==================== mem_bus_arbiter
mem_bus_arbiter/layer_met1.png
Scale bar: 20 µm. Cells faint in the background.
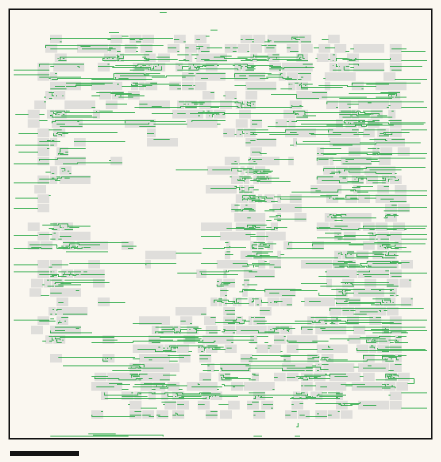

$ cat src/rtl/mem_bus_arbiter.sv
// mem_bus_arbiter: shares one SRAM-like memory port between instruction fetch and data access
module mem_bus_arbiter #(
  parameter int ADDR_W       = 32,
  parameter int DATA_W       = 32,
  parameter int STARVE_LIMIT = 4
) (
  input  logic              clk,
  input  logic              resetn,
  input  logic              flush,
  input  logic              inst_req,
  input  logic              inst_wr,
  input  logic [1:0]        inst_size,
  input  logic [ADDR_W-1:0] inst_addr,
  input  logic [DATA_W-1:0] inst_wdata,
  output logic              inst_addr_ok,
  output logic              inst_data_ok,
  output logic [DATA_W-1:0] inst_rdata,
  input  logic              data_req,
  input  logic              data_wr,
  input  logic [1:0]        data_size,
  input  logic [ADDR_W-1:0] data_addr,
  input  logic [DATA_W-1:0] data_wdata,
  output logic              data_addr_ok,
  output logic              data_data_ok,
  output logic [DATA_W-1:0] data_rdata,
  output logic              bus_req,
  output logic              bus_wr,
  output logic [1:0]        bus_size,
  output logic [ADDR_W-1:0] bus_addr,
  output logic [DATA_W-1:0] bus_wdata,
  input  logic              bus_addr_ok,
  input  logic              bus_data_ok,
  input  logic [DATA_W-1:0] bus_rdata
);
  localparam int RUN_W = STARVE_LIMIT > 0 ? $clog2(STARVE_LIMIT + 1) : 1;
  localparam logic [RUN_W-1:0] RUN_MAX = RUN_W'(STARVE_LIMIT);
  typedef enum logic [1:0] {IDLE, ADDR, DATA} state_t;
  state_t            state_q, state_d;
  logic              owner_data_q, owner_data_d;
  logic              drop_q, drop_d;
  logic [RUN_W-1:0]  run_q, run_d;
  logic              wr_q, wr_d;
  logic [1:0]        size_q, size_d;
  logic [ADDR_W-1:0] addr_q, addr_d;
  logic [DATA_W-1:0] wdata_q, wdata_d;
  logic              starve, grant_inst, grant_data;
  // Arbitration: data wins unless fetch has waited through STARVE_LIMIT data grants
  always_comb begin
    starve     = STARVE_LIMIT != 0 && run_q == RUN_MAX && inst_req && !flush;
    grant_inst = state_q == IDLE && (starve || (!data_req && inst_req && !flush));
    grant_data = state_q == IDLE && data_req && !starve;
  end
  // Next-state: transaction sequencing, request capture, flush drop flag, starvation count
  always_comb begin
    state_d      = state_q;
    owner_data_d = owner_data_q;
    drop_d       = drop_q;
    wr_d         = wr_q;
    size_d       = size_q;
    addr_d       = addr_q;
    wdata_d      = wdata_q;
    if (grant_inst || grant_data) begin
      state_d      = ADDR;
      owner_data_d = grant_data;
      wr_d         = grant_data ? data_wr : inst_wr;
      size_d       = grant_data ? data_size : inst_size;
      addr_d       = grant_data ? data_addr : inst_addr;
      wdata_d      = grant_data ? data_wdata : inst_wdata;
    end else if (state_q == ADDR && bus_addr_ok) begin
      state_d = DATA;
    end else if (state_q == DATA && bus_data_ok) begin
      state_d = IDLE;
    end
    if (state_q != IDLE && !owner_data_q && flush) drop_d = 1'b1;
    if (state_d == IDLE) drop_d = 1'b0;
    run_d = (!inst_req || grant_inst) ? '0 :
            (grant_data && run_q != RUN_MAX) ? run_q + RUN_W'(1) : run_q;
  end
  // State and captured-request registers; reset abandons any in-flight transaction
  always_ff @(posedge clk or negedge resetn) begin
    if (!resetn) begin
      state_q      <= IDLE;
      owner_data_q <= 1'b0;
      drop_q       <= 1'b0;
      run_q        <= '0;
      wr_q         <= 1'b0;
      size_q       <= '0;
      addr_q       <= '0;
      wdata_q      <= '0;
    end else begin
      state_q      <= state_d;
      owner_data_q <= owner_data_d;
      drop_q       <= drop_d;
      run_q        <= run_d;
      wr_q         <= wr_d;
      size_q       <= size_d;
      addr_q       <= addr_d;
      wdata_q      <= wdata_d;
    end
  end
  // Outputs: grants are gated by reset so nothing is accepted while resetn is low
  always_comb begin
    inst_addr_ok = resetn && grant_inst;
    data_addr_ok = resetn && grant_data;
    inst_data_ok = state_q == DATA && !owner_data_q && bus_data_ok && !drop_q && !flush;
    data_data_ok = state_q == DATA && owner_data_q && bus_data_ok;
    inst_rdata   = bus_rdata;
    data_rdata   = bus_rdata;
    bus_req      = state_q == ADDR;
    bus_wr       = wr_q;
    bus_size     = size_q;
    bus_addr     = addr_q;
    bus_wdata    = wdata_q;
  end
endmodule
$ cat config.mk
export PLATFORM = sky130hd
export DESIGN_NAME = mem_bus_arbiter
export DESIGN_NICKNAME = d
export VERILOG_FILES = /design/src/rtl/mem_bus_arbiter.sv
export SDC_FILE = /design/constraint.sdc
export NUM_CORES = 1
export LEC_CHECK = 0
export CORE_AREA = 5 5 117 119
export DETAILED_ROUTE_END_ITERATION = 8
export DIE_AREA = 0 0 122 124
export GPL_TIMING_DRIVEN = 1
export PLACE_DENSITY_LB_ADDON = 0.25
export RECOVER_POWER = 100
export SETUP_SLACK_MARGIN = 0.1
export SLEW_MARGIN = 5
export SYNTH_ARGS = -nofsm -noshare
export SYNTH_HDL_FRONTEND = slang
export SYNTH_SLANG_ARGS = --single-unit
$ cat constraint.sdc
create_clock -name clk -period 3.5 [get_ports clk]
set_input_delay 0.7 -clock clk [delete_from_list [all_inputs] [get_ports clk]]
set_output_delay 0.7 -clock clk [all_outputs]
set_load 0.02 [all_outputs]
==================== pipeline_mem_arbiter_flat
[config.mk]
export PLATFORM = sky130hd
export DESIGN_NAME = pipeline_mem_arbiter_flat
export DESIGN_NICKNAME = d
export VERILOG_FILES = /design/src/rtl/pipeline_mem_arbiter_pkg.sv /design/src/rtl/pipeline_mem_arbiter_if.sv /design/src/rtl/pipeline_mem_arbiter.sv /design/src/flat_wrapper.sv
export SDC_FILE = /design/constraint.sdc
export NUM_CORES = 1
export LEC_CHECK = 0
export ABC_AREA = 1
export CELL_PAD_IN_SITES_DETAIL_PLACEMENT = 1
export CELL_PAD_IN_SITES_GLOBAL_PLACEMENT = 1
export CORE_MARGIN = 2
export CORE_UTILIZATION = 22
export DETAILED_ROUTE_END_ITERATION = 8
export GPL_ROUTABILITY_DRIVEN = 0
export PLACE_DENSITY_LB_ADDON = 0.25
export SYNTH_ARGS = -nofsm -noshare
export SYNTH_HDL_FRONTEND = slang
export SYNTH_SLANG_ARGS = --single-unit
[constraint.sdc]
create_clock -name CLK -period 1.9 [get_ports CLK]
set_clock_uncertainty 0.1 [all_clocks]
set_input_delay 0.38 -clock CLK [delete_from_list [all_inputs] [get_ports CLK]]
set_output_delay 0.38 -clock CLK [all_outputs]
set_load 0.02 [all_outputs]
[src/rtl/pipeline_mem_arbiter_pkg.sv]
// Shared types for the fetch/data RAM arbiter: word type, FSM states,
// access kind and the request latched at grant.
package pipeline_mem_arbiter_pkg;

  typedef logic [31:0] word_t;

  typedef enum logic [1:0] {IDLE, IACC, DACC, HALTED} arb_state_t;

  typedef enum logic {INSTR, DATA} arb_kind_t;

  typedef struct packed {
    arb_kind_t kind;
    logic      wen;
    word_t     addr;
    word_t     store;
  } arb_req_t;

endpackage

[src/rtl/pipeline_mem_arbiter_if.sv]
// Bus bundle between the pipeline, the arbiter and the single-ported RAM.
// The arbiter sits on the slave modport; the pipeline/RAM side uses master.
interface pipeline_mem_arbiter_if;
  import pipeline_mem_arbiter_pkg::*;

  logic  iREN;
  word_t iaddr;
  logic  ihit;
  word_t iload;
  logic  dREN;
  logic  dWEN;
  word_t daddr;
  word_t dstore;
  logic  dhit;
  word_t dload;
  logic  flush;
  logic  halt;
  logic  ramREN;
  logic  ramWEN;
  word_t ramaddr;
  word_t ramstore;
  word_t ramload;
  logic  ramready;
  logic  halted;
  logic  err;

  modport slave (
    input  iREN, iaddr, dREN, dWEN, daddr, dstore, flush, halt, ramload, ramready,
    output ihit, iload, dhit, dload, ramREN, ramWEN, ramaddr, ramstore, halted, err
  );

  modport master (
    output iREN, iaddr, dREN, dWEN, daddr, dstore, flush, halt, ramload, ramready,
    input  ihit, iload, dhit, dload, ramREN, ramWEN, ramaddr, ramstore, halted, err
  );

endinterface

[src/rtl/pipeline_mem_arbiter.sv]
// Arbitrates the single RAM port between instruction fetch and data access.
// Data wins by default; a data-grant streak limit keeps fetch moving.
module pipeline_mem_arbiter
  import pipeline_mem_arbiter_pkg::*;
#(
  parameter int MAX_DSTREAK = 2,
  parameter int TIMEOUT     = 255
) (
  input logic                    CLK,
  input logic                    RST,
  pipeline_mem_arbiter_if.slave  bus
);

  localparam int DSW = $clog2(MAX_DSTREAK + 1);
  localparam logic [DSW-1:0] DS_MAX = DSW'(MAX_DSTREAK);
  localparam logic [7:0]     TMO_LAST = 8'(TIMEOUT - 1);

  arb_state_t     state_q, state_d;
  arb_req_t       req_q, req_d;
  logic [DSW-1:0] dstreak_q, dstreak_d;
  logic           cancel_q, cancel_d;
  logic [7:0]     tmo_q, tmo_d;
  logic           err_q, err_d;

  logic busy, tmo_hit, strobe, hit_ok;

  assign busy    = (state_q == IACC) || (state_q == DACC);
  assign tmo_hit = busy && (tmo_q == TMO_LAST);

  always_comb begin
    state_d   = state_q;
    req_d     = req_q;
    dstreak_d = dstreak_q;
    cancel_d  = cancel_q;
    tmo_d     = tmo_q;
    err_d     = err_q;

    if (!bus.iREN) dstreak_d = '0;

    case (state_q)
      IDLE: begin
        if (bus.halt && !bus.dREN && !bus.dWEN) begin
          state_d = HALTED;
        end else if (bus.iREN && !bus.halt && dstreak_q == DS_MAX) begin
          state_d   = IACC;
          req_d     = '{kind: INSTR, wen: 1'b0, addr: bus.iaddr, store: '0};
          dstreak_d = '0;
          tmo_d     = '0;
        end else if (bus.dREN || bus.dWEN) begin
          // A simultaneous read+write request is resolved as a write and flagged.
          state_d = DACC;
          req_d   = '{kind: DATA, wen: bus.dWEN, addr: bus.daddr, store: bus.dstore};
          tmo_d   = '0;
          if (bus.dREN && bus.dWEN) err_d = 1'b1;
          if (bus.iREN && dstreak_q != DS_MAX) dstreak_d = dstreak_q + 1'b1;
        end else if (bus.iREN && !bus.halt && !bus.flush) begin
          state_d   = IACC;
          req_d     = '{kind: INSTR, wen: 1'b0, addr: bus.iaddr, store: '0};
          dstreak_d = '0;
          tmo_d     = '0;
        end
      end
      IACC, DACC: begin
        tmo_d = tmo_q + 8'd1;
        if (state_q == IACC && bus.flush) cancel_d = 1'b1;
        if (tmo_hit) begin
          err_d   = 1'b1;
          state_d = IDLE;
        end else if (bus.ramready) begin
          state_d = IDLE;
        end
      end
      HALTED:  state_d = HALTED;
      default: state_d = IDLE;
    endcase

    // A cancelled fetch is forgotten as soon as the access retires.
    if (state_d != IACC) cancel_d = 1'b0;
  end

  always_ff @(posedge CLK) begin
    if (RST) begin
      state_q   <= IDLE;
      req_q     <= '0;
      dstreak_q <= '0;
      cancel_q  <= 1'b0;
      tmo_q     <= '0;
      err_q     <= 1'b0;
    end else begin
      state_q   <= state_d;
      req_q     <= req_d;
      dstreak_q <= dstreak_d;
      cancel_q  <= cancel_d;
      tmo_q     <= tmo_d;
      err_q     <= err_d;
    end
  end

  // Strobes and hits are gated by RST so a reset mid-access releases the RAM at once.
  assign strobe = busy && !RST;
  assign hit_ok = strobe && bus.ramready && !tmo_hit;

  assign bus.ramREN   = strobe && !req_q.wen;
  assign bus.ramWEN   = strobe && req_q.wen;
  assign bus.ramaddr  = strobe ? req_q.addr : '0;
  assign bus.ramstore = (strobe && req_q.wen) ? req_q.store : '0;

  assign bus.ihit  = hit_ok && (state_q == IACC) && !cancel_q && !bus.flush;
  assign bus.dhit  = hit_ok && (state_q == DACC);
  assign bus.iload = bus.ihit ? bus.ramload : '0;
  assign bus.dload = (bus.dhit && !req_q.wen) ? bus.ramload : '0;

  assign bus.halted = (state_q == HALTED);
  assign bus.err    = err_q;

endmodule

[src/flat_wrapper.sv]
// flat-port wrapper written by rule: the top's interface ports become plain ports
module pipeline_mem_arbiter_flat import pipeline_mem_arbiter_pkg::*;
#(
  parameter int MAX_DSTREAK = 2,
  parameter int TIMEOUT     = 255
)
  (CLK, RST, bus_iREN, bus_iaddr, bus_dREN, bus_dWEN, bus_daddr, bus_dstore, bus_flush, bus_halt, bus_ramload, bus_ramready, bus_ihit, bus_iload, bus_dhit, bus_dload, bus_ramREN, bus_ramWEN, bus_ramaddr, bus_ramstore, bus_halted, bus_err);
  pipeline_mem_arbiter_if bus_i ();
  input logic CLK;
  input logic RST;
  input wire logic [$bits(bus_i.iREN)-1:0] bus_iREN;
  input wire logic [$bits(bus_i.iaddr)-1:0] bus_iaddr;
  input wire logic [$bits(bus_i.dREN)-1:0] bus_dREN;
  input wire logic [$bits(bus_i.dWEN)-1:0] bus_dWEN;
  input wire logic [$bits(bus_i.daddr)-1:0] bus_daddr;
  input wire logic [$bits(bus_i.dstore)-1:0] bus_dstore;
  input wire logic [$bits(bus_i.flush)-1:0] bus_flush;
  input wire logic [$bits(bus_i.halt)-1:0] bus_halt;
  input wire logic [$bits(bus_i.ramload)-1:0] bus_ramload;
  input wire logic [$bits(bus_i.ramready)-1:0] bus_ramready;
  output wire logic [$bits(bus_i.ihit)-1:0] bus_ihit;
  output wire logic [$bits(bus_i.iload)-1:0] bus_iload;
  output wire logic [$bits(bus_i.dhit)-1:0] bus_dhit;
  output wire logic [$bits(bus_i.dload)-1:0] bus_dload;
  output wire logic [$bits(bus_i.ramREN)-1:0] bus_ramREN;
  output wire logic [$bits(bus_i.ramWEN)-1:0] bus_ramWEN;
  output wire logic [$bits(bus_i.ramaddr)-1:0] bus_ramaddr;
  output wire logic [$bits(bus_i.ramstore)-1:0] bus_ramstore;
  output wire logic [$bits(bus_i.halted)-1:0] bus_halted;
  output wire logic [$bits(bus_i.err)-1:0] bus_err;
  assign bus_i.iREN = bus_iREN;
  assign bus_i.iaddr = bus_iaddr;
  assign bus_i.dREN = bus_dREN;
  assign bus_i.dWEN = bus_dWEN;
  assign bus_i.daddr = bus_daddr;
  assign bus_i.dstore = bus_dstore;
  assign bus_i.flush = bus_flush;
  assign bus_i.halt = bus_halt;
  assign bus_i.ramload = bus_ramload;
  assign bus_i.ramready = bus_ramready;
  assign bus_ihit = bus_i.ihit;
  assign bus_iload = bus_i.iload;
  assign bus_dhit = bus_i.dhit;
  assign bus_dload = bus_i.dload;
  assign bus_ramREN = bus_i.ramREN;
  assign bus_ramWEN = bus_i.ramWEN;
  assign bus_ramaddr = bus_i.ramaddr;
  assign bus_ramstore = bus_i.ramstore;
  assign bus_halted = bus_i.halted;
  assign bus_err = bus_i.err;
  pipeline_mem_arbiter #(.MAX_DSTREAK(MAX_DSTREAK), .TIMEOUT(TIMEOUT)) u_core (.CLK(CLK), .RST(RST), .bus(bus_i));
endmodule
==================== imem_loader
===== src/rtl/imem_loader.sv =====
// Instruction-memory loader: takes a valid/ready byte stream, writes it from a base address,
// checks a trailing checksum byte, and holds the CPU until an image has loaded cleanly.
//
// state  | meaning
// IDLE   | no load yet since reset; CPU held
// LOAD   | accepting program bytes, one memory write per accepted byte
// CHECK  | accepting the checksum byte (not written)
// DONE   | image loaded with good checksum; CPU released
// ERR    | range or checksum failure; CPU held, err_o holds the code
module imem_loader #(
  parameter int ADDR_W = 10,
  parameter int LEN_W  = 11
) (
  input  logic              clk_i,
  input  logic              rst_i,
  input  logic              start_i,
  input  logic [ADDR_W-1:0] base_addr_i,
  input  logic [LEN_W-1:0]  len_i,
  input  logic              byte_valid_i,
  input  logic [7:0]        byte_data_i,
  output logic              byte_ready_o,
  output logic              we_o,
  output logic [ADDR_W-1:0] waddr_o,
  output logic [7:0]        wdata_o,
  output logic              busy_o,
  output logic              done_o,
  output logic [1:0]        err_o,
  output logic              cpu_hold_o
);

  // Wide enough that neither operand of base+len can wrap before the range compare.
  localparam int END_W = ((ADDR_W > LEN_W) ? ADDR_W : LEN_W) + 1;

  localparam logic [1:0] ERR_NONE  = 2'd0;
  localparam logic [1:0] ERR_RANGE = 2'd1;
  localparam logic [1:0] ERR_CSUM  = 2'd2;

  typedef enum logic [2:0] {
    S_IDLE,
    S_LOAD,
    S_CHECK,
    S_DONE,
    S_ERR
  } state_t;

  state_t            r_state;
  logic [ADDR_W-1:0] r_ptr;
  logic [LEN_W-1:0]  r_len;
  logic [LEN_W-1:0]  r_count;
  logic [7:0]        r_sum;
  logic              r_byte_ready;
  logic              r_we;
  logic [ADDR_W-1:0] r_waddr;
  logic [7:0]        r_wdata;
  logic              r_busy;
  logic              r_done;
  logic [1:0]        r_err;
  logic              r_cpu_hold;

  logic              w_accept;
  logic              w_can_start;
  logic [END_W-1:0]  w_end;
  logic [END_W-1:0]  w_limit;
  logic              w_range_bad;
  logic              w_len_zero;
  logic              w_last_byte;
  logic [7:0]        w_sum_next;
  logic              w_sum_ok;

  assign w_accept    = byte_valid_i & r_byte_ready;
  assign w_can_start = (r_state == S_IDLE) || (r_state == S_DONE) || (r_state == S_ERR);
  assign w_end       = END_W'(base_addr_i) + END_W'(len_i);
  assign w_limit     = END_W'(1) << ADDR_W;
  assign w_range_bad = (w_end > w_limit);
  assign w_len_zero  = (len_i == '0);
  // LOAD is only entered with len >= 1, so len-1 cannot underflow here.
  assign w_last_byte = (r_count == (r_len - LEN_W'(1)));
  assign w_sum_next  = r_sum + byte_data_i;
  assign w_sum_ok    = (w_sum_next == 8'h00);

  always_ff @(posedge clk_i) begin
    if (rst_i) begin
      r_state      <= S_IDLE;
      r_ptr        <= '0;
      r_len        <= '0;
      r_count      <= '0;
      r_sum        <= '0;
      r_byte_ready <= 1'b0;
      r_we         <= 1'b0;
      r_waddr      <= '0;
      r_wdata      <= '0;
      r_busy       <= 1'b0;
      r_done       <= 1'b0;
      r_err        <= ERR_NONE;
      r_cpu_hold   <= 1'b1;
    end else begin
      r_we <= 1'b0;
      case (r_state)
        S_IDLE, S_DONE, S_ERR: begin
          if (start_i && w_can_start) begin
            r_ptr      <= base_addr_i;
            r_len      <= len_i;
            r_count    <= '0;
            r_sum      <= '0;
            r_done     <= 1'b0;
            r_cpu_hold <= 1'b1;
            if (w_range_bad) begin
              r_state      <= S_ERR;
              r_err        <= ERR_RANGE;
              r_byte_ready <= 1'b0;
              r_busy       <= 1'b0;
            end else begin
              r_state      <= w_len_zero ? S_CHECK : S_LOAD;
              r_err        <= ERR_NONE;
              r_byte_ready <= 1'b1;
              r_busy       <= 1'b1;
            end
          end
        end

        S_LOAD: begin
          if (w_accept) begin
            r_we    <= 1'b1;
            r_waddr <= r_ptr;
            r_wdata <= byte_data_i;
            r_ptr   <= r_ptr + ADDR_W'(1);
            r_count <= r_count + LEN_W'(1);
            r_sum   <= w_sum_next;
            if (w_last_byte) begin
              r_state <= S_CHECK;
            end
          end
        end

        S_CHECK: begin
          // Hold release happens here, one edge after the last data write was issued.
          if (w_accept) begin
            r_sum        <= w_sum_next;
            r_byte_ready <= 1'b0;
            r_busy       <= 1'b0;
            if (w_sum_ok) begin
              r_state    <= S_DONE;
              r_done     <= 1'b1;
              r_cpu_hold <= 1'b0;
            end else begin
              r_state <= S_ERR;
              r_err   <= ERR_CSUM;
            end
          end
        end

        default: begin
          r_state      <= S_IDLE;
          r_byte_ready <= 1'b0;
          r_busy       <= 1'b0;
          r_done       <= 1'b0;
          r_cpu_hold   <= 1'b1;
        end
      endcase
    end
  end

  assign byte_ready_o = r_byte_ready;
  assign we_o         = r_we;
  assign waddr_o      = r_waddr;
  assign wdata_o      = r_wdata;
  assign busy_o       = r_busy;
  assign done_o       = r_done;
  assign err_o        = r_err;
  assign cpu_hold_o   = r_cpu_hold;

endmodule


===== config.mk =====
export PLATFORM = sky130hd
export DESIGN_NAME = imem_loader
export DESIGN_NICKNAME = d
export VERILOG_FILES = /design/src/rtl/imem_loader.sv
export SDC_FILE = /design/constraint.sdc
export NUM_CORES = 1
export LEC_CHECK = 0
export CAP_MARGIN = 20
export CORE_ASPECT_RATIO = 0.5
export CORE_MARGIN = 5
export CORE_UTILIZATION = 55
export DETAILED_ROUTE_END_ITERATION = 8
export GPL_ROUTABILITY_DRIVEN = 1
export GPL_TIMING_DRIVEN = 0
export PLACE_DENSITY = 0.9
export SLEW_MARGIN = 30
export SYNTH_ARGS = -nofsm -noshare
export SYNTH_HDL_FRONTEND = slang
export SYNTH_SLANG_ARGS = --single-unit
export TNS_END_PERCENT = 10

===== constraint.sdc =====
create_clock -name clk_i -period 8.3 [get_ports clk_i]
set_input_delay 1.245 -clock clk_i [delete_from_list [all_inputs] [get_ports clk_i]]
set_output_delay 1.245 -clock clk_i [all_outputs]
set_load 0.005 [all_outputs]

mem_bus_arbiter/layer_met2.png
Scale bar: 20 µm. Cells faint in the background.
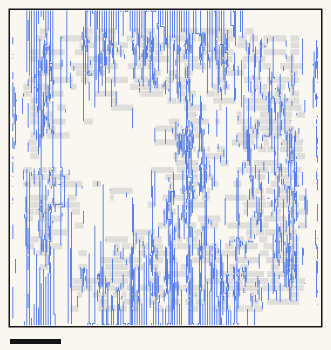
The wires run mostly vertical. The longest straight run is 61.2 µm. The layer holds 51% of the routed length.

mem_bus_arbiter/congestion.png
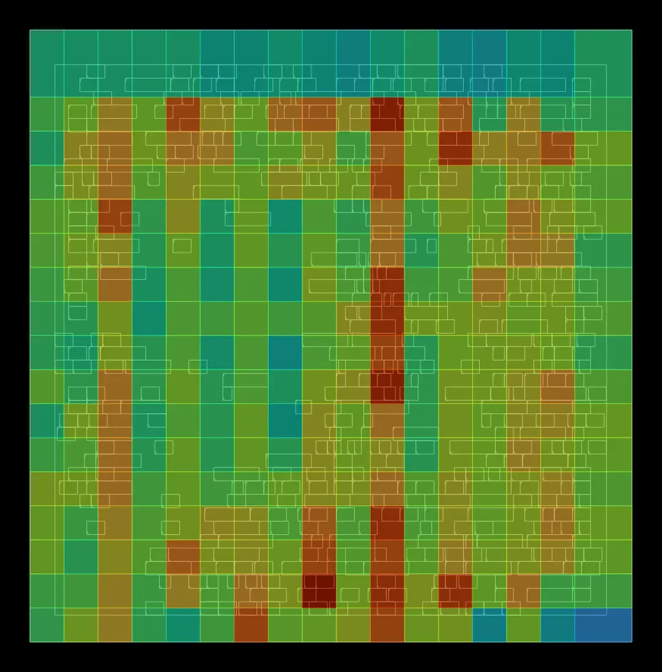
routing usage on met2: 30.6%
Routed wire per std cell: 21.4 µm
total track usage: 17.8%
Core Util, Final: 47.3%
GRT Max-Usage Layer: met2

## Picture notes: mem_bus_arbiter/layer_met1.png
The wires run mostly horizontal. The longest straight run is 59.3 µm.

==> flow_metrics.tcl, mem_bus_arbiter <==
# collected from the flow reports
set metrics [dict create \
    outcome "complete, but fails checks" \
    violations "max-capacitance violations, max-slew violations" \
    crit_top_cell "dlygate4sd3_1" \
    clk_latency_ps 340 \
    cp.depth 4 \
    cts_resized 0 \
    ys_top_cells_by_count "74 x dfrtp_1, 71 x and3_1, 67 x a221o_1, 66 x buf_4, 18 x clkbuf_1" \
    fmax_ghz 0.310 \
    top_layer_used "met4" \
    cp.required_ps 2800 \
    grt_pass1_vias 3493 \
    critPathBufInv 2 \
    ys_sh_simple_pct 15.1 \
    path_max_fanout 4 \
    r2r_cells 4 \
    path_delay_family "buffers and inverters" \
    maxSlewViolCount 107 \
    powerClk_uw 915 \
    clkbuf_count 10 \
    inverters 5 \
    critPathSlowestCell "dlygate4sd3_1" \
    intPower_uw 2910 \
    antenna_found_initial 0 \
    syn_to_final_growth_pct 51.4 \
    post-cts-setup-buffers 0 \
    flops 74 \
    yosysTopAreaCellShare_pct 47.5 \
    final_cell_mix "136 x clkdlybuf4s50_1, 75 x dlygate4sd3_1, 74 x dfrtp_1" \
    drv_cap 2 \
    layout.cells.most_common "clkdlybuf4s50_1" \
    cp-endpoint "data_addr_ok" \
    die_h_um 124 \
    fin_tns_setup_ps 0 \
]
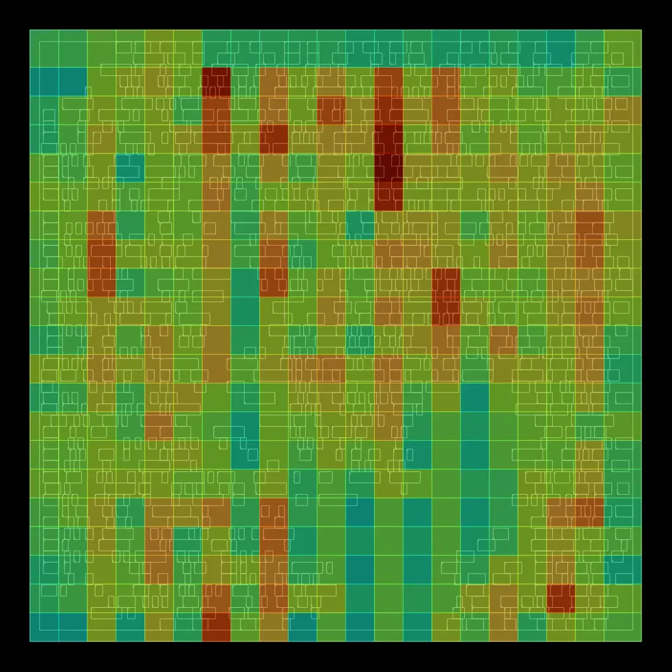
pipeline_mem_arbiter_flat/congestion.png
GRT Max-Usage Layer: met2
total track usage: 17.3%
met1 Use GR: 20.2%

==> flow_metrics.tcl, pipeline_mem_arbiter_flat <==
# collected from the flow reports
set metrics [dict create \
    outcome "complete, but fails checks" \
    violations "negative setup slack" \
    finalPower_uw 5100 \
    syn_area_per_cell_um2 6.04 \
    top_cell "nand2_1" \
    flops 79 \
    rsz0062_at_grt "yes" \
    holdWs_ps 359 \
    fp_nets 889 \
    final-setup-viol-count 132 \
    largestRegisters "u_core.req_q (65), u_core.tmo_q (8)" \
    final_util_pct 44.9 \
    path_max_fanout 6 \
    dieWidth_um 147 \
    route.met3.wl_um 1530 \
    period_used_pct 128 \
    area_leaders "dfxtp_1 35%, nand2_1 14%, nor2_1 12%" \
    intPower_uw 3510 \
    clk_path_buf_depth 2 \
    die_area_mm2 0.0216 \
    yosysSeqAreaShare_pct 35.2 \
    grt_pass1_vias 5776 \
    post-cts-setup-buffers 5 \
    clk_share_pct 3.16 \
    worstPathCellList "inv_2, ha_4, inv_4, nor2_4, nand3_4, nor2_4, inv_6, clkbuf_16, nor2_4, buf_4" \
    instances_no_fill 1330 \
    critPathSlowestCell "dfxtp_2" \
    clkPwrFrac_pct 33.9 \
    dr.pass1.iters 4 \
    fin_ws_ps -536 \
    dp_cells 1305 \
    pg_comb_uw 1500 \
    drcViolationCount 0 \
    clk_pin_slew_ps 60 \
    r2r-start "u_core.dstreak_q[0]$_SDFF_PP0_" \
    pre_cts_slack_ps -911 \
    finalHoldViolations 0 \
    final_cell_mix "162 x nand2_1, 140 x buf_4, 136 x clkdlybuf4s50_1" \
    yosysTopAreaCellShare_pct 35.2 \
    comb_area_mm2 0.00309 \
    r2r_cells 10 \
    grt_pass1_wl_um 30000 \
    worstMarginPinSlew_ps 475 \
]
imem_loader/layer_met1.png
Scale bar: 50 µm. Cells faint in the background.
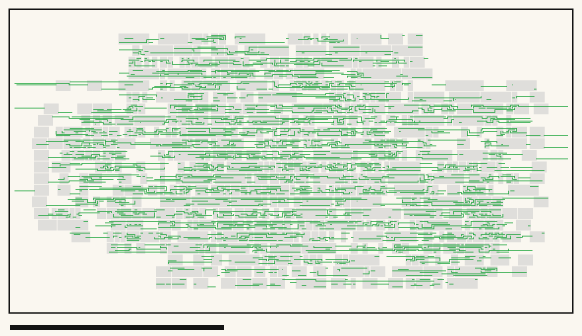
604 nets have wire on it. The longest straight run is 58.0 µm.

imem_loader/layer_met4.png
Scale bar: 50 µm.
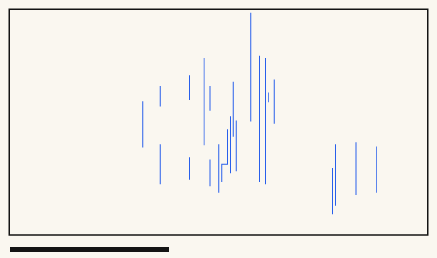
The layer carries 366 µm of wire. The wires run mostly vertical. The layer holds 3.1% of the routed length. 19 nets have wire on it. The longest straight run is 39.4 µm.
WL final: 11800 µm
via count: 4282

==> flow_metrics.tcl, imem_loader <==
# collected from the flow reports
set metrics [dict create \
    outcome "finished clean" \
    drtIter0Drc 456 \
    edf_count 0 \
    wl_met2_um 5200 \
    clkPwrFrac_pct 27.6 \
    fp_util_pct 56.0 \
    comb_area_mm2 0.00256 \
    cp-endpoint "r_state[1]$_SDFFE_PP0P_" \
    nMultiInputCombCells 418 \
    syn_area_per_cell_um2 7.75 \
    startpoint_type "input port" \
    critPathBufInv 1 \
    regArea_mm2 0.00134 \
    synthDistinctLibCells 59 \
    power_frac_seq_pct 33.7 \
    largestRegisters "r_count (11), r_len (11)" \
    wire_per_inst_um 17.0 \
    post-cts-setup-buffers 0 \
]

==================== fetch_stage
### src/rtl/fetch_stage.sv
// fetch_stage: owns the PC, keeps one instruction-memory request in flight, and feeds the IF/ID register.
// Define FETCH_MISALIGN_EN to add fetch_misalign_o and a HALT state for misaligned redirects.
`timescale 1ns/1ps
module fetch_stage #(
    parameter int              XLEN      = 32,
    parameter logic [XLEN-1:0] RESET_PC  = '0,
    parameter logic [XLEN-1:0] NOP_INSTR = XLEN'(32'h0000_0013)
) (
    input  logic            clk_i,
    input  logic            rst_n_i,
    input  logic            stall_i,
    input  logic            redirect_i,
    input  logic [XLEN-1:0] redirect_pc_i,
    output logic            imem_req_o,
    output logic [XLEN-1:0] imem_addr_o,
    input  logic            imem_ready_i,
    input  logic            imem_rvalid_i,
    input  logic [XLEN-1:0] imem_rdata_i,
    output logic            if_id_valid_o,
    output logic [XLEN-1:0] if_id_pc_o,
    output logic [XLEN-1:0] if_id_instr_o,
    output logic [6:0]      opcode_o
`ifdef FETCH_MISALIGN_EN
    ,
    output logic            fetch_misalign_o
`endif
);

    localparam logic [2:0] S_REQ  = 3'd0;
    localparam logic [2:0] S_WAIT = 3'd1;
    localparam logic [2:0] S_HOLD = 3'd2;
    localparam logic [2:0] S_DROP = 3'd3;
`ifdef FETCH_MISALIGN_EN
    localparam logic [2:0] S_HALT = 3'd4;
`endif

    logic [2:0]      r_state;
    logic [2:0]      w_state_nxt;
    logic [XLEN-1:0] r_pc;
    logic [XLEN-1:0] w_pc_nxt;
    logic [XLEN-1:0] w_pc_inc;
    logic [XLEN-1:0] w_redir_pc;
    logic            r_req;
    logic            w_accept;
    logic            w_load;
    logic [XLEN-1:0] w_load_instr;
    logic            w_buf_we;
    logic [XLEN-1:0] r_buf_instr;
    logic            r_ifid_valid;
    logic [XLEN-1:0] r_ifid_pc;
    logic [XLEN-1:0] r_ifid_instr;

    // r_req is low through reset and its first cycle, so a REQ state alone is not a live request.
    assign w_accept = r_req & imem_ready_i;
    assign w_pc_inc = r_pc + XLEN'(4);

`ifdef FETCH_MISALIGN_EN
    logic w_misalign;
    logic r_misalign;
    assign w_misalign = redirect_i & (redirect_pc_i[1:0] != 2'b00);
    assign w_redir_pc = redirect_pc_i;
`else
    assign w_redir_pc = redirect_pc_i & ~XLEN'(3);
`endif

    always_comb begin
        w_state_nxt  = r_state;
        w_pc_nxt     = r_pc;
        w_load       = 1'b0;
        w_load_instr = imem_rdata_i;
        w_buf_we     = 1'b0;
        case (r_state)
            S_REQ: begin
                if (redirect_i) begin
                    w_pc_nxt    = w_redir_pc;
                    w_state_nxt = w_accept ? S_DROP : S_REQ;
                end else if (w_accept) begin
                    w_state_nxt = S_WAIT;
                end
            end
            S_WAIT: begin
                if (redirect_i) begin
                    w_pc_nxt    = w_redir_pc;
                    w_state_nxt = imem_rvalid_i ? S_REQ : S_DROP;
                end else if (imem_rvalid_i) begin
                    if (stall_i) begin
                        w_buf_we    = 1'b1;
                        w_state_nxt = S_HOLD;
                    end else begin
                        w_load      = 1'b1;
                        w_pc_nxt    = w_pc_inc;
                        w_state_nxt = S_REQ;
                    end
                end
            end
            S_HOLD: begin
                if (redirect_i) begin
                    w_pc_nxt    = w_redir_pc;
                    w_state_nxt = S_REQ;
                end else if (!stall_i) begin
                    w_load       = 1'b1;
                    w_load_instr = r_buf_instr;
                    w_pc_nxt     = w_pc_inc;
                    w_state_nxt  = S_REQ;
                end
            end
            S_DROP: begin
                // A redirect that coincides with the dropped response must not wait for a second one.
                if (redirect_i) begin
                    w_pc_nxt    = w_redir_pc;
                    w_state_nxt = imem_rvalid_i ? S_REQ : S_DROP;
                end else if (imem_rvalid_i) begin
                    w_state_nxt = S_REQ;
                end
            end
`ifdef FETCH_MISALIGN_EN
            S_HALT: begin
                if (redirect_i) begin
                    w_pc_nxt    = w_redir_pc;
                    w_state_nxt = S_REQ;
                end
            end
`endif
            default: w_state_nxt = S_REQ;
        endcase
`ifdef FETCH_MISALIGN_EN
        if (w_misalign) begin
            w_state_nxt = S_HALT;
            w_pc_nxt    = r_pc;
            w_load      = 1'b0;
            w_buf_we    = 1'b0;
        end
`endif
    end

    always_ff @(posedge clk_i or negedge rst_n_i) begin
        if (!rst_n_i) begin
            r_state     <= S_REQ;
            r_pc        <= RESET_PC;
            r_req       <= 1'b0;
            r_buf_instr <= NOP_INSTR;
        end else begin
            r_state <= w_state_nxt;
            r_pc    <= w_pc_nxt;
            r_req   <= (w_state_nxt == S_REQ);
            if (w_buf_we) begin
                r_buf_instr <= imem_rdata_i;
            end
        end
    end

    // IF/ID register: flush beats hold, hold beats load, and anything else is a bubble.
    always_ff @(posedge clk_i or negedge rst_n_i) begin
        if (!rst_n_i) begin
            r_ifid_valid <= 1'b0;
            r_ifid_pc    <= '0;
            r_ifid_instr <= NOP_INSTR;
        end else if (redirect_i) begin
            r_ifid_valid <= 1'b0;
            r_ifid_instr <= NOP_INSTR;
        end else if (stall_i) begin
            r_ifid_valid <= r_ifid_valid;
        end else if (w_load) begin
            r_ifid_valid <= 1'b1;
            r_ifid_pc    <= r_pc;
            r_ifid_instr <= w_load_instr;
        end else begin
            r_ifid_valid <= 1'b0;
            r_ifid_instr <= NOP_INSTR;
        end
    end

`ifdef FETCH_MISALIGN_EN
    always_ff @(posedge clk_i or negedge rst_n_i) begin
        if (!rst_n_i) begin
            r_misalign <= 1'b0;
        end else begin
            r_misalign <= w_misalign;
        end
    end
    assign fetch_misalign_o = r_misalign;
`endif

    assign imem_req_o    = r_req;
    assign imem_addr_o   = r_pc;
    assign if_id_valid_o = r_ifid_valid;
    assign if_id_pc_o    = r_ifid_pc;
    assign if_id_instr_o = r_ifid_instr;
    assign opcode_o      = r_ifid_instr[6:0];

endmodule

### config.mk
export PLATFORM = sky130hd
export DESIGN_NAME = fetch_stage
export DESIGN_NICKNAME = d
export VERILOG_FILES = /design/src/rtl/fetch_stage.sv
export SDC_FILE = /design/constraint.sdc
export NUM_CORES = 1
export LEC_CHECK = 0
export CAP_MARGIN = 30
export CORE_UTILIZATION = 40
export DETAILED_ROUTE_END_ITERATION = 7
export GPL_TIMING_DRIVEN = 0
export MAX_ROUTING_LAYER = met4
export PLACE_DENSITY = 0.69
export SETUP_SLACK_MARGIN = 0.1
export SYNTH_ARGS = -nofsm -noshare
export SYNTH_HDL_FRONTEND = slang
export SYNTH_SLANG_ARGS = --single-unit
### constraint.sdc
create_clock -name clk_i -period 2.4 [get_ports clk_i]
set_input_delay 0.36 -clock clk_i [delete_from_list [all_inputs] [get_ports clk_i]]
set_output_delay 0.36 -clock clk_i [all_outputs]
set_load 0.02 [all_outputs]
==================== mem_responder
--- src/rtl/mem_responder.sv ---
// mem_responder: memory-side responder for the multicycle processor FSM.
// Services MemRead/MemWrite after WAIT_CYCLES wait states and signals
// completion with a one-cycle ready pulse. It holds the word-addressed data
// array and has a loader port for preloading the array while the processor
// is idle.
// Optional access statistics (rd_count/wr_count) are built when the macro
// MEM_STATS_EN is defined.
module mem_responder #(
  parameter int ADDR_W      = 8,
  parameter int DATA_W      = 8,
  parameter int WAIT_CYCLES = 2
) (
  input  logic              clock,
  input  logic              reset,
  input  logic              MemRead,
  input  logic              MemWrite,
  input  logic [ADDR_W-1:0] addr,
  input  logic [DATA_W-1:0] wdata,
  output logic [DATA_W-1:0] rdata,
  output logic              ready,
  output logic              busy,
  output logic              proto_err,
  input  logic              ld_we,
  input  logic [ADDR_W-1:0] ld_addr,
  input  logic [DATA_W-1:0] ld_data,
  output logic              ld_reject
`ifdef MEM_STATS_EN
  ,
  output logic [15:0]       rd_count,
  output logic [15:0]       wr_count
`endif
);

  localparam int DEPTH = 2 ** ADDR_W;

  localparam logic [1:0] S_IDLE = 2'd0;
  localparam logic [1:0] S_WAIT = 2'd1;
  localparam logic [1:0] S_DONE = 2'd2;

  // The wait counter counts down from WAIT_CYCLES-1 to 0 while in WAIT.
  localparam logic [3:0] CNT_INIT = (WAIT_CYCLES > 0) ? 4'(WAIT_CYCLES - 1) : 4'd0;
  localparam bit         NO_WAIT  = (WAIT_CYCLES == 0);

  logic [1:0]        state_q, state_d;
  logic [3:0]        cnt_q, cnt_d;
  logic              op_wr_q;
  logic [ADDR_W-1:0] addr_q;
  logic [DATA_W-1:0] wdata_q;
  logic [DATA_W-1:0] rdata_q;
  logic              proto_err_q;
  logic              ld_reject_q;

  logic [DATA_W-1:0] mem_q [DEPTH];

  logic              is_idle;
  logic              rd_req;
  logic              wr_req;
  logic              both_req;
  logic              start;
  logic              commit;
  logic              c_op_wr;
  logic [ADDR_W-1:0] c_addr;
  logic [DATA_W-1:0] c_wdata;
  logic              commit_rd;
  logic              commit_wr;
  logic              ld_ok;
  logic              ld_rej_d;

  assign is_idle  = (state_q == S_IDLE);
  assign rd_req   = MemRead & ~MemWrite;
  assign wr_req   = MemWrite & ~MemRead;
  assign both_req = MemRead & MemWrite;
  assign start    = is_idle & (rd_req | wr_req);

  // Next-state and wait-counter logic.
  always_comb begin
    state_d = state_q;
    cnt_d   = cnt_q;
    case (state_q)
      S_IDLE: begin
        if (start) begin
          if (NO_WAIT) begin
            state_d = S_DONE;
          end else begin
            state_d = S_WAIT;
            cnt_d   = CNT_INIT;
          end
        end
      end
      S_WAIT: begin
        if (cnt_q == 4'd0) begin
          state_d = S_DONE;
        end else begin
          cnt_d = cnt_q - 4'd1;
        end
      end
      S_DONE: begin
        state_d = S_IDLE;
      end
      default: begin
        state_d = S_IDLE;
      end
    endcase
  end

  // The commit happens on the edge that enters DONE. With no wait states that
  // edge is the one leaving IDLE, so the live request fields are used directly;
  // otherwise the copies latched on entry to WAIT are used.
  assign commit    = ((state_q == S_WAIT) && (cnt_q == 4'd0)) || (start && NO_WAIT);
  assign c_op_wr   = is_idle ? wr_req : op_wr_q;
  assign c_addr    = is_idle ? addr   : addr_q;
  assign c_wdata   = is_idle ? wdata  : wdata_q;

  // Reset aborts an in-flight access, so a commit coinciding with reset is dropped.
  assign commit_rd = commit & ~c_op_wr & ~reset;
  assign commit_wr = commit &  c_op_wr & ~reset;

  // The loader only gets the array when the processor is idle and not asking.
  assign ld_ok    = ld_we & is_idle & ~MemRead & ~MemWrite;
  assign ld_rej_d = ld_we & ~ld_ok;

  // Control state: FSM, counter, latched op and the one-cycle status pulses.
  always_ff @(posedge clock) begin
    if (reset) begin
      state_q     <= S_IDLE;
      cnt_q       <= 4'd0;
      op_wr_q     <= 1'b0;
      proto_err_q <= 1'b0;
      ld_reject_q <= 1'b0;
    end else begin
      state_q     <= state_d;
      cnt_q       <= cnt_d;
      proto_err_q <= is_idle & both_req;
      ld_reject_q <= ld_rej_d;
      if (start) begin
        op_wr_q <= wr_req;
      end
    end
  end

  // Request address and write data captured when an access is accepted.
  always_ff @(posedge clock) begin
    if (start) begin
      addr_q  <= addr;
      wdata_q <= wdata;
    end
  end

  // Read data register: only a READ commit changes it.
  always_ff @(posedge clock) begin
    if (reset) begin
      rdata_q <= '0;
    end else if (commit_rd) begin
      rdata_q <= mem_q[c_addr];
    end
  end

  // Array write port shared by processor commits and the loader; the two
  // can never fire in the same cycle because the loader needs both strobes low.
  always_ff @(posedge clock) begin
    if (!reset) begin
      if (commit_wr) begin
        mem_q[c_addr] <= c_wdata;
      end else if (ld_ok) begin
        mem_q[ld_addr] <= ld_data;
      end
    end
  end

`ifdef MEM_STATS_EN
  logic [15:0] rd_count_q;
  logic [15:0] wr_count_q;

  function automatic logic [15:0] sat_inc16(input logic [15:0] v);
    return (v == 16'hFFFF) ? v : v + 16'd1;
  endfunction

  // Commit counters, saturating at all-ones; loader writes are not counted.
  always_ff @(posedge clock) begin
    if (reset) begin
      rd_count_q <= 16'd0;
      wr_count_q <= 16'd0;
    end else begin
      if (commit_rd) begin
        rd_count_q <= sat_inc16(rd_count_q);
      end
      if (commit_wr) begin
        wr_count_q <= sat_inc16(wr_count_q);
      end
    end
  end

  assign rd_count = rd_count_q;
  assign wr_count = wr_count_q;
`endif

  assign rdata     = rdata_q;
  assign ready     = (state_q == S_DONE);
  assign busy      = ~is_idle;
  assign proto_err = proto_err_q;
  assign ld_reject = ld_reject_q;

endmodule

--- config.mk ---
export PLATFORM = sky130hd
export DESIGN_NAME = mem_responder
export DESIGN_NICKNAME = d
export VERILOG_FILES = /design/src/rtl/mem_responder.sv
export SDC_FILE = /design/constraint.sdc
export NUM_CORES = 2
export LEC_CHECK = 0
export CORE_MARGIN = 2
export CORE_UTILIZATION = 39
export DETAILED_ROUTE_END_ITERATION = 10
export GPL_TIMING_DRIVEN = 0
export PLACE_DENSITY = 0.51
export SLEW_MARGIN = 20
export SYNTH_ARGS = -nofsm -noshare
export SYNTH_HDL_FRONTEND = slang
export SYNTH_SLANG_ARGS = --single-unit
--- constraint.sdc ---
create_clock -name clock -period 32.8 [get_ports clock]
set_clock_uncertainty 0.1 [all_clocks]
set_input_delay 6.56 -clock clock [delete_from_list [all_inputs] [get_ports clock]]
set_output_delay 6.56 -clock clock [all_outputs]
set_load 0.02 [all_outputs]
==================== ones_pattern_gen
### config.mk
export PLATFORM = sky130hd
export DESIGN_NAME = ones_pattern_gen
export DESIGN_NICKNAME = d
export VERILOG_FILES = /design/src/rtl/ones_pattern_gen.sv
export SDC_FILE = /design/constraint.sdc
export NUM_CORES = 1
export LEC_CHECK = 0
export CAP_MARGIN = 20
export CELL_PAD_IN_SITES_DETAIL_PLACEMENT = 1
export CELL_PAD_IN_SITES_GLOBAL_PLACEMENT = 1
export CORE_AREA = 2 2 66 68
export CTS_CLUSTER_SIZE = 40
export DETAILED_ROUTE_END_ITERATION = 16
export DIE_AREA = 0 0 68 70
export GPL_TIMING_DRIVEN = 0
export PLACE_DENSITY = 0.75
export SKIP_CTS_REPAIR_TIMING = 1
export SLEW_MARGIN = 20
export SYNTH_ARGS = -nofsm -noshare
export SYNTH_HDL_FRONTEND = slang
export SYNTH_SLANG_ARGS = --single-unit
### constraint.sdc
create_clock -name clk -period 2.2 [get_ports clk]
set_input_delay 0.44 -clock clk [delete_from_list [all_inputs] [get_ports clk]]
set_output_delay 0.44 -clock clk [all_outputs]
set_load 0.005 [all_outputs]
### src/rtl/ones_pattern_gen.sv
`timescale 1ns/1ps
`default_nettype none
// ============================================================================
// Module      : ones_pattern_gen
// Description : Inverse of a population counter. Accepts a ones-count on din
//               and builds a DATA_WIDTH word holding exactly min(din,
//               DATA_WIDTH) one bits as a single contiguous run. The word is
//               assembled bit-serially (one bit per cycle, DATA_WIDTH cycles)
//               and presented with a valid/ready handshake.
//
// Parameters  : DATA_WIDTH  output word width (>= 2); count width is
//                           $clog2(DATA_WIDTH)+1
//
// Ports       : clk         in   clock, rising edge
//               resetn      in   asynchronous active-low reset
//               din         in   requested number of one bits
//               din_valid   in   din is valid
//               din_ready   out  block can accept din (IDLE only)
//               dout        out  generated word (0 unless dout_valid)
//               dout_valid  out  dout/sat are valid (HOLD only)
//               dout_ready  in   consumer accepts dout
//               sat         out  din exceeded DATA_WIDTH and was clamped
//
// Build option: ONES_PATTERN_ROTATE_EN
//               defined   - the start bit of each run advances by one
//                           (mod DATA_WIDTH) after every delivered word, and
//                           runs wrap past the MSB into bit 0.
//               undefined - start bit is always 0, giving an LSB-aligned
//                           thermometer code dout = (1<<n)-1.
//
// Revision    : 1.0  initial release
// ============================================================================
module ones_pattern_gen #(
  parameter int DATA_WIDTH = 16
) (
  input  logic                          clk,
  input  logic                          resetn,
  input  logic [$clog2(DATA_WIDTH):0]   din,
  input  logic                          din_valid,
  output logic                          din_ready,
  output logic [DATA_WIDTH-1:0]         dout,
  output logic                          dout_valid,
  input  logic                          dout_ready,
  output logic                          sat
);

  localparam int c_IDX_W = $clog2(DATA_WIDTH);
  localparam int c_CNT_W = c_IDX_W + 1;

  // DATA_WIDTH expressed at count width, used for clamping and position wrap
  localparam logic [c_CNT_W-1:0] c_DW_CNT   = c_CNT_W'(DATA_WIDTH);
  localparam logic [c_IDX_W-1:0] c_LAST_IDX = c_IDX_W'(DATA_WIDTH - 1);
  localparam logic [c_IDX_W-1:0] c_IDX_ONE  = c_IDX_W'(1);

  typedef enum logic [1:0] {
    S_IDLE  = 2'd0,
    S_BUILD = 2'd1,
    S_HOLD  = 2'd2
  } state_t;

  state_t                  state_q,   state_d;
  logic [DATA_WIDTH-1:0]   word_q,    word_d;
  logic [c_CNT_W-1:0]      n_q,       n_d;
  logic                    sat_q,     sat_d;
  logic [c_IDX_W-1:0]      off_q,     off_d;
  logic [c_IDX_W-1:0]      idx_q,     idx_d;
  logic [c_IDX_W-1:0]      rot_ptr_q, rot_ptr_d;

  logic                    w_accept;
  logic                    w_deliver;
  logic [c_CNT_W-1:0]      w_pos_sum;
  logic [c_CNT_W-1:0]      w_pos_wrap;
  logic [c_IDX_W-1:0]      w_pos;
  logic                    w_bit;

  assign w_accept  = (state_q == S_IDLE) && din_valid;
  assign w_deliver = (state_q == S_HOLD) && dout_ready;

  // Bit position (off + idx) mod DATA_WIDTH. Both operands are below
  // DATA_WIDTH, so a single conditional subtract is a full modulo and also
  // covers widths that are not a power of two.
  assign w_pos_sum  = {1'b0, off_q} + {1'b0, idx_q};
  assign w_pos_wrap = (w_pos_sum >= c_DW_CNT) ? (w_pos_sum - c_DW_CNT) : w_pos_sum;
  assign w_pos      = w_pos_wrap[c_IDX_W-1:0];

  // The first n positions of the run are ones, the remainder zeros
  assign w_bit = ({1'b0, idx_q} < n_q);

  // --------------------------------------------------------------------------
  // State and datapath registers
  // --------------------------------------------------------------------------
  always_ff @(posedge clk or negedge resetn) begin
    if (!resetn) begin
      state_q   <= S_IDLE;
      word_q    <= '0;
      n_q       <= '0;
      sat_q     <= 1'b0;
      off_q     <= '0;
      idx_q     <= '0;
      rot_ptr_q <= '0;
    end else begin
      state_q   <= state_d;
      word_q    <= word_d;
      n_q       <= n_d;
      sat_q     <= sat_d;
      off_q     <= off_d;
      idx_q     <= idx_d;
      rot_ptr_q <= rot_ptr_d;
    end
  end

  // --------------------------------------------------------------------------
  // Next-state logic
  // --------------------------------------------------------------------------
  always_comb begin
    state_d   = state_q;
    word_d    = word_q;
    n_d       = n_q;
    sat_d     = sat_q;
    off_d     = off_q;
    idx_d     = idx_q;
    rot_ptr_d = rot_ptr_q;

    case (state_q)
      S_IDLE: begin
        if (w_accept) begin
          // Saturation is decided on the unclamped request
          sat_d   = (din > c_DW_CNT);
          n_d     = (din > c_DW_CNT) ? c_DW_CNT : din;
          off_d   = rot_ptr_q;
          idx_d   = '0;
          // Every bit is rewritten during BUILD; clearing keeps the
          // contents deterministic should a build ever be cut short.
          word_d  = '0;
          state_d = S_BUILD;
        end
      end

      S_BUILD: begin
        word_d[w_pos] = w_bit;
        if (idx_q == c_LAST_IDX) begin
          idx_d   = '0;
          state_d = S_HOLD;
        end else begin
          idx_d   = idx_q + c_IDX_ONE;
        end
      end

      S_HOLD: begin
        if (w_deliver) begin
          state_d = S_IDLE;
`ifdef ONES_PATTERN_ROTATE_EN
          rot_ptr_d = (rot_ptr_q == c_LAST_IDX) ? '0 : (rot_ptr_q + c_IDX_ONE);
`else
          rot_ptr_d = '0;
`endif
        end
      end

      default: begin
        state_d = S_IDLE;
      end
    endcase
  end

  // --------------------------------------------------------------------------
  // Outputs: decoded from registered state only. dout and sat are masked to
  // zero outside HOLD so a consumer never sees a partially built word.
  // --------------------------------------------------------------------------
  assign din_ready  = (state_q == S_IDLE);
  assign dout_valid = (state_q == S_HOLD);
  assign dout       = (state_q == S_HOLD) ? word_q : '0;
  assign sat        = (state_q == S_HOLD) ? sat_q  : 1'b0;

endmodule
`default_nettype wire

==================== stack_op_sequencer
===== src/rtl/stack_op_sequencer.sv =====
// rtl/stack_op_sequencer.sv - push/pop/peek sequencer for a full-descending hardware stack
module stack_op_sequencer #(
    parameter int WIDTH    = 16,
    parameter int SP_TOP   = 1016,
    parameter int SP_LIMIT = 768
) (
    input  logic             clk,
    input  logic             reset,
    input  logic             req_valid,
    output logic             req_ready,
    input  logic [1:0]       req_op,
    input  logic [WIDTH-1:0] req_data,
    output logic             resp_valid,
    input  logic             resp_ready,
    output logic [WIDTH-1:0] resp_data,
    output logic             resp_err,
    input  logic [WIDTH-1:0] sp_in,
    output logic             sp_write,
    output logic [WIDTH-1:0] sp_new,
    output logic [WIDTH-1:0] mem_addr,
    output logic [WIDTH-1:0] mem_wdata,
    output logic             mem_write,
    output logic             mem_read,
    input  logic [WIDTH-1:0] mem_rdata
);

    localparam logic [2:0] S_IDLE       = 3'd0;
    localparam logic [2:0] S_PUSH_DEC   = 3'd1;
    localparam logic [2:0] S_PUSH_WR    = 3'd2;
    localparam logic [2:0] S_RD_ISSUE   = 3'd3;
    localparam logic [2:0] S_RD_CAPTURE = 3'd4;
    localparam logic [2:0] S_RESP       = 3'd5;

    localparam logic [1:0] OP_PUSH = 2'b00;
    localparam logic [1:0] OP_POP  = 2'b01;
    localparam logic [1:0] OP_PEEK = 2'b10;

    localparam logic [WIDTH-1:0] SP_TOP_W   = WIDTH'(SP_TOP);
    localparam logic [WIDTH-1:0] SP_LIMIT_W = WIDTH'(SP_LIMIT);

    logic [2:0]       state;
    logic [1:0]       op_q;
    logic [WIDTH-1:0] data_q;
    logic             req_bad;

    // Overflow, underflow and the reserved opcode all short-circuit straight to RESP.
    always_comb begin
        req_bad = 1'b0;
        case (req_op)
            OP_PUSH: req_bad = (sp_in == SP_LIMIT_W);
            OP_POP:  req_bad = (sp_in == SP_TOP_W);
            OP_PEEK: req_bad = (sp_in == SP_TOP_W);
            default: req_bad = 1'b1;
        endcase
    end

    always_ff @(posedge clk or posedge reset) begin
        if (reset) begin
            state     <= S_IDLE;
            op_q      <= 2'b00;
            data_q    <= '0;
            resp_data <= '0;
            resp_err  <= 1'b0;
        end else begin
            case (state)
                S_IDLE: begin
                    if (req_valid) begin
                        op_q   <= req_op;
                        data_q <= req_data;
                        if (req_bad) begin
                            resp_err  <= 1'b1;
                            resp_data <= '0;
                            state     <= S_RESP;
                        end else if (req_op == OP_PUSH) begin
                            state <= S_PUSH_DEC;
                        end else begin
                            state <= S_RD_ISSUE;
                        end
                    end
                end
                S_PUSH_DEC:   state <= S_PUSH_WR;
                S_PUSH_WR:    state <= S_RESP;
                S_RD_ISSUE:   state <= S_RD_CAPTURE;
                S_RD_CAPTURE: begin
                    resp_data <= mem_rdata;
                    state     <= S_RESP;
                end
                S_RESP: begin
                    if (resp_ready) begin
                        resp_data <= '0;
                        resp_err  <= 1'b0;
                        state     <= S_IDLE;
                    end
                end
                default: state <= S_IDLE;
            endcase
        end
    end

    always_comb begin
        req_ready  = 1'b0;
        resp_valid = 1'b0;
        sp_write   = 1'b0;
        sp_new     = '0;
        mem_addr   = '0;
        mem_wdata  = '0;
        mem_write  = 1'b0;
        mem_read   = 1'b0;
        case (state)
            S_IDLE:     req_ready = 1'b1;
            S_PUSH_DEC: begin
                sp_write = 1'b1;
                sp_new   = sp_in - 1'b1;
            end
            // sp_in already reflects the decrement written in PUSH_DEC.
            S_PUSH_WR: begin
                mem_addr  = sp_in;
                mem_wdata = data_q;
                mem_write = 1'b1;
            end
            S_RD_ISSUE: begin
                mem_addr = sp_in;
                mem_read = 1'b1;
            end
            S_RD_CAPTURE: begin
                if (op_q == OP_POP) begin
                    sp_write = 1'b1;
                    sp_new   = sp_in + 1'b1;
                end
            end
            S_RESP:     resp_valid = 1'b1;
            default: ;
        endcase
    end

endmodule


===== config.mk =====
export PLATFORM = sky130hd
export DESIGN_NAME = stack_op_sequencer
export DESIGN_NICKNAME = d
export VERILOG_FILES = /design/src/rtl/stack_op_sequencer.sv
export SDC_FILE = /design/constraint.sdc
export NUM_CORES = 1
export LEC_CHECK = 0
export CAP_MARGIN = 20
export CORE_ASPECT_RATIO = 2
export CORE_MARGIN = 5
export CORE_UTILIZATION = 30
export CTS_BUF_LIST = sky130_fd_sc_hd__clkbuf_4 sky130_fd_sc_hd__clkbuf_8
export DETAILED_ROUTE_END_ITERATION = 8
export GPL_TIMING_DRIVEN = 0
export SETUP_SLACK_MARGIN = 0.02
export SLEW_MARGIN = 30
export SYNTH_ARGS = -nofsm -noshare
export SYNTH_HDL_FRONTEND = slang
export SYNTH_SLANG_ARGS = --single-unit

===== constraint.sdc =====
create_clock -name clk -period 6 [get_ports clk]
set_input_delay 1.8 -clock clk [delete_from_list [all_inputs] [get_ports clk]]
set_output_delay 1.8 -clock clk [all_outputs]
set_load 0.02 [all_outputs]

fetch_stage/layer_met2.png
Scale bar: 50 µm. Cells faint in the background.
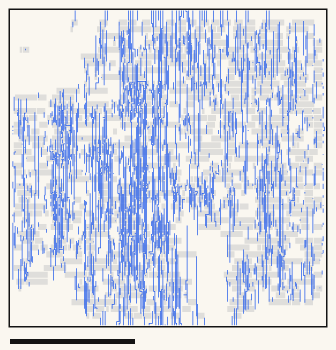
The layer holds 47% of the routed length. The longest straight run is 62.6 µm. 759 nets have wire on it. The layer carries 8470 µm of wire.

==> flow_metrics.tcl, fetch_stage <==
# collected from the flow reports
set metrics [dict create \
    outcome "finished clean" \
    p_switching_uw 2520 \
    clkbuf_count 19 \
    startpoint_type "flip-flop" \
    numCtsBuffers 17 \
    dp_cells 966 \
    yosys.area.top_type "dfrtp_1" \
    yosysSeqAreaShare_pct 52.6 \
    grt_max_degree 86 \
    maxSlewViolCount 0 \
    final-setup-viol-count 0 \
    nMultiInputCombCells 425 \
    post-cts-setup-buffers 0 \
    ys_sh_aoi_pct 12.1 \
    nets 873 \
    cts.sinks 129 \
    grt_busiest_layer "met2" \
    area_leaders "dfrtp_1 50%, nand2_1 8.2%, mux2i_1 6.7%" \
    top_layer_used "met4" \
    dr.pass1.iters 5 \
    xor_share_pct 0.142 \
    ys_sh_mux_pct 12.5 \
    worstMarginPinSlew_ps 661 \
    topCombFamilyByArea "simple AND/OR/NAND/NOR gates" \
]
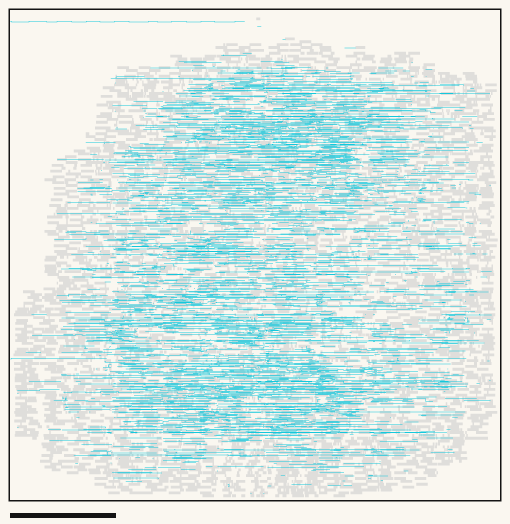
mem_responder/layer_met3.png
Scale bar: 100 µm. Cells faint in the background.
The wires run mostly horizontal. The layer holds 14% of the routed length. The longest straight run is 241 µm. 1081 nets have wire on it.

==> flow_metrics.tcl, mem_responder <==
# collected from the flow reports
set metrics [dict create \
    intPower_uw 4690 \
    area_leaders "edfxtp_1 75%, nand2_1 6.8%, nand3_1 3.6%" \
    drive_gt1_share_pct 13.9 \
    die_area_mm2 0.215 \
    track_usage_pct 36.4 \
    port_buffers 47 \
    slowest_delay_ps 980 \
    topCombFamilyByArea "simple AND/OR/NAND/NOR gates" \
    final_util_pct 46.0 \
    tool_warnings 31 \
    top_register "mem_q" \
    wire_per_inst_um 43.2 \
    dr.pass1.iters 6 \
    nMultiInputCombCells 3422 \
    nonClkBufAreaFrac_pct 5.56 \
    top_layer_used "met5" \
    outcome "finished clean" \
    comb_area_mm2 0.0187 \
    post-cts-setup-buffers 0 \
    ant_nets 0 \
    fillers 18500 \
    grt_use_met1_pct 45.4 \
    clk_latency_ps 910 \
    flops 2081 \
    fp_util_pct 39.3 \
    maxSlewViolCount 0 \
    syn_area_mm2 0.0825 \
    syn_inst 5885 \
    comb-cell-share_pct 19.3 \
    htreeDepth 4 \
    grt_use_met2_pct 52.8 \
    p_switching_uw 2330 \
    endpoint_kind "flip-flop" \
    pg_comb_uw 1600 \
    clkPwrFrac_pct 33.7 \
    finalPower_uw 7020 \
    layout.cells.most_common "edfxtp_1" \
    fp_nets 5926 \
    gp_congestion 1.04 \
    finalInstanceArea_mm2 0.0966 \
    vias_per_cell 6.43 \
    use_met3_pct 12.6 \
    ys_ff 2081 \
    clk_share_pct 6.79 \
    cp.depth 13 \
]
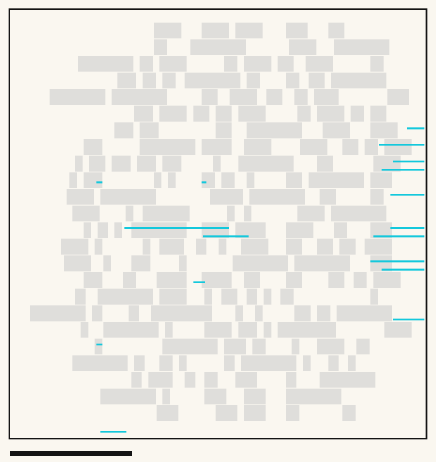
ones_pattern_gen/layer_met3.png
Scale bar: 20 µm. Cells faint in the background.
The layer holds 2.3% of the routed length. The layer carries 90.8 µm of wire. The longest straight run is 16.8 µm. 13 nets have wire on it. The wires run mostly horizontal.
via count: 1288
met3 usage: 1.93%
WL final: 3980 µm

==> flow_metrics.tcl, ones_pattern_gen <==
# collected from the flow reports
set metrics [dict create \
    yosysSeqAreaShare_pct 44.4 \
    layout.cells.most_common "dfrtp_1" \
    final-setup-viol-count 0 \
    drtIter0Drc 57 \
    ys_sh_simple_pct 17.1 \
    critPathSlowestCell "clkdlybuf4s50_1" \
    comb-cell-share_pct 39.3 \
    outcome "finished clean" \
    syn_to_final_growth_pct 29.0 \
    grt_pass1_vias 1362 \
    top_layer_used "met4" \
    yosys.area.top_type "dfrtp_1" \
    flops 28 \
    grt_use_met2_pct 30.3 \
    clk_path_buf_depth 2 \
    die_area_mm2 0.00476 \
    worstMarginPinSlew_ps 654 \
    grt_overflow 0 \
    grt_pass1_wl_um 6600 \
    fp_nets 164 \
    grt_max_degree 29 \
    topCombFamilyByArea "AND-OR/OR-AND gates" \
    vdd_drop_max_mv 0.527 \
    slowest_delay_ps 490 \
    cp.depth 4 \
    numCtsBuffers 3 \
    powerClk_uw 290 \
    cts_root_buffer "clkbuf_8" \
]
stack_op_sequencer/layer_met3.png
Scale bar: 20 µm. Cells faint in the background.
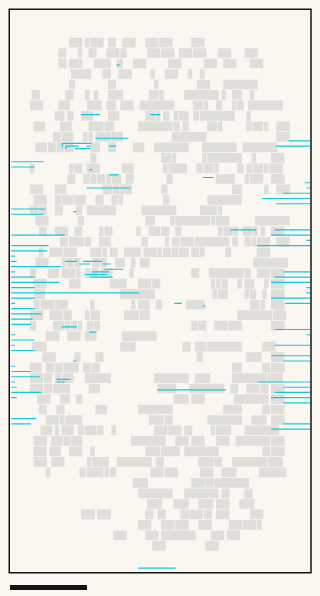
The layer carries 554 µm of wire. The wires run mostly horizontal. The longest straight run is 32.9 µm. The layer holds 5.5% of the routed length.
met3 usage: 3.41%
WL final: 10000 µm

==> flow_metrics.tcl, stack_op_sequencer <==
# collected from the flow reports
set metrics [dict create \
    dominant_cells "combinational gates" \
    num_vias 2983 \
    yosys.area_share.adder_pct 2.26 \
    period_used_pct 99.2 \
    dr.pass1.iters 5 \
    grt_max_degree 27 \
    cts_resized 22 \
    cts.sinks 38 \
    endpoint_kind "output pin" \
    synthArstFlopShare_pct 100 \
    cp.depth 6 \
    largestRegisters "data_q (16), resp_data (16), state (3)" \
    worstMarginPinSlew_ps 663 \
    clkPwrFrac_pct 11.4 \
    syn_area_per_cell_um2 8.56 \
    clk_share_pct 2.26 \
    drive_gt1_share_pct 13.8 \
    fp_util_pct 30.7 \
    outcome "finished clean" \
    fmax_ghz 0.168 \
    p_switching_uw 706 \
    crit_top_cell "or4_4" \
    drcViolationCount 0 \
    syn_to_final_growth_pct 52.2 \
    cts_tree "done" \
    switching_share_pct 42.6 \
    p_seq_uw 455 \
    placed_area_mm2 0.00408 \
    gp_congestion 0.909 \
    dieWidth_um 77.9 \
    flop_cell "dfrtp_1" \
    cts_root_buffer "clkbuf_8" \
    comb_area_mm2 0.00169 \
    yosysCellCount 323 \
    p_leak_uw 0.00166 \
    fp_nets 382 \
    ys_ff 38 \
    fin_ws_ps 45.7 \
    ys_top_cells_by_count "38 x dfrtp_1, 38 x nand2_1, 35 x and2_1, 23 x o21ai_0, 22 x clkbuf_1" \
]

==> gallery <==
Track usage over the die.
picture 1
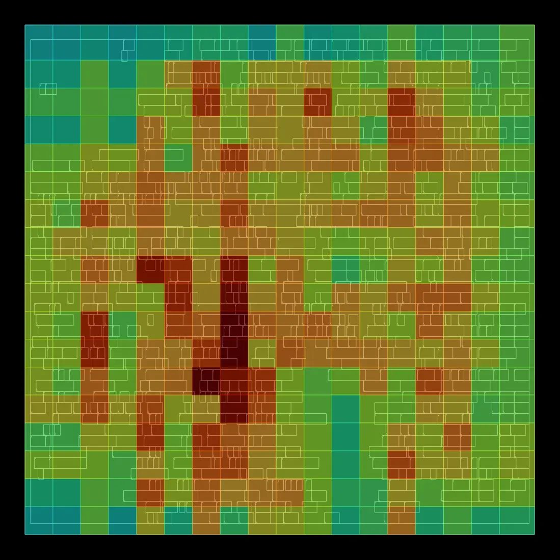
picture 2
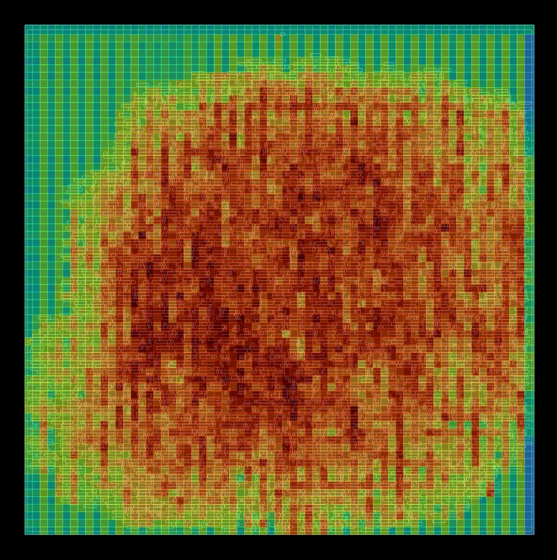
picture 3
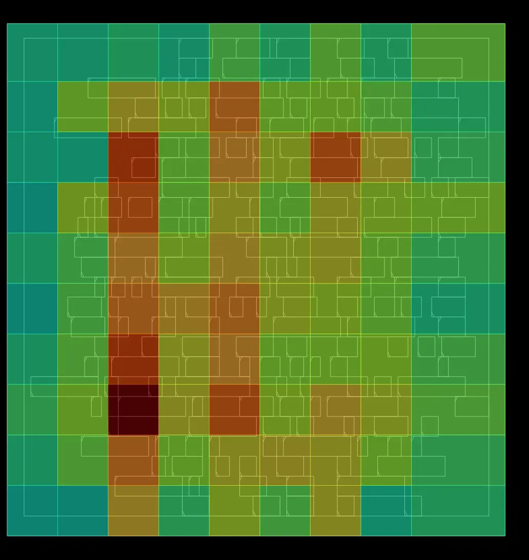
picture 4
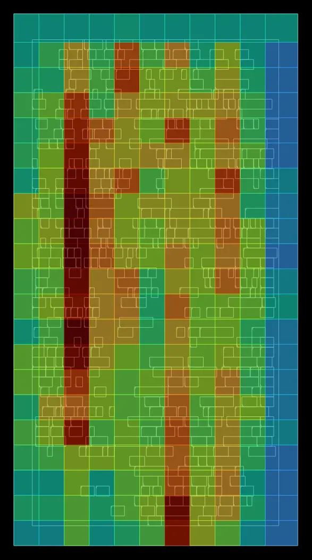
Picture 2 comes from mem_responder.
Picture 3 comes from ones_pattern_gen.
Picture 1 comes from fetch_stage.
Picture 4 comes from stack_op_sequencer.
The one with the highest track usage is picture 2.


==================== ama_riscv_fetch
ama_riscv_fetch/layer_met4.png
Scale bar: 50 µm.
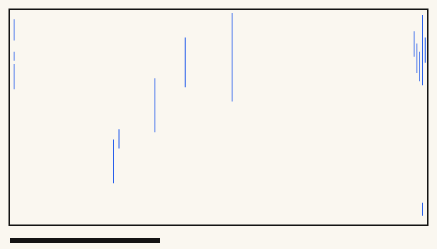

$ cat config.mk
export PLATFORM = sky130hd
export DESIGN_NAME = ama_riscv_fetch
export DESIGN_NICKNAME = d
export VERILOG_FILES = /design/src/rtl/ama_riscv_fetch.sv
export SDC_FILE = /design/constraint.sdc
export NUM_CORES = 1
export LEC_CHECK = 0
export CORE_ASPECT_RATIO = 0.5
export CORE_MARGIN = 2
export CORE_UTILIZATION = 41
export DETAILED_ROUTE_END_ITERATION = 6
export GPL_ROUTABILITY_DRIVEN = 0
export PLACE_DENSITY = 0.81
export SYNTH_ARGS = -nofsm -noshare
export SYNTH_HDL_FRONTEND = slang
export SYNTH_SLANG_ARGS = --single-unit
export TNS_END_PERCENT = 50
$ cat constraint.sdc
create_clock -name clk -period 2.6 [get_ports clk]
set_clock_uncertainty 0.2 [all_clocks]
set_input_delay 0.52 -clock clk [delete_from_list [all_inputs] [get_ports clk]]
set_output_delay 0.52 -clock clk [all_outputs]
set_load 0.01 [all_outputs]
$ cat src/rtl/ama_riscv_fetch.sv
// Instruction fetch stage: keeps a PC, drives the IMEM word address and presents
// the returned word to decode with a valid/ready handshake.
//
// Handshake: valid_o high means inst_o/pc_o hold a fetched instruction; it is
// accepted on an edge where valid_o and ready_i are both high. While not accepted,
// inst_o/pc_o stay stable unless a redirect replaces them on the next cycle.
module ama_riscv_fetch #(
    parameter logic [31:0] RESET_PC = 32'h0000_0000
) (
    input  logic        clk,
    input  logic        rst_n,
    input  logic        redirect_i,
    input  logic [31:0] redirect_pc_i,
    input  logic        ready_i,
    output logic [13:0] imem_addr_o,
    input  logic [31:0] imem_data_i,
    output logic        valid_o,
    output logic [31:0] inst_o,
    output logic [31:0] pc_o,
    output logic        misalign_o,
    output logic [31:0] inst_cnt_o,
    output logic        dbg_state
);

    typedef enum logic {
        BOOT = 1'b0,
        RUN  = 1'b1
    } state_t;

    state_t      state_q;
    state_t      state_d;
    logic [31:0] pc_q;
    logic [31:0] next_pc;
    logic [31:0] cnt_q;
    logic        misalign_q;
    logic        misalign_d;
    logic        handshake;

    // The IMEM is addressed with next_pc so the word arriving next cycle always
    // belongs to the pc_q loaded on the same edge: no bubbles, no tag matching.
    always_comb begin
        state_d    = state_q;
        next_pc    = pc_q;
        valid_o    = 1'b0;
        handshake  = 1'b0;
        misalign_d = 1'b0;
        case (state_q)
            BOOT: begin
                state_d = RUN;
                next_pc = RESET_PC;
            end
            RUN: begin
                valid_o   = 1'b1;
                handshake = ready_i;
                if (redirect_i) begin
                    next_pc    = {redirect_pc_i[31:2], 2'b00};
                    misalign_d = |redirect_pc_i[1:0];
                end else if (ready_i) begin
                    next_pc = pc_q + 32'd4;
                end
            end
            default: begin
                state_d = BOOT;
                next_pc = RESET_PC;
            end
        endcase
    end

    always_ff @(posedge clk or negedge rst_n) begin
        if (!rst_n) begin
            state_q    <= BOOT;
            pc_q       <= RESET_PC;
            cnt_q      <= 32'd0;
            misalign_q <= 1'b0;
        end else begin
            state_q    <= state_d;
            pc_q       <= next_pc;
            misalign_q <= misalign_d;
            if (handshake) begin
                cnt_q <= cnt_q + 32'd1;
            end
        end
    end

    // Only word bits [15:2] reach the 64 KiB IMEM; higher PC bits alias.
    assign imem_addr_o = next_pc[15:2];
    assign inst_o      = imem_data_i;
    assign pc_o        = pc_q;
    assign misalign_o  = misalign_q;
    assign inst_cnt_o  = cnt_q;
    assign dbg_state   = state_q;

endmodule

==================== mbledhesi_serial
<file path="config.mk">
export PLATFORM = sky130hd
export DESIGN_NAME = mbledhesi_serial
export DESIGN_NICKNAME = d
export VERILOG_FILES = /design/src/rtl/mbledhesi_pkg.sv /design/src/rtl/mbledhesi_chunk.sv /design/src/rtl/mbledhesi_serial.sv
export SDC_FILE = /design/constraint.sdc
export NUM_CORES = 1
export LEC_CHECK = 0
export CAP_MARGIN = 20
export CORE_ASPECT_RATIO = 1.75
export CORE_MARGIN = 3
export CORE_UTILIZATION = 46
export CTS_CLUSTER_DIAMETER = 50
export CTS_CLUSTER_SIZE = 20
export DETAILED_ROUTE_END_ITERATION = 8
export PLACE_DENSITY = 0.73
export SLEW_MARGIN = 15
export SYNTH_ARGS = -nofsm -noshare
export SYNTH_HDL_FRONTEND = slang
export SYNTH_SLANG_ARGS = --single-unit
</file>
<file path="constraint.sdc">
create_clock -name clk -period 2.4 [get_ports clk]
set_input_delay 0.6 -clock clk [delete_from_list [all_inputs] [get_ports clk]]
set_output_delay 0.6 -clock clk [all_outputs]
set_load 0.02 [all_outputs]
</file>
<file path="src/rtl/mbledhesi_pkg.sv">
// Shared types and elaboration helpers for the serial adder.
package mbledhesi_pkg;

   typedef enum logic [1:0] {
      IDLE = 2'd0,
      RUN  = 2'd1,
      DONE = 2'd2
   } state_t;

   // Width of the chunk counter: enough bits to count WIDTH/CHUNK steps, never below one bit.
   function automatic int cnt_width(input int width, input int chunk);
      int n;
      n = width / chunk;
      if (n <= 32'sd1) begin
         return 32'sd1;
      end else begin
         return $clog2(n);
      end
   endfunction

endpackage

</file>
<file path="src/rtl/mbledhesi_chunk.sv">
// Combinational W-bit ripple adder built from per-bit full adders.
module mbledhesi_chunk #(
   parameter int W = 1
) (
   input  logic [W-1:0] x,
   input  logic [W-1:0] y,
   input  logic         ci,
   output logic [W-1:0] s,
   output logic         co
);

   logic [W:0] c_s;

   assign c_s[0] = ci;

   for (genvar i = 0; i < W; i++) begin : g_fa
      assign s[i]     = x[i] ^ y[i] ^ c_s[i];
      assign c_s[i+1] = (x[i] & y[i]) | (c_s[i] & (x[i] ^ y[i]));
   end

   assign co = c_s[W];

endmodule

</file>
<file path="src/rtl/mbledhesi_serial.sv">
// Multi-cycle adder: CHUNK bits per clock, start/busy/done handshake,
// reports sum, unsigned carry-out and two's-complement overflow.
module mbledhesi_serial
   import mbledhesi_pkg::*;
#(
   parameter int WIDTH = 8,
   parameter int CHUNK = 1
) (
   input  logic             clk,
   input  logic             rst_n,
   input  logic             start,
   input  logic [WIDTH-1:0] a,
   input  logic [WIDTH-1:0] b,
   input  logic             cin,
   output logic             busy,
   output logic             done,
   output logic [WIDTH-1:0] sum,
   output logic             cout,
   output logic             overflow
);

   localparam int N  = WIDTH / CHUNK;
   localparam int CW = cnt_width(WIDTH, CHUNK);
   localparam logic [CW-1:0] CNT_LAST = CW'(N - 32'sd1);
   localparam logic [CW-1:0] CNT_ONE  = CW'(32'sd1);

   if ((WIDTH < 2) || (CHUNK < 1) || ((WIDTH % CHUNK) != 0)) begin : g_bad_param
      $error("mbledhesi_serial: WIDTH must be >= 2 and divisible by CHUNK");
   end

   state_t           state_r;
   state_t           state_nx_s;
   logic [CW-1:0]    cnt_r;
   logic [WIDTH-1:0] a_sh_r;
   logic [WIDTH-1:0] b_sh_r;
   logic [WIDTH-1:0] sum_r;
   logic [WIDTH-1:0] sum_nx_s;
   logic             carry_r;
   logic             a_msb_r;
   logic             b_msb_r;
   logic             cout_r;
   logic             ovf_r;
   logic             busy_r;
   logic             done_r;
   logic [CHUNK-1:0] csum_s;
   logic             cco_s;
   logic             accept_s;
   logic             last_s;

   // A new operation is taken whenever the unit is not mid-run.
   assign accept_s = start && (state_r != RUN);
   assign last_s   = (state_r == RUN) && (cnt_r == CNT_LAST);

   mbledhesi_chunk #(
      .W (CHUNK)
   ) u_chunk (
      .x  (a_sh_r[CHUNK-1:0]),
      .y  (b_sh_r[CHUNK-1:0]),
      .ci (carry_r),
      .s  (csum_s),
      .co (cco_s)
   );

   // New chunk enters at the MSB end; with a single chunk the whole word is replaced.
   if (CHUNK == WIDTH) begin : g_sum_full
      assign sum_nx_s = csum_s;
   end else begin : g_sum_shift
      assign sum_nx_s = {csum_s, sum_r[WIDTH-1:CHUNK]};
   end

   // Next-state logic for the IDLE/RUN/DONE sequencer.
   always_comb begin
      state_nx_s = state_r;
      case (state_r)
         IDLE: begin
            if (start) begin
               state_nx_s = RUN;
            end else begin
               state_nx_s = IDLE;
            end
         end
         RUN: begin
            if (cnt_r == CNT_LAST) begin
               state_nx_s = DONE;
            end else begin
               state_nx_s = RUN;
            end
         end
         DONE: begin
            if (start) begin
               state_nx_s = RUN;
            end else begin
               state_nx_s = IDLE;
            end
         end
         default: begin
            state_nx_s = IDLE;
         end
      endcase
   end

   // Sequencer state register.
   always_ff @(posedge clk or negedge rst_n) begin
      if (!rst_n) begin
         state_r <= IDLE;
      end else begin
         state_r <= state_nx_s;
      end
   end

   // Handshake flags registered from the next state so they align with the state itself.
   always_ff @(posedge clk or negedge rst_n) begin
      if (!rst_n) begin
         busy_r <= 1'b0;
         done_r <= 1'b0;
      end else begin
         busy_r <= (state_nx_s == RUN);
         done_r <= (state_nx_s == DONE);
      end
   end

   // Operand capture, per-chunk shifting, carry propagation and step counting.
   always_ff @(posedge clk or negedge rst_n) begin
      if (!rst_n) begin
         a_sh_r  <= {WIDTH{1'b0}};
         b_sh_r  <= {WIDTH{1'b0}};
         sum_r   <= {WIDTH{1'b0}};
         carry_r <= 1'b0;
         a_msb_r <= 1'b0;
         b_msb_r <= 1'b0;
         cnt_r   <= {CW{1'b0}};
      end else if (accept_s) begin
         a_sh_r  <= a;
         b_sh_r  <= b;
         carry_r <= cin;
         a_msb_r <= a[WIDTH-1];
         b_msb_r <= b[WIDTH-1];
         cnt_r   <= {CW{1'b0}};
      end else if (state_r == RUN) begin
         a_sh_r  <= a_sh_r >> CHUNK;
         b_sh_r  <= b_sh_r >> CHUNK;
         sum_r   <= sum_nx_s;
         carry_r <= cco_s;
         cnt_r   <= cnt_r + CNT_ONE;
      end
   end

   // Carry-out and overflow are committed on the final chunk and held until the next one.
   always_ff @(posedge clk or negedge rst_n) begin
      if (!rst_n) begin
         cout_r <= 1'b0;
         ovf_r  <= 1'b0;
      end else if (last_s) begin
         cout_r <= cco_s;
         ovf_r  <= (a_msb_r == b_msb_r) && (csum_s[CHUNK-1] != a_msb_r);
      end
   end

   assign busy     = busy_r;
   assign done     = done_r;
   assign sum      = sum_r;
   assign cout     = cout_r;
   assign overflow = ovf_r;

endmodule

</file>
ama_riscv_fetch/layer_met2.png
Scale bar: 50 µm. Cells faint in the background.
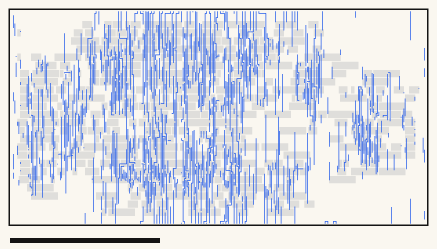
The layer holds 51% of the routed length. The longest straight run is 31.3 µm. The layer carries 4950 µm of wire.

## Picture notes: ama_riscv_fetch/layer_met4.png
The longest straight run is 29.2 µm. 13 nets have wire on it. The wires run mostly vertical. The layer holds 1.7% of the routed length. The layer carries 164 µm of wire.

==> flow_metrics.tcl, ama_riscv_fetch <==
# collected from the flow reports
set metrics [dict create \
    outcome "complete, but fails checks" \
    violations "negative hold slack" \
    cts_resized 52 \
    tool_warnings 26 \
    startpoint_type "input port" \
    wl_met2_um 4950 \
    die_area_mm2 0.00995 \
    top_cell "dfrtp_1" \
    r2r-start "dbg_state$_DFF_PN0_" \
    cts.sinks 64 \
    power_frac_seq_pct 39.6 \
    ys_sh_mux_pct 0.569 \
    p_seq_uw 1180 \
    ys_sh_simple_pct 21.0 \
    finalHoldViolations 1 \
    core-area_mm2 0.00877 \
    r2r-end "inst_cnt_o[10]$_DFFE_PN0P_" \
    topCombFamilyByArea "simple AND/OR/NAND/NOR gates" \
    r2r_slack_ps 200 \
    ys_sh_aoi_pct 12.1 \
    cts_root_buffer "clkbuf_16" \
    clkPwrFrac_pct 42.4 \
    grt_max_degree 65 \
    yosys_warnings 0 \
    intPower_uw 2230 \
    fp-row-count 24 \
    diodes 0 \
    comb_area_mm2 0.00173 \
    path_max_fanout 6 \
    dominant_cells "combinational gates" \
    largest_register_ffs 32 \
    clk_share_pct 6.11 \
    synthDistinctLibCells 41 \
    fmax_ghz 0.393 \
    grt_use_met2_pct 33.8 \
    cp-startpoint "ready_i" \
    tap_cells 117 \
    cp.depth 8 \
    pre_cts_slack_ps -631 \
    maxSlewHeadroom_pct 58.2 \
    fillers 734 \
    holdWs_ps -2.05 \
    pwr-share-comb_pct 18.0 \
    worstMarginPinSlew_ps 627 \
    numCtsBuffers 9 \
]
mbledhesi_serial/congestion.png
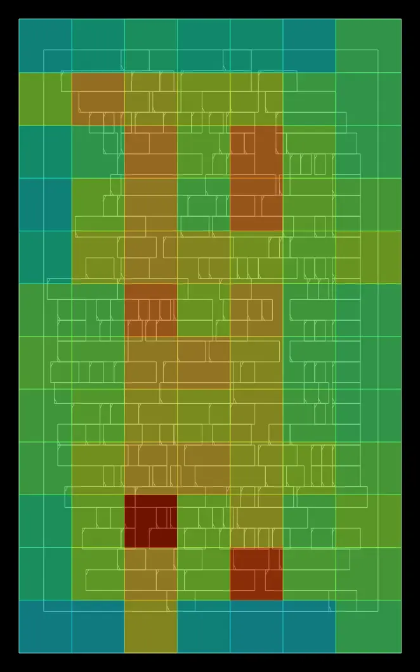
met3 usage: 5.03%
met1 Use GR: 17.2%
GRT Max-Usage Layer: met2
routing usage on met2: 23.8%
total track usage: 14.9%

==> flow_metrics.tcl, mbledhesi_serial <==
# collected from the flow reports
set metrics [dict create \
    r2r_slack_ps 940 \
    ys_sh_aoi_pct 7.56 \
    dr.pass1.iters 5 \
    intPower_uw 1630 \
    slowest_delay_ps 610 \
    pg_comb_uw 890 \
    instances_no_fill 221 \
    outcome "finished clean" \
    switching_share_pct 33.8 \
    inverters 1 \
    yosysTopAreaCellShare_pct 57.9 \
    syn_to_final_growth_pct 29.5 \
    clkPwrFrac_pct 23.2 \
    ant_nets 0 \
    period_used_pct 78.0 \
    drcViolationCount 0 \
    clkbuf_count 7 \
    r2r_cells 4 \
    powerClk_uw 573 \
    endpoint_kind "output pin" \
    yosys.area.top_type "dfrtp_1" \
    post-cts-setup-buffers 0 \
    ys_sh_simple_pct 14.6 \
    seq_share_pct 44.7 \
    top_cell "nand2_1" \
    grt_pass1_wl_um 4750 \
]

==> gallery <==
Signal wires on met3.
image #1
Scale bar: 50 µm. Cells faint in the background.
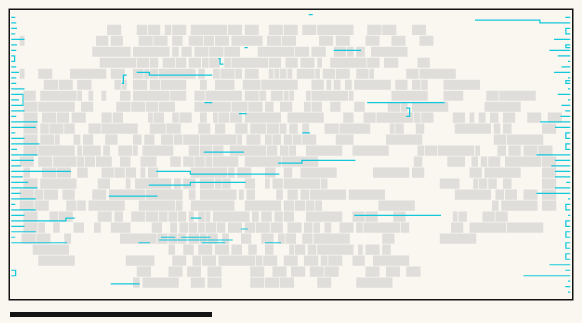
image #2
Scale bar: 10 µm. Cells faint in the background.
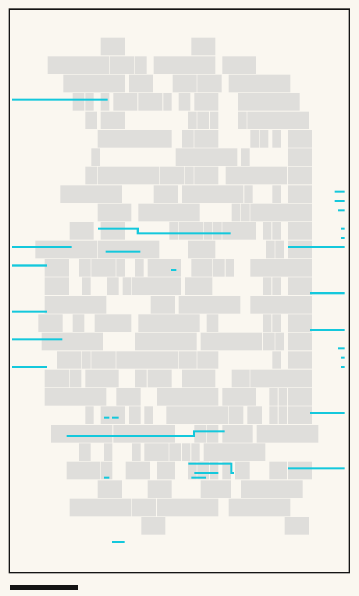
mbledhesi_serial is image #2.
ama_riscv_fetch is image #1.


==================== e1_hdb3_tx
e1_hdb3_tx/layer_met3.png
Scale bar: 20 µm. Cells faint in the background.
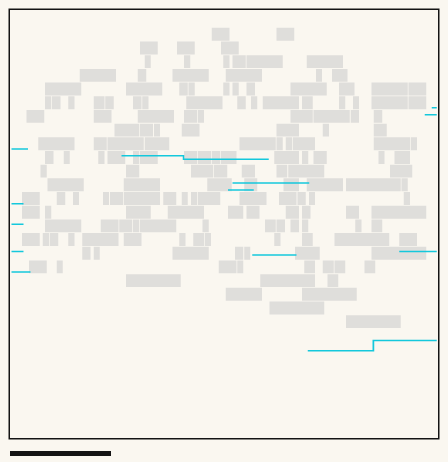

===== src/rtl/e1_hdb3_tx.sv =====
// ---------------------------------------------------------------------------
// e1_hdb3_tx -- E1 line transmitter (HDB3, RZ pulses)
//
// Takes bytes from a valid/ready port and sends them MSB first at one bit per
// TICKS_PER_BIT clocks. Each bit goes through a 4-symbol HDB3 window, and each
// symbol leaving the window becomes a return-to-zero pulse on txp or txn.
// If no byte is available at a bit boundary, IDLE_BIT is sent (AIS when 1)
// and underrun pulses for one cycle.
//
// Ports
//   clk           host clock (16.384 MHz, 8x line rate with defaults)
//   reset         synchronous, active-high
//   in_valid      byte offered
//   in_ready      byte accepted when in_valid & in_ready (registered, = !buf_full)
//   in_data[7:0]  payload byte, bit 7 sent first
//   txp / txn     positive / negative pulse line drive, never both high
//   underrun      one-cycle pulse per bit period that carried IDLE_BIT
//   underrun_cnt  saturating count of underrun pulses (only when the
//                 E1_TX_UNDERRUN_CNT_EN macro is defined)
//
// Optional feature macro: E1_TX_UNDERRUN_CNT_EN
// ---------------------------------------------------------------------------
module e1_hdb3_tx #(
    parameter int TICKS_PER_BIT = 8,
    parameter int PULSE_TICKS   = 4,
    parameter bit IDLE_BIT      = 1'b1
) (
    input  logic        clk,
    input  logic        reset,
    input  logic        in_valid,
    output logic        in_ready,
    input  logic [7:0]  in_data,
    output logic        txp,
    output logic        txn,
    output logic        underrun
`ifdef E1_TX_UNDERRUN_CNT_EN
    ,
    output logic [31:0] underrun_cnt
`endif
);

    localparam int TW = $clog2(TICKS_PER_BIT);
    localparam logic [TW-1:0] LAST_TICK = TW'(TICKS_PER_BIT - 1);

    typedef enum logic [1:0] {SYM_ZERO, SYM_MARK, SYM_B, SYM_V} sym_t;
    typedef enum logic {POL_NEG, POL_POS} pol_t;

    // Bit timing
    logic [TW-1:0] tick;
    logic [TW-1:0] tick_nx;
    logic          boundary;

    // Input path: one-deep buffer feeding the shifter
    logic          buf_full;
    logic [7:0]    buf_data;
    logic [6:0]    sh_data;
    logic [6:0]    sh_data_nx;
    logic [2:0]    sh_cnt;      // bits still waiting in the shifter
    logic [2:0]    sh_cnt_nx;
    logic          take_buf;
    logic          idle;
    logic          bit_val;
    logic          accept;

    // HDB3 window: index 0 is the oldest symbol, index 3 the newest
    sym_t          win    [4];
    sym_t          win_nx [4];
    sym_t          leaving;
    logic          parity;
    logic          parity_nx;

    // Line polarity and pulse of the current bit period
    pol_t          last_pol;
    pol_t          last_pol_nx;
    pol_t          cur_pol;
    pol_t          pol_nx;
    logic          cur_pulse;
    logic          pulse_nx;
    logic          act_pulse;
    pol_t          act_pol;
    logic          shape_on;

    assign boundary = (tick == LAST_TICK);
    assign tick_nx  = boundary ? '0 : tick + 1'b1;
    assign in_ready = !buf_full;
    assign accept   = in_valid && !buf_full;

    // NOTE: every signal driven here gets a default first, so no path leaves
    // it unassigned and no latch is inferred.
    always_comb begin
        bit_val     = IDLE_BIT;
        take_buf    = 1'b0;
        idle        = 1'b0;
        sh_data_nx  = sh_data;
        sh_cnt_nx   = sh_cnt;
        parity_nx   = parity;
        win_nx[0]   = win[1];
        win_nx[1]   = win[2];
        win_nx[2]   = win[3];
        win_nx[3]   = SYM_ZERO;
        leaving     = win[0];
        pol_nx      = last_pol;
        last_pol_nx = last_pol;
        pulse_nx    = 1'b0;

        // Bit source: shifter first, then the buffer (its MSB goes out on the
        // same boundary it is loaded), otherwise the idle bit.
        if (sh_cnt != 3'd0) begin
            bit_val    = sh_data[6];
            sh_data_nx = {sh_data[5:0], 1'b0};
            sh_cnt_nx  = sh_cnt - 3'd1;
        end else if (buf_full) begin
            bit_val    = buf_data[7];
            sh_data_nx = buf_data[6:0];
            sh_cnt_nx  = 3'd7;
            take_buf   = 1'b1;
        end else begin
            idle = 1'b1;
        end

        if (bit_val) begin
            win_nx[3] = SYM_MARK;
            parity_nx = !parity;
        end else if (win[1] == SYM_ZERO && win[2] == SYM_ZERO && win[3] == SYM_ZERO) begin
            // Fourth zero in a row: 000V if an odd number of marks went out
            // since the last violation, B00V otherwise, so that successive
            // violations alternate polarity.
            if (!parity) begin
                win_nx[0] = SYM_B;
            end
            win_nx[3] = SYM_V;
            parity_nx = 1'b0;
        end

        case (leaving)
            SYM_MARK, SYM_B: begin
                pol_nx      = (last_pol == POL_POS) ? POL_NEG : POL_POS;
                last_pol_nx = pol_nx;
                pulse_nx    = 1'b1;
            end
            SYM_V: begin
                pulse_nx = 1'b1;   // violation repeats the previous polarity
            end
            default: begin
                pulse_nx = 1'b0;
            end
        endcase
    end

    // The symbol latched at a boundary drives the bit period that starts on
    // the following cycle; the pulse occupies ticks 0..PULSE_TICKS-1.
    assign act_pulse = boundary ? pulse_nx : cur_pulse;
    assign act_pol   = boundary ? pol_nx   : cur_pol;
    assign shape_on  = (int'(tick_nx) < PULSE_TICKS);

    // NOTE: state is updated with non-blocking assignments so every register
    // samples the pre-edge values regardless of statement order.
    always_ff @(posedge clk) begin
        if (reset) begin
            tick      <= '0;
            buf_full  <= 1'b0;
            buf_data  <= '0;
            sh_data   <= '0;
            sh_cnt    <= '0;
            for (int i = 0; i < 4; i++) begin
                win[i] <= SYM_ZERO;
            end
            parity    <= 1'b0;
            last_pol  <= POL_NEG;
            cur_pol   <= POL_NEG;
            cur_pulse <= 1'b0;
            txp       <= 1'b0;
            txn       <= 1'b0;
            underrun  <= 1'b0;
        end else begin
            tick     <= tick_nx;
            underrun <= boundary && idle;
            txp      <= act_pulse && (act_pol == POL_POS) && shape_on;
            txn      <= act_pulse && (act_pol == POL_NEG) && shape_on;

            // accept needs buf_full=0 and take_buf needs buf_full=1, so the
            // two never collide.
            if (accept) begin
                buf_full <= 1'b1;
                buf_data <= in_data;
            end

            if (boundary) begin
                if (take_buf) begin
                    buf_full <= 1'b0;
                end
                sh_data   <= sh_data_nx;
                sh_cnt    <= sh_cnt_nx;
                for (int i = 0; i < 4; i++) begin
                    win[i] <= win_nx[i];
                end
                parity    <= parity_nx;
                last_pol  <= last_pol_nx;
                cur_pol   <= pol_nx;
                cur_pulse <= pulse_nx;
            end
        end
    end

`ifdef E1_TX_UNDERRUN_CNT_EN
    always_ff @(posedge clk) begin
        if (reset) begin
            underrun_cnt <= '0;
        end else if (boundary && idle && underrun_cnt != 32'hFFFF_FFFF) begin
            underrun_cnt <= underrun_cnt + 32'd1;
        end
    end
`endif

endmodule

===== config.mk =====
export PLATFORM = sky130hd
export DESIGN_NAME = e1_hdb3_tx
export DESIGN_NICKNAME = d
export VERILOG_FILES = /design/src/rtl/e1_hdb3_tx.sv
export SDC_FILE = /design/constraint.sdc
export NUM_CORES = 1
export LEC_CHECK = 0
export ABC_CLOCK_PERIOD_IN_PS = 2000
export CAP_MARGIN = 15
export CORE_MARGIN = 2
export CORE_UTILIZATION = 23
export CTS_BUF_LIST = sky130_fd_sc_hd__clkbuf_4 sky130_fd_sc_hd__clkbuf_8
export DETAILED_ROUTE_END_ITERATION = 10
export PLACE_DENSITY = 0.51
export SLEW_MARGIN = 20
export SYNTH_ARGS = -nofsm -noshare
export SYNTH_HDL_FRONTEND = slang
export SYNTH_SLANG_ARGS = --single-unit

===== constraint.sdc =====
create_clock -name clk -period 2 [get_ports clk]
set_clock_uncertainty 0.1 [all_clocks]
set_input_delay 0.3 -clock clk [delete_from_list [all_inputs] [get_ports clk]]
set_output_delay 0.3 -clock clk [all_outputs]
set_load 0.02 [all_outputs]

==================== shared_unit_sched
===== src/rtl/shared_unit_pkg.sv =====
// Shared definitions for the round-robin arithmetic-unit scheduler:
// state encodings and the operand-slice index helper.
package shared_unit_pkg;

    localparam logic [1:0] ST_IDLE = 2'd0;
    localparam logic [1:0] ST_BUSY = 2'd1;
    localparam logic [1:0] ST_DONE = 2'd2;

    function automatic int unsigned slice_lo(input int unsigned idx, input int unsigned width);
        return idx * width;
    endfunction

endpackage


===== src/rtl/shared_unit_sched_rr_select.sv =====
// Combinational round-robin selector: first set request bit at ptr, ptr+1, ...
// wrapping modulo N.
module rr_select #(
    parameter  int unsigned N  = 4,
    localparam int unsigned PW = (N > 1) ? $clog2(N) : 1
) (
    input  logic [N-1:0]  req,
    input  logic [PW-1:0] ptr,
    output logic          any,
    output logic [PW-1:0] winner,
    output logic [N-1:0]  onehot
);

    int unsigned idx;

    always_comb begin
        any    = 1'b0;
        winner = '0;
        onehot = '0;
        idx    = 0;
        for (int unsigned k = 0; k < N; k++) begin
            idx = (32'(ptr) + k) % N;
            if (!any && req[idx]) begin
                any         = 1'b1;
                winner      = PW'(idx);
                onehot[idx] = 1'b1;
            end
        end
    end

endmodule


===== src/rtl/shared_unit_sched.sv =====
// Shares one adder between N requesters with rotating priority; each operation
// occupies the unit for LAT cycles and ends with a one-cycle done pulse.
module shared_unit_sched
    import shared_unit_pkg::*;
#(
    parameter int unsigned N   = 4,
    parameter int unsigned W   = 4,
    parameter int unsigned LAT = 3
) (
    input  logic           clk,
    input  logic           rst_n,
    input  logic [N-1:0]   req,
    input  logic [N*W-1:0] a_bus,
    input  logic [N*W-1:0] b_bus,
    output logic [N-1:0]   grant,
    output logic           busy,
    output logic           done,
    output logic [W-1:0]   result
);

    localparam int unsigned PW = (N > 1) ? $clog2(N) : 1;
    localparam int unsigned CW = (LAT > 1) ? $clog2(LAT) : 1;

    if (LAT < 1) begin : g_bad_lat
        $error("shared_unit_sched: LAT must be at least 1");
    end
    if (N < 2 || N > 8) begin : g_bad_n
        $error("shared_unit_sched: N must be in 2..8");
    end

    logic [1:0]    state;
    logic [PW-1:0] ptr;
    logic [PW-1:0] win_q;
    logic [CW-1:0] cnt;
    logic [W-1:0]  op_a;
    logic [W-1:0]  op_b;

    logic          sel_any;
    logic [PW-1:0] sel_winner;
    logic [N-1:0]  sel_onehot;

    rr_select #(.N(N)) u_rr_select (
        .req    (req),
        .ptr    (ptr),
        .any    (sel_any),
        .winner (sel_winner),
        .onehot (sel_onehot)
    );

    assign busy = (state != ST_IDLE);

    always_ff @(posedge clk or negedge rst_n) begin
        if (!rst_n) begin
            state  <= ST_IDLE;
            grant  <= '0;
            done   <= 1'b0;
            result <= '0;
            ptr    <= '0;
            win_q  <= '0;
            cnt    <= '0;
            op_a   <= '0;
            op_b   <= '0;
        end else begin
            case (state)
                ST_IDLE: begin
                    if (sel_any) begin
                        op_a  <= a_bus[slice_lo(32'(sel_winner), W) +: W];
                        op_b  <= b_bus[slice_lo(32'(sel_winner), W) +: W];
                        grant <= sel_onehot;
                        win_q <= sel_winner;
                        cnt   <= CW'(LAT - 1);
                        state <= ST_BUSY;
                    end
                end
                ST_BUSY: begin
                    if (cnt != '0) begin
                        cnt <= cnt - CW'(1);
                    end else begin
                        // Carry out of the W-bit sum is intentionally dropped.
                        result <= op_a + op_b;
                        done   <= 1'b1;
                        state  <= ST_DONE;
                    end
                end
                ST_DONE: begin
                    done  <= 1'b0;
                    grant <= '0;
                    ptr   <= (win_q == PW'(N - 1)) ? '0 : win_q + PW'(1);
                    state <= ST_IDLE;
                end
                default: state <= ST_IDLE;
            endcase
        end
    end

    a_grant_onehot0: assert property (@(posedge clk) disable iff (!rst_n) $onehot0(grant));
    a_done_busy:     assert property (@(posedge clk) disable iff (!rst_n) done |-> busy);
    a_grant_busy:    assert property (@(posedge clk) disable iff (!rst_n) (grant != '0) == busy);
    a_state_legal:   assert property (@(posedge clk) disable iff (!rst_n) state != 2'd3);

endmodule


===== config.mk =====
export PLATFORM = sky130hd
export DESIGN_NAME = shared_unit_sched
export DESIGN_NICKNAME = d
export VERILOG_FILES = /design/src/rtl/shared_unit_pkg.sv /design/src/rtl/shared_unit_sched_rr_select.sv /design/src/rtl/shared_unit_sched.sv
export SDC_FILE = /design/constraint.sdc
export NUM_CORES = 1
export LEC_CHECK = 0
export ABC_AREA = 1
export CAP_MARGIN = 20
export CORE_AREA = 8 8 89 91
export DETAILED_ROUTE_END_ITERATION = 6
export DIE_AREA = 0 0 97 99
export MAX_ROUTING_LAYER = met4
export SYNTH_ARGS = -nofsm -noshare
export SYNTH_HDL_FRONTEND = slang
export SYNTH_SLANG_ARGS = --single-unit

===== constraint.sdc =====
create_clock -name clk -period 4.3 [get_ports clk]
set_clock_uncertainty 0.2 [all_clocks]
set_input_delay 1.29 -clock clk [delete_from_list [all_inputs] [get_ports clk]]
set_output_delay 1.29 -clock clk [all_outputs]
set_load 0.01 [all_outputs]

==================== datamem_arbiter
==> src/rtl/dm_arb_pkg.sv <==
// rtl/dm_arb_pkg.sv - shared types for the data memory arbiter
package dm_arb_pkg;

   typedef enum logic [1:0] {
      IDLE,
      ISSUE,
      RWAIT
   } state_e;

   typedef enum logic {
      REQ_CPU,
      REQ_DBG
   } req_e;

   localparam int STARVE_CNT_W = 4;

endpackage

==> src/rtl/datamem_arbiter.sv <==
// rtl/datamem_arbiter.sv - cpu/dbg arbiter in front of the single-port data memory
module datamem_arbiter
   import dm_arb_pkg::*;
#(
   parameter int ADDR_WIDTH   = 8,
   parameter int DATA_WIDTH   = 8,
   parameter int STARVE_LIMIT = 4
) (
   input  logic                  clk,
   input  logic                  rst_n,

   input  logic                  cpu_req_i,
   input  logic                  cpu_we_i,
   input  logic [ADDR_WIDTH-1:0] cpu_addr_i,
   input  logic [DATA_WIDTH-1:0] cpu_wdata_i,
   output logic                  cpu_gnt_o,
   output logic                  cpu_rvalid_o,
   output logic [DATA_WIDTH-1:0] cpu_rdata_o,
   output logic                  cpu_stall_o,

   input  logic                  dbg_req_i,
   input  logic                  dbg_we_i,
   input  logic [ADDR_WIDTH-1:0] dbg_addr_i,
   input  logic [DATA_WIDTH-1:0] dbg_wdata_i,
   output logic                  dbg_gnt_o,
   output logic                  dbg_rvalid_o,
   output logic [DATA_WIDTH-1:0] dbg_rdata_o,

   output logic                  mem_writemem_o,
   output logic                  mem_readmem_o,
   output logic [ADDR_WIDTH-1:0] mem_addr_o,
   output logic [DATA_WIDTH-1:0] mem_data_o,
   input  logic [DATA_WIDTH-1:0] mem_q_i
);

   localparam logic [STARVE_CNT_W-1:0] LP_LIMIT = STARVE_CNT_W'(STARVE_LIMIT);

   state_e                  r_state;
   state_e                  w_state_nxt;
   req_e                    r_winner;
   logic                    r_we;
   logic [ADDR_WIDTH-1:0]   r_addr;
   logic [DATA_WIDTH-1:0]   r_wdata;
   logic [STARVE_CNT_W-1:0] r_starve_cnt;
   logic [DATA_WIDTH-1:0]   r_cpu_rdata;
   logic [DATA_WIDTH-1:0]   r_dbg_rdata;
   logic                    r_cpu_rvalid;
   logic                    r_dbg_rvalid;

   logic                    w_any_req;
   logic                    w_pick_dbg;
   logic                    w_cpu_gnt;
   logic                    w_dbg_gnt;

   assign w_any_req  = cpu_req_i | dbg_req_i;
   // dbg wins when cpu is idle, or when it has waited through LP_LIMIT cpu grants
   assign w_pick_dbg = ~cpu_req_i | (dbg_req_i & (r_starve_cnt == LP_LIMIT));

   always_comb begin
      w_state_nxt    = r_state;
      w_cpu_gnt      = 1'b0;
      w_dbg_gnt      = 1'b0;
      mem_writemem_o = 1'b0;
      mem_readmem_o  = 1'b0;
      mem_addr_o     = '0;
      mem_data_o     = '0;
      case (r_state)
         IDLE: begin
            if (w_any_req) w_state_nxt = ISSUE;
         end
         ISSUE: begin
            mem_addr_o     = r_addr;
            mem_writemem_o = r_we;
            mem_readmem_o  = ~r_we;
            if (r_we) mem_data_o = r_wdata;
            w_cpu_gnt      = (r_winner == REQ_CPU);
            w_dbg_gnt      = (r_winner == REQ_DBG);
            w_state_nxt    = r_we ? IDLE : RWAIT;
         end
         RWAIT: begin
            w_state_nxt = IDLE;
         end
         default: begin
            w_state_nxt = IDLE;
         end
      endcase
   end

   always_ff @(posedge clk) begin
      if (!rst_n) begin
         r_state      <= IDLE;
         r_winner     <= REQ_CPU;
         r_we         <= 1'b0;
         r_addr       <= '0;
         r_wdata      <= '0;
         r_starve_cnt <= '0;
         r_cpu_rdata  <= '0;
         r_dbg_rdata  <= '0;
         r_cpu_rvalid <= 1'b0;
         r_dbg_rvalid <= 1'b0;
      end else begin
         r_state      <= w_state_nxt;
         r_cpu_rvalid <= 1'b0;
         r_dbg_rvalid <= 1'b0;

         if (r_state == IDLE && w_any_req) begin
            r_winner <= w_pick_dbg ? REQ_DBG : REQ_CPU;
            r_we     <= w_pick_dbg ? dbg_we_i    : cpu_we_i;
            r_addr   <= w_pick_dbg ? dbg_addr_i  : cpu_addr_i;
            r_wdata  <= w_pick_dbg ? dbg_wdata_i : cpu_wdata_i;
         end

         if (r_state == RWAIT) begin
            if (r_winner == REQ_CPU) begin
               r_cpu_rdata  <= mem_q_i;
               r_cpu_rvalid <= 1'b1;
            end else begin
               r_dbg_rdata  <= mem_q_i;
               r_dbg_rvalid <= 1'b1;
            end
         end

         if (!dbg_req_i || w_dbg_gnt) begin
            r_starve_cnt <= '0;
         end else if (w_cpu_gnt && r_starve_cnt != LP_LIMIT) begin
            r_starve_cnt <= r_starve_cnt + 1'b1;
         end
      end
   end

   assign cpu_gnt_o    = w_cpu_gnt;
   assign dbg_gnt_o    = w_dbg_gnt;
   assign cpu_rvalid_o = r_cpu_rvalid;
   assign dbg_rvalid_o = r_dbg_rvalid;
   assign cpu_rdata_o  = r_cpu_rdata;
   assign dbg_rdata_o  = r_dbg_rdata;

   // a cpu read keeps the pipeline held from request until its data returns
   assign cpu_stall_o = (cpu_req_i & ~w_cpu_gnt)
                      | ((r_winner == REQ_CPU) & (((r_state == ISSUE) & ~r_we) | (r_state == RWAIT)));

endmodule

==> config.mk <==
export PLATFORM = sky130hd
export DESIGN_NAME = datamem_arbiter
export DESIGN_NICKNAME = d
export VERILOG_FILES = /design/src/rtl/dm_arb_pkg.sv /design/src/rtl/datamem_arbiter.sv
export SDC_FILE = /design/constraint.sdc
export NUM_CORES = 1
export LEC_CHECK = 0
export ABC_CLOCK_PERIOD_IN_PS = 2700
export CELL_PAD_IN_SITES_DETAIL_PLACEMENT = 1
export CELL_PAD_IN_SITES_GLOBAL_PLACEMENT = 2
export CORE_MARGIN = 4
export CORE_UTILIZATION = 24
export DETAILED_ROUTE_END_ITERATION = 7
export GPL_ROUTABILITY_DRIVEN = 0
export PLACE_DENSITY = 0.78
export SLEW_MARGIN = 20
export SYNTH_ARGS = -nofsm -noshare
export SYNTH_HDL_FRONTEND = slang
export SYNTH_SLANG_ARGS = --single-unit
==> constraint.sdc <==
create_clock -name clk -period 2.7 [get_ports clk]
set_input_delay 0.81 -clock clk [delete_from_list [all_inputs] [get_ports clk]]
set_output_delay 0.81 -clock clk [all_outputs]
set_load 0.01 [all_outputs]
==================== digit_serial_addsub
$ cat src/rtl/digit_serial_addsub.sv
// Digit-serial two's-complement adder/subtractor, LSD first, N digits per word.
// Word framing comes from an internal digit counter; output stage is registered.
module digit_serial_addsub #(
    parameter int W = 4,
    parameter int N = 8
) (
    input  logic         clk,
    input  logic         reset,
    input  logic         in_valid,
    output logic         in_ready,
    input  logic         sub,
    input  logic [W-1:0] a,
    input  logic [W-1:0] b,
    output logic         out_valid,
    input  logic         out_ready,
    output logic [W-1:0] s,
    output logic         out_first,
    output logic         out_last,
    output logic         c_out,
    output logic         ovf
);

    localparam int IW = $clog2(N);
    localparam logic [IW-1:0] LAST = IW'(N - 1);

    logic [IW-1:0] idx_q, idx_d;
    logic          carry_q;
    logic          mode_q;
    logic          valid_q;
    logic [W-1:0]  s_q;
    logic          first_q, last_q, cout_q, ovf_q;

    logic          acc, is_first, is_last, mode, cin, cy, cmsb;
    logic [W-1:0]  bx;
    logic [W:0]    tot;

    assign in_ready = ~valid_q | out_ready;
    assign acc      = in_valid & in_ready;
    assign is_first = (idx_q == '0);
    assign is_last  = (idx_q == LAST);

    // Digit 0 uses the live sub input; later digits use the latched mode.
    assign mode = is_first ? sub : mode_q;
    assign bx   = b ^ {W{mode}};
    assign cin  = is_first ? mode : carry_q;
    assign tot  = {1'b0, a} + {1'b0, bx} + {{W{1'b0}}, cin};
    assign cy   = tot[W];
    assign cmsb = tot[W-1] ^ a[W-1] ^ bx[W-1];

    assign idx_d = is_last ? '0 : idx_q + 1'b1;

    always_ff @(posedge clk or posedge reset) begin
        if (reset) begin
            idx_q   <= '0;
            carry_q <= 1'b0;
            mode_q  <= 1'b0;
            valid_q <= 1'b0;
            s_q     <= '0;
            first_q <= 1'b0;
            last_q  <= 1'b0;
            cout_q  <= 1'b0;
            ovf_q   <= 1'b0;
        end else begin
            if (acc) begin
                idx_q   <= idx_d;
                carry_q <= cy;
                if (is_first)
                    mode_q <= sub;
                s_q     <= tot[W-1:0];
                first_q <= is_first;
                last_q  <= is_last;
                cout_q  <= is_last & cy;
                ovf_q   <= is_last & (cy ^ cmsb);
            end
            if (acc)
                valid_q <= 1'b1;
            else if (out_ready)
                valid_q <= 1'b0;
        end
    end

    assign out_valid = valid_q;
    assign s         = s_q;
    assign out_first = first_q;
    assign out_last  = last_q;
    assign c_out     = cout_q;
    assign ovf       = ovf_q;

endmodule

$ cat config.mk
export PLATFORM = sky130hd
export DESIGN_NAME = digit_serial_addsub
export DESIGN_NICKNAME = d
export VERILOG_FILES = /design/src/rtl/digit_serial_addsub.sv
export SDC_FILE = /design/constraint.sdc
export NUM_CORES = 1
export LEC_CHECK = 0
export CORE_MARGIN = 4
export CORE_UTILIZATION = 46
export CTS_BUF_LIST = sky130_fd_sc_hd__clkbuf_4 sky130_fd_sc_hd__clkbuf_8 sky130_fd_sc_hd__clkbuf_16
export CTS_CLUSTER_DIAMETER = 40
export DETAILED_ROUTE_END_ITERATION = 16
export HOLD_SLACK_MARGIN = 0.08
export PLACE_DENSITY_LB_ADDON = 0.2
export SLEW_MARGIN = 20
export SYNTH_ARGS = -nofsm -noshare
export SYNTH_HDL_FRONTEND = slang
export SYNTH_SLANG_ARGS = --single-unit
$ cat constraint.sdc
create_clock -name clk -period 3.8 [get_ports clk]
set_input_delay 0.38 -clock clk [delete_from_list [all_inputs] [get_ports clk]]
set_output_delay 0.38 -clock clk [all_outputs]
set_load 0.02 [all_outputs]

==> gallery <==
Signal wires on met3.
(a)
Scale bar: 10 µm. Cells faint in the background.
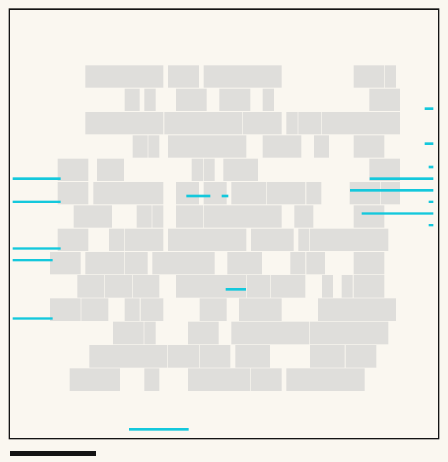
(b)
Scale bar: 20 µm. Cells faint in the background.
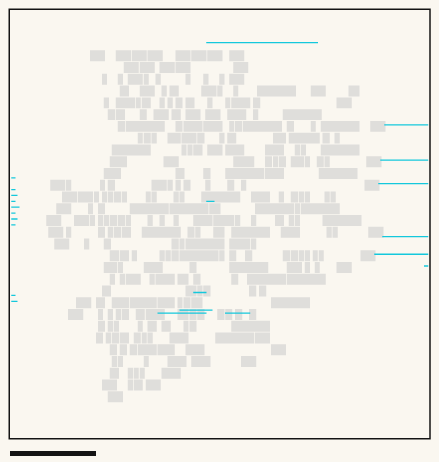
(c)
Scale bar: 20 µm. Cells faint in the background.
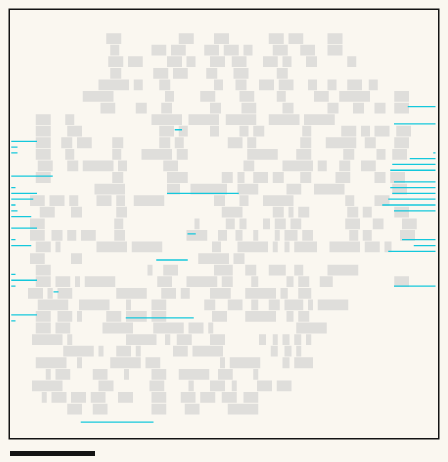
- smallest die: (a)
| picture | from |
|---|---|
| (b) | shared_unit_sched |
| (a) | digit_serial_addsub |
| (c) | datamem_arbiter |

Key to (a):
15 nets have wire on it. The wires run mostly horizontal.

digit_serial_addsub/layer_met1.png
Scale bar: 10 µm. Cells faint in the background.
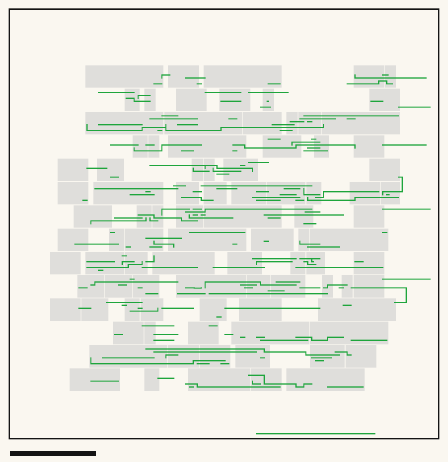
The layer carries 649 µm of wire. 97 nets have wire on it. The wires run mostly horizontal. The layer holds 45% of the routed length.
via count: 567
WL final: 1460 µm
met1 Use GR: 16.0%

==> flow_metrics.tcl, digit_serial_addsub <==
# collected from the flow reports
set metrics [dict create \
    diodes 0 \
    maxSlewViolCount 0 \
    cts_resized 0 \
    maxSlewHeadroom_pct 64.0 \
    dieWidth_um 49.9 \
    clkbuf_count 4 \
    ys_sh_mux_pct 11.1 \
    vias_per_cell 5.25 \
    nets 114 \
    endpoint_kind "flip-flop" \
    drive_gt1_share_pct 14.1 \
    fin_tns_setup_ps 0 \
    path_max_fanout 4 \
    rsz0062_at_grt "no" \
    clk_share_pct 3.37 \
    cts_root_buffer "clkbuf_4" \
    finalHoldViolations 0 \
    path_delay_family "adder cells" \
    outcome "finished clean" \
    powerClk_uw 105 \
    syn_area_per_cell_um2 11.9 \
]
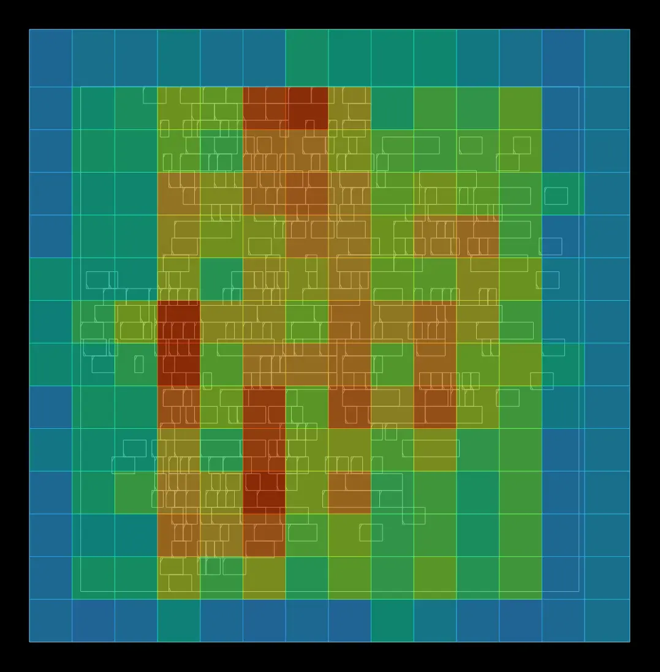
shared_unit_sched/congestion.png
met3 usage: 1.26%
Routed wire per std cell: 12.2 µm
total track usage: 9.92%

==> flow_metrics.tcl, shared_unit_sched <==
# collected from the flow reports
set metrics [dict create \
    yosysCellCount 247 \
    cp-endpoint "op_a[1]$_DFFE_PN0P_" \
    wl_met2_um 2340 \
    cts_tree "done" \
    ys_sh_aoi_pct 11.9 \
    cp.required_ps 4260 \
    rsz0062_at_grt "no" \
    numCtsBuffers 3 \
    final-setup-viol-count 0 \
    p_switching_uw 977 \
    port_buffers 47 \
    drive_gt1_share_pct 12.9 \
    m1WireLength_um 2080 \
    outcome "finished clean" \
    regArea_um2 626 \
    nonClkBufAreaFrac_pct 19.5 \
    r2r-start "ptr[0]$_DFFE_PN0P_" \
    ys_sh_mux_pct 0 \
    fillers 697 \
    syn_inst 247 \
]
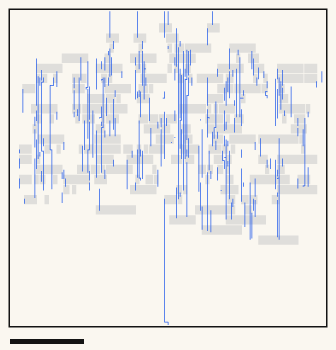
e1_hdb3_tx/layer_met2.png
Scale bar: 20 µm. Cells faint in the background.
The layer holds 47% of the routed length. The longest straight run is 40.8 µm. The layer carries 1290 µm of wire. The wires run mostly vertical. 144 nets have wire on it.

About e1_hdb3_tx/layer_met3.png:
The layer holds 3.9% of the routed length. 10 nets have wire on it. The layer carries 108 µm of wire. The wires run mostly horizontal.
via count: 1054
met3 usage: 3.50%
WL final: 2770 µm

==> flow_metrics.tcl, e1_hdb3_tx <==
# collected from the flow reports
set metrics [dict create \
    r2r_cells 6 \
    syn_inst 154 \
    fp-row-count 29 \
    xor_share_pct 1.16 \
    syn_area_mm2 0.00151 \
    r2r_slack_ps 130 \
    ys_sh_mux_pct 4.97 \
    route.met3.wl_um 107 \
    yosys_warnings 0 \
    hp-class "flip-flop to flip-flop" \
    yosysCellCount 154 \
    dominant_cells "flip-flops and latches" \
    flops 37 \
    powerClk_uw 687 \
    fin_ws_ps 127 \
    startpoint_type "flip-flop" \
    topCombFamilyByArea "simple AND/OR/NAND/NOR gates" \
    pwr-share-comb_pct 6.5 \
    final_cell_mix "29 x dfxtp_1, 22 x nand2_1, 16 x nor2_1" \
    clkPwrFrac_pct 43.3 \
    layout.cells.most_common "dfxtp_1" \
    regArea_um2 821 \
    cts_resized 0 \
    period_minus_slack_ps 1870 \
    fin_tns_setup_ps 0 \
    m1WireLength_um 1320 \
    maxSlewHeadroom_pct 73.7 \
    pg_comb_uw 103 \
    track_usage_pct 8.68 \
    p_per_area_mw_per_mm2 853 \
    comb-cell-share_pct 33.9 \
    path_max_fanout 5 \
    outcome "finished clean" \
    worstMarginPinSlew_ps 393 \
]
datamem_arbiter/io_placement.png
Scale bar: 20 µm. Pins as bars across the die edge, other pins in gray.
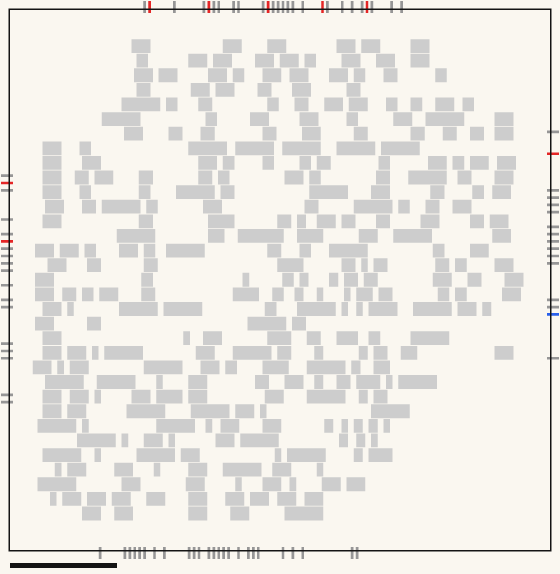
Key: blue = `cpu_stall_o` [pins 1, direction output, edge east]; red = `dbg_addr_i` [pins 8, direction input, edge 5 north, 2 west, 1 east]
All pins by edge: 26 north, 25 south, 18 west, 16 east.

==> flow_metrics.tcl, datamem_arbiter <==
# collected from the flow reports
set metrics [dict create \
    grt_overflow 0 \
    synthDistinctLibCells 31 \
    htreeDepth 2 \
    cp-startpoint "cpu_req_i" \
    grt_use_met2_pct 22.3 \
    grt_pass1_vias 2065 \
    clkbuf_count 5 \
    p_per_area_mw_per_mm2 445 \
    yosys_warnings 0 \
    rsz0062_at_grt "no" \
    drv_cap 0 \
    ys_ff 42 \
    yosysCellCount 226 \
    diodes 0 \
    syn_to_final_growth_pct 54.7 \
    core-area_mm2 0.00826 \
    final-setup-viol-count 0 \
    fp_util_pct 24.9 \
    comb-cell-share_pct 35.6 \
    r2r-start "r_starve_cnt[0]$_SDFFE_PP0P_" \
    yosysTopAreaCellShare_pct 40.9 \
    outcome "finished clean" \
    die_area_mm2 0.0101 \
    clkPwrFrac_pct 29.2 \
    powerClk_uw 413 \
    hold_depth 2 \
    cp.required_ps 1890 \
    clk_share_pct 2.83 \
    top_layer_used "met4" \
]


## Gallery

Ports around the boundary.
panel A
Scale bar: 20 µm. Pins as bars across the die edge, other pins in gray.
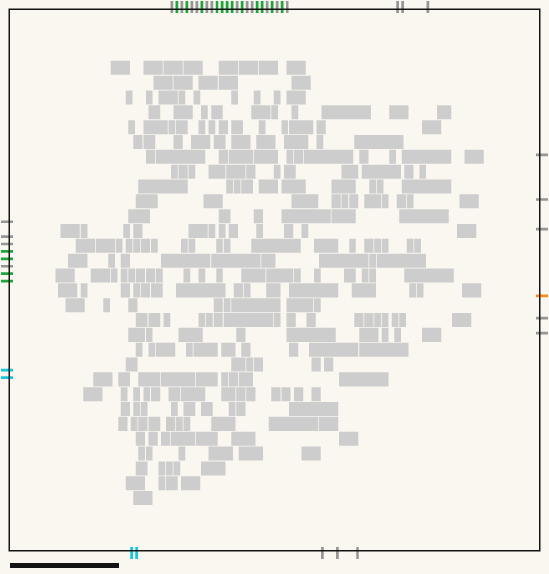
panel B
Scale bar: 10 µm. Pins as bars across the die edge, other pins in gray.
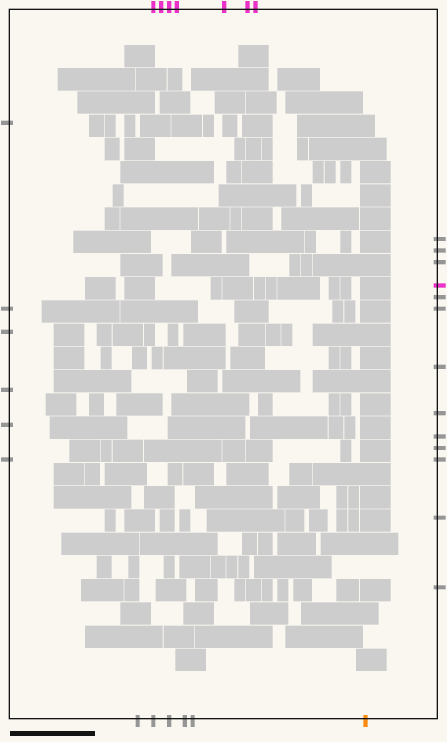
panel C
Scale bar: 10 µm. Pins as bars across the die edge, other pins in gray.
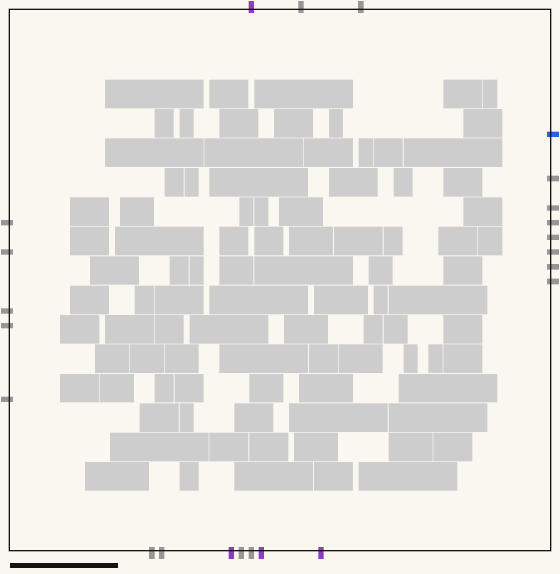
panel D
Scale bar: 20 µm. Pins as bars across the die edge, other pins in gray.
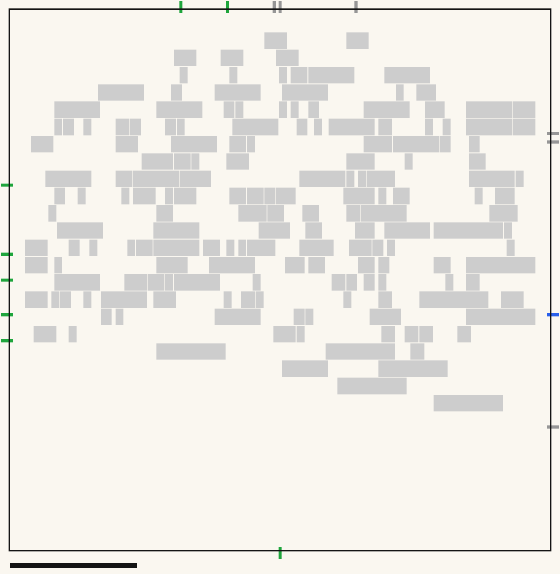
panel E
Scale bar: 20 µm. Pins as bars across the die edge, other pins in gray.
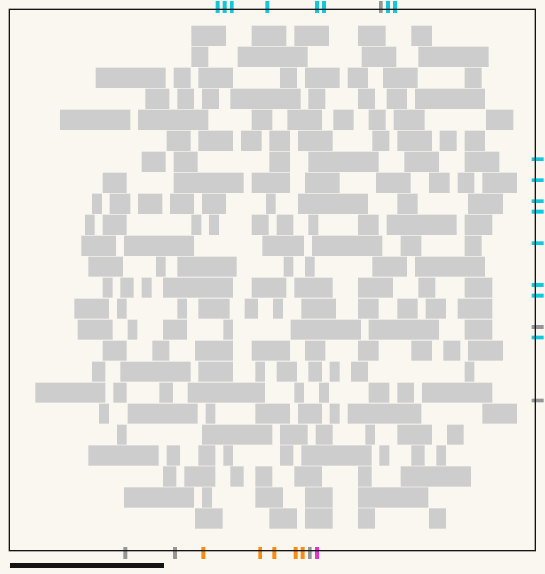
Of these, largest die: panel A
Panel E is ones_pattern_gen.
Panel D is e1_hdb3_tx.
Panel B is mbledhesi_serial.
Panel C is digit_serial_addsub.
Panel A is shared_unit_sched.


==> notes/layouts.md <==
Pictures saved along the way, in no particular order.

Signal wires on met1.
Plate I
Scale bar: 20 µm. Cells faint in the background.
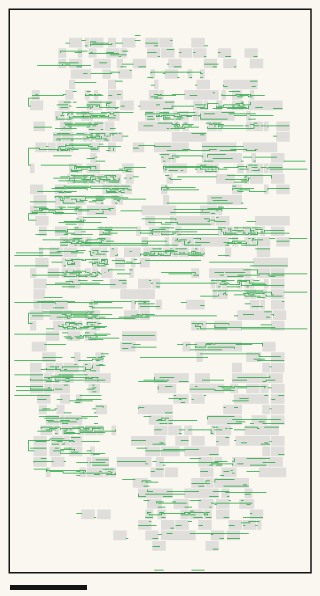
Plate II
Scale bar: 50 µm. Cells faint in the background.
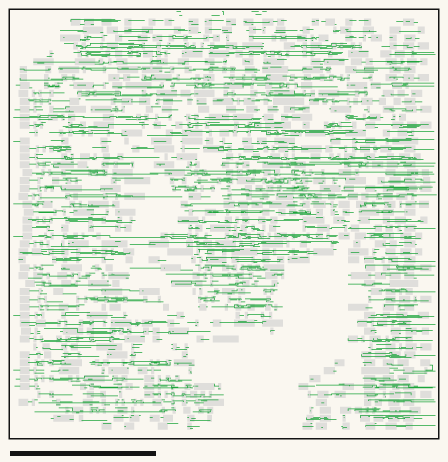
Plate III
Scale bar: 50 µm. Cells faint in the background.
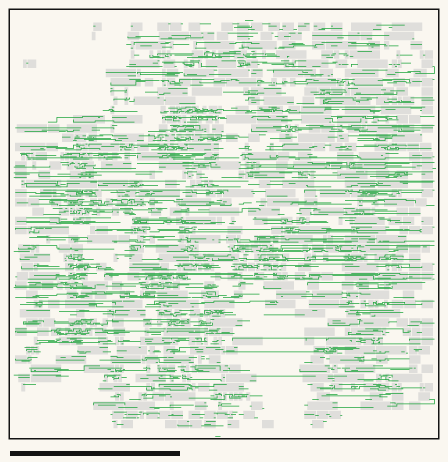
Plate IV
Scale bar: 20 µm. Cells faint in the background.
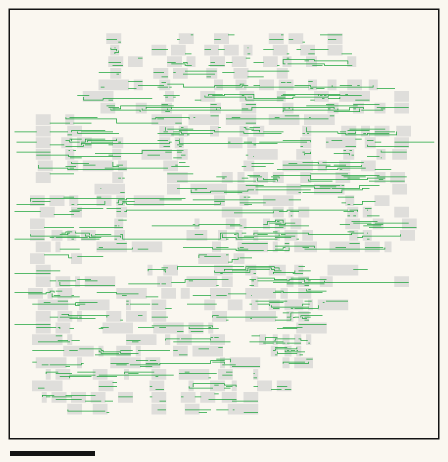
Plate V
Scale bar: 20 µm. Cells faint in the background.
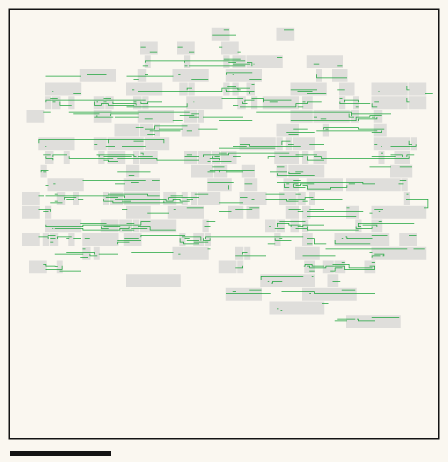
Plate VI
Scale bar: 100 µm. Cells faint in the background.
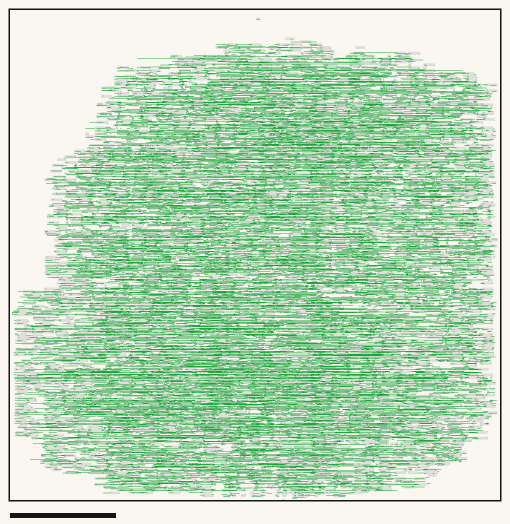
Plate VI -> mem_responder
Plate V -> e1_hdb3_tx
Plate II -> pipeline_mem_arbiter_flat
Plate III -> fetch_stage
Plate IV -> datamem_arbiter
Plate I -> stack_op_sequencer
Of these, smallest die: Plate V
Of these, largest die: Plate VI

Key to Plate III:
The layer carries 7730 µm of wire. The longest straight run is 48.3 µm. The layer holds 43% of the routed length. The wires run mostly horizontal.

No activity file was given, so power comes from the tool's default toggle rates.
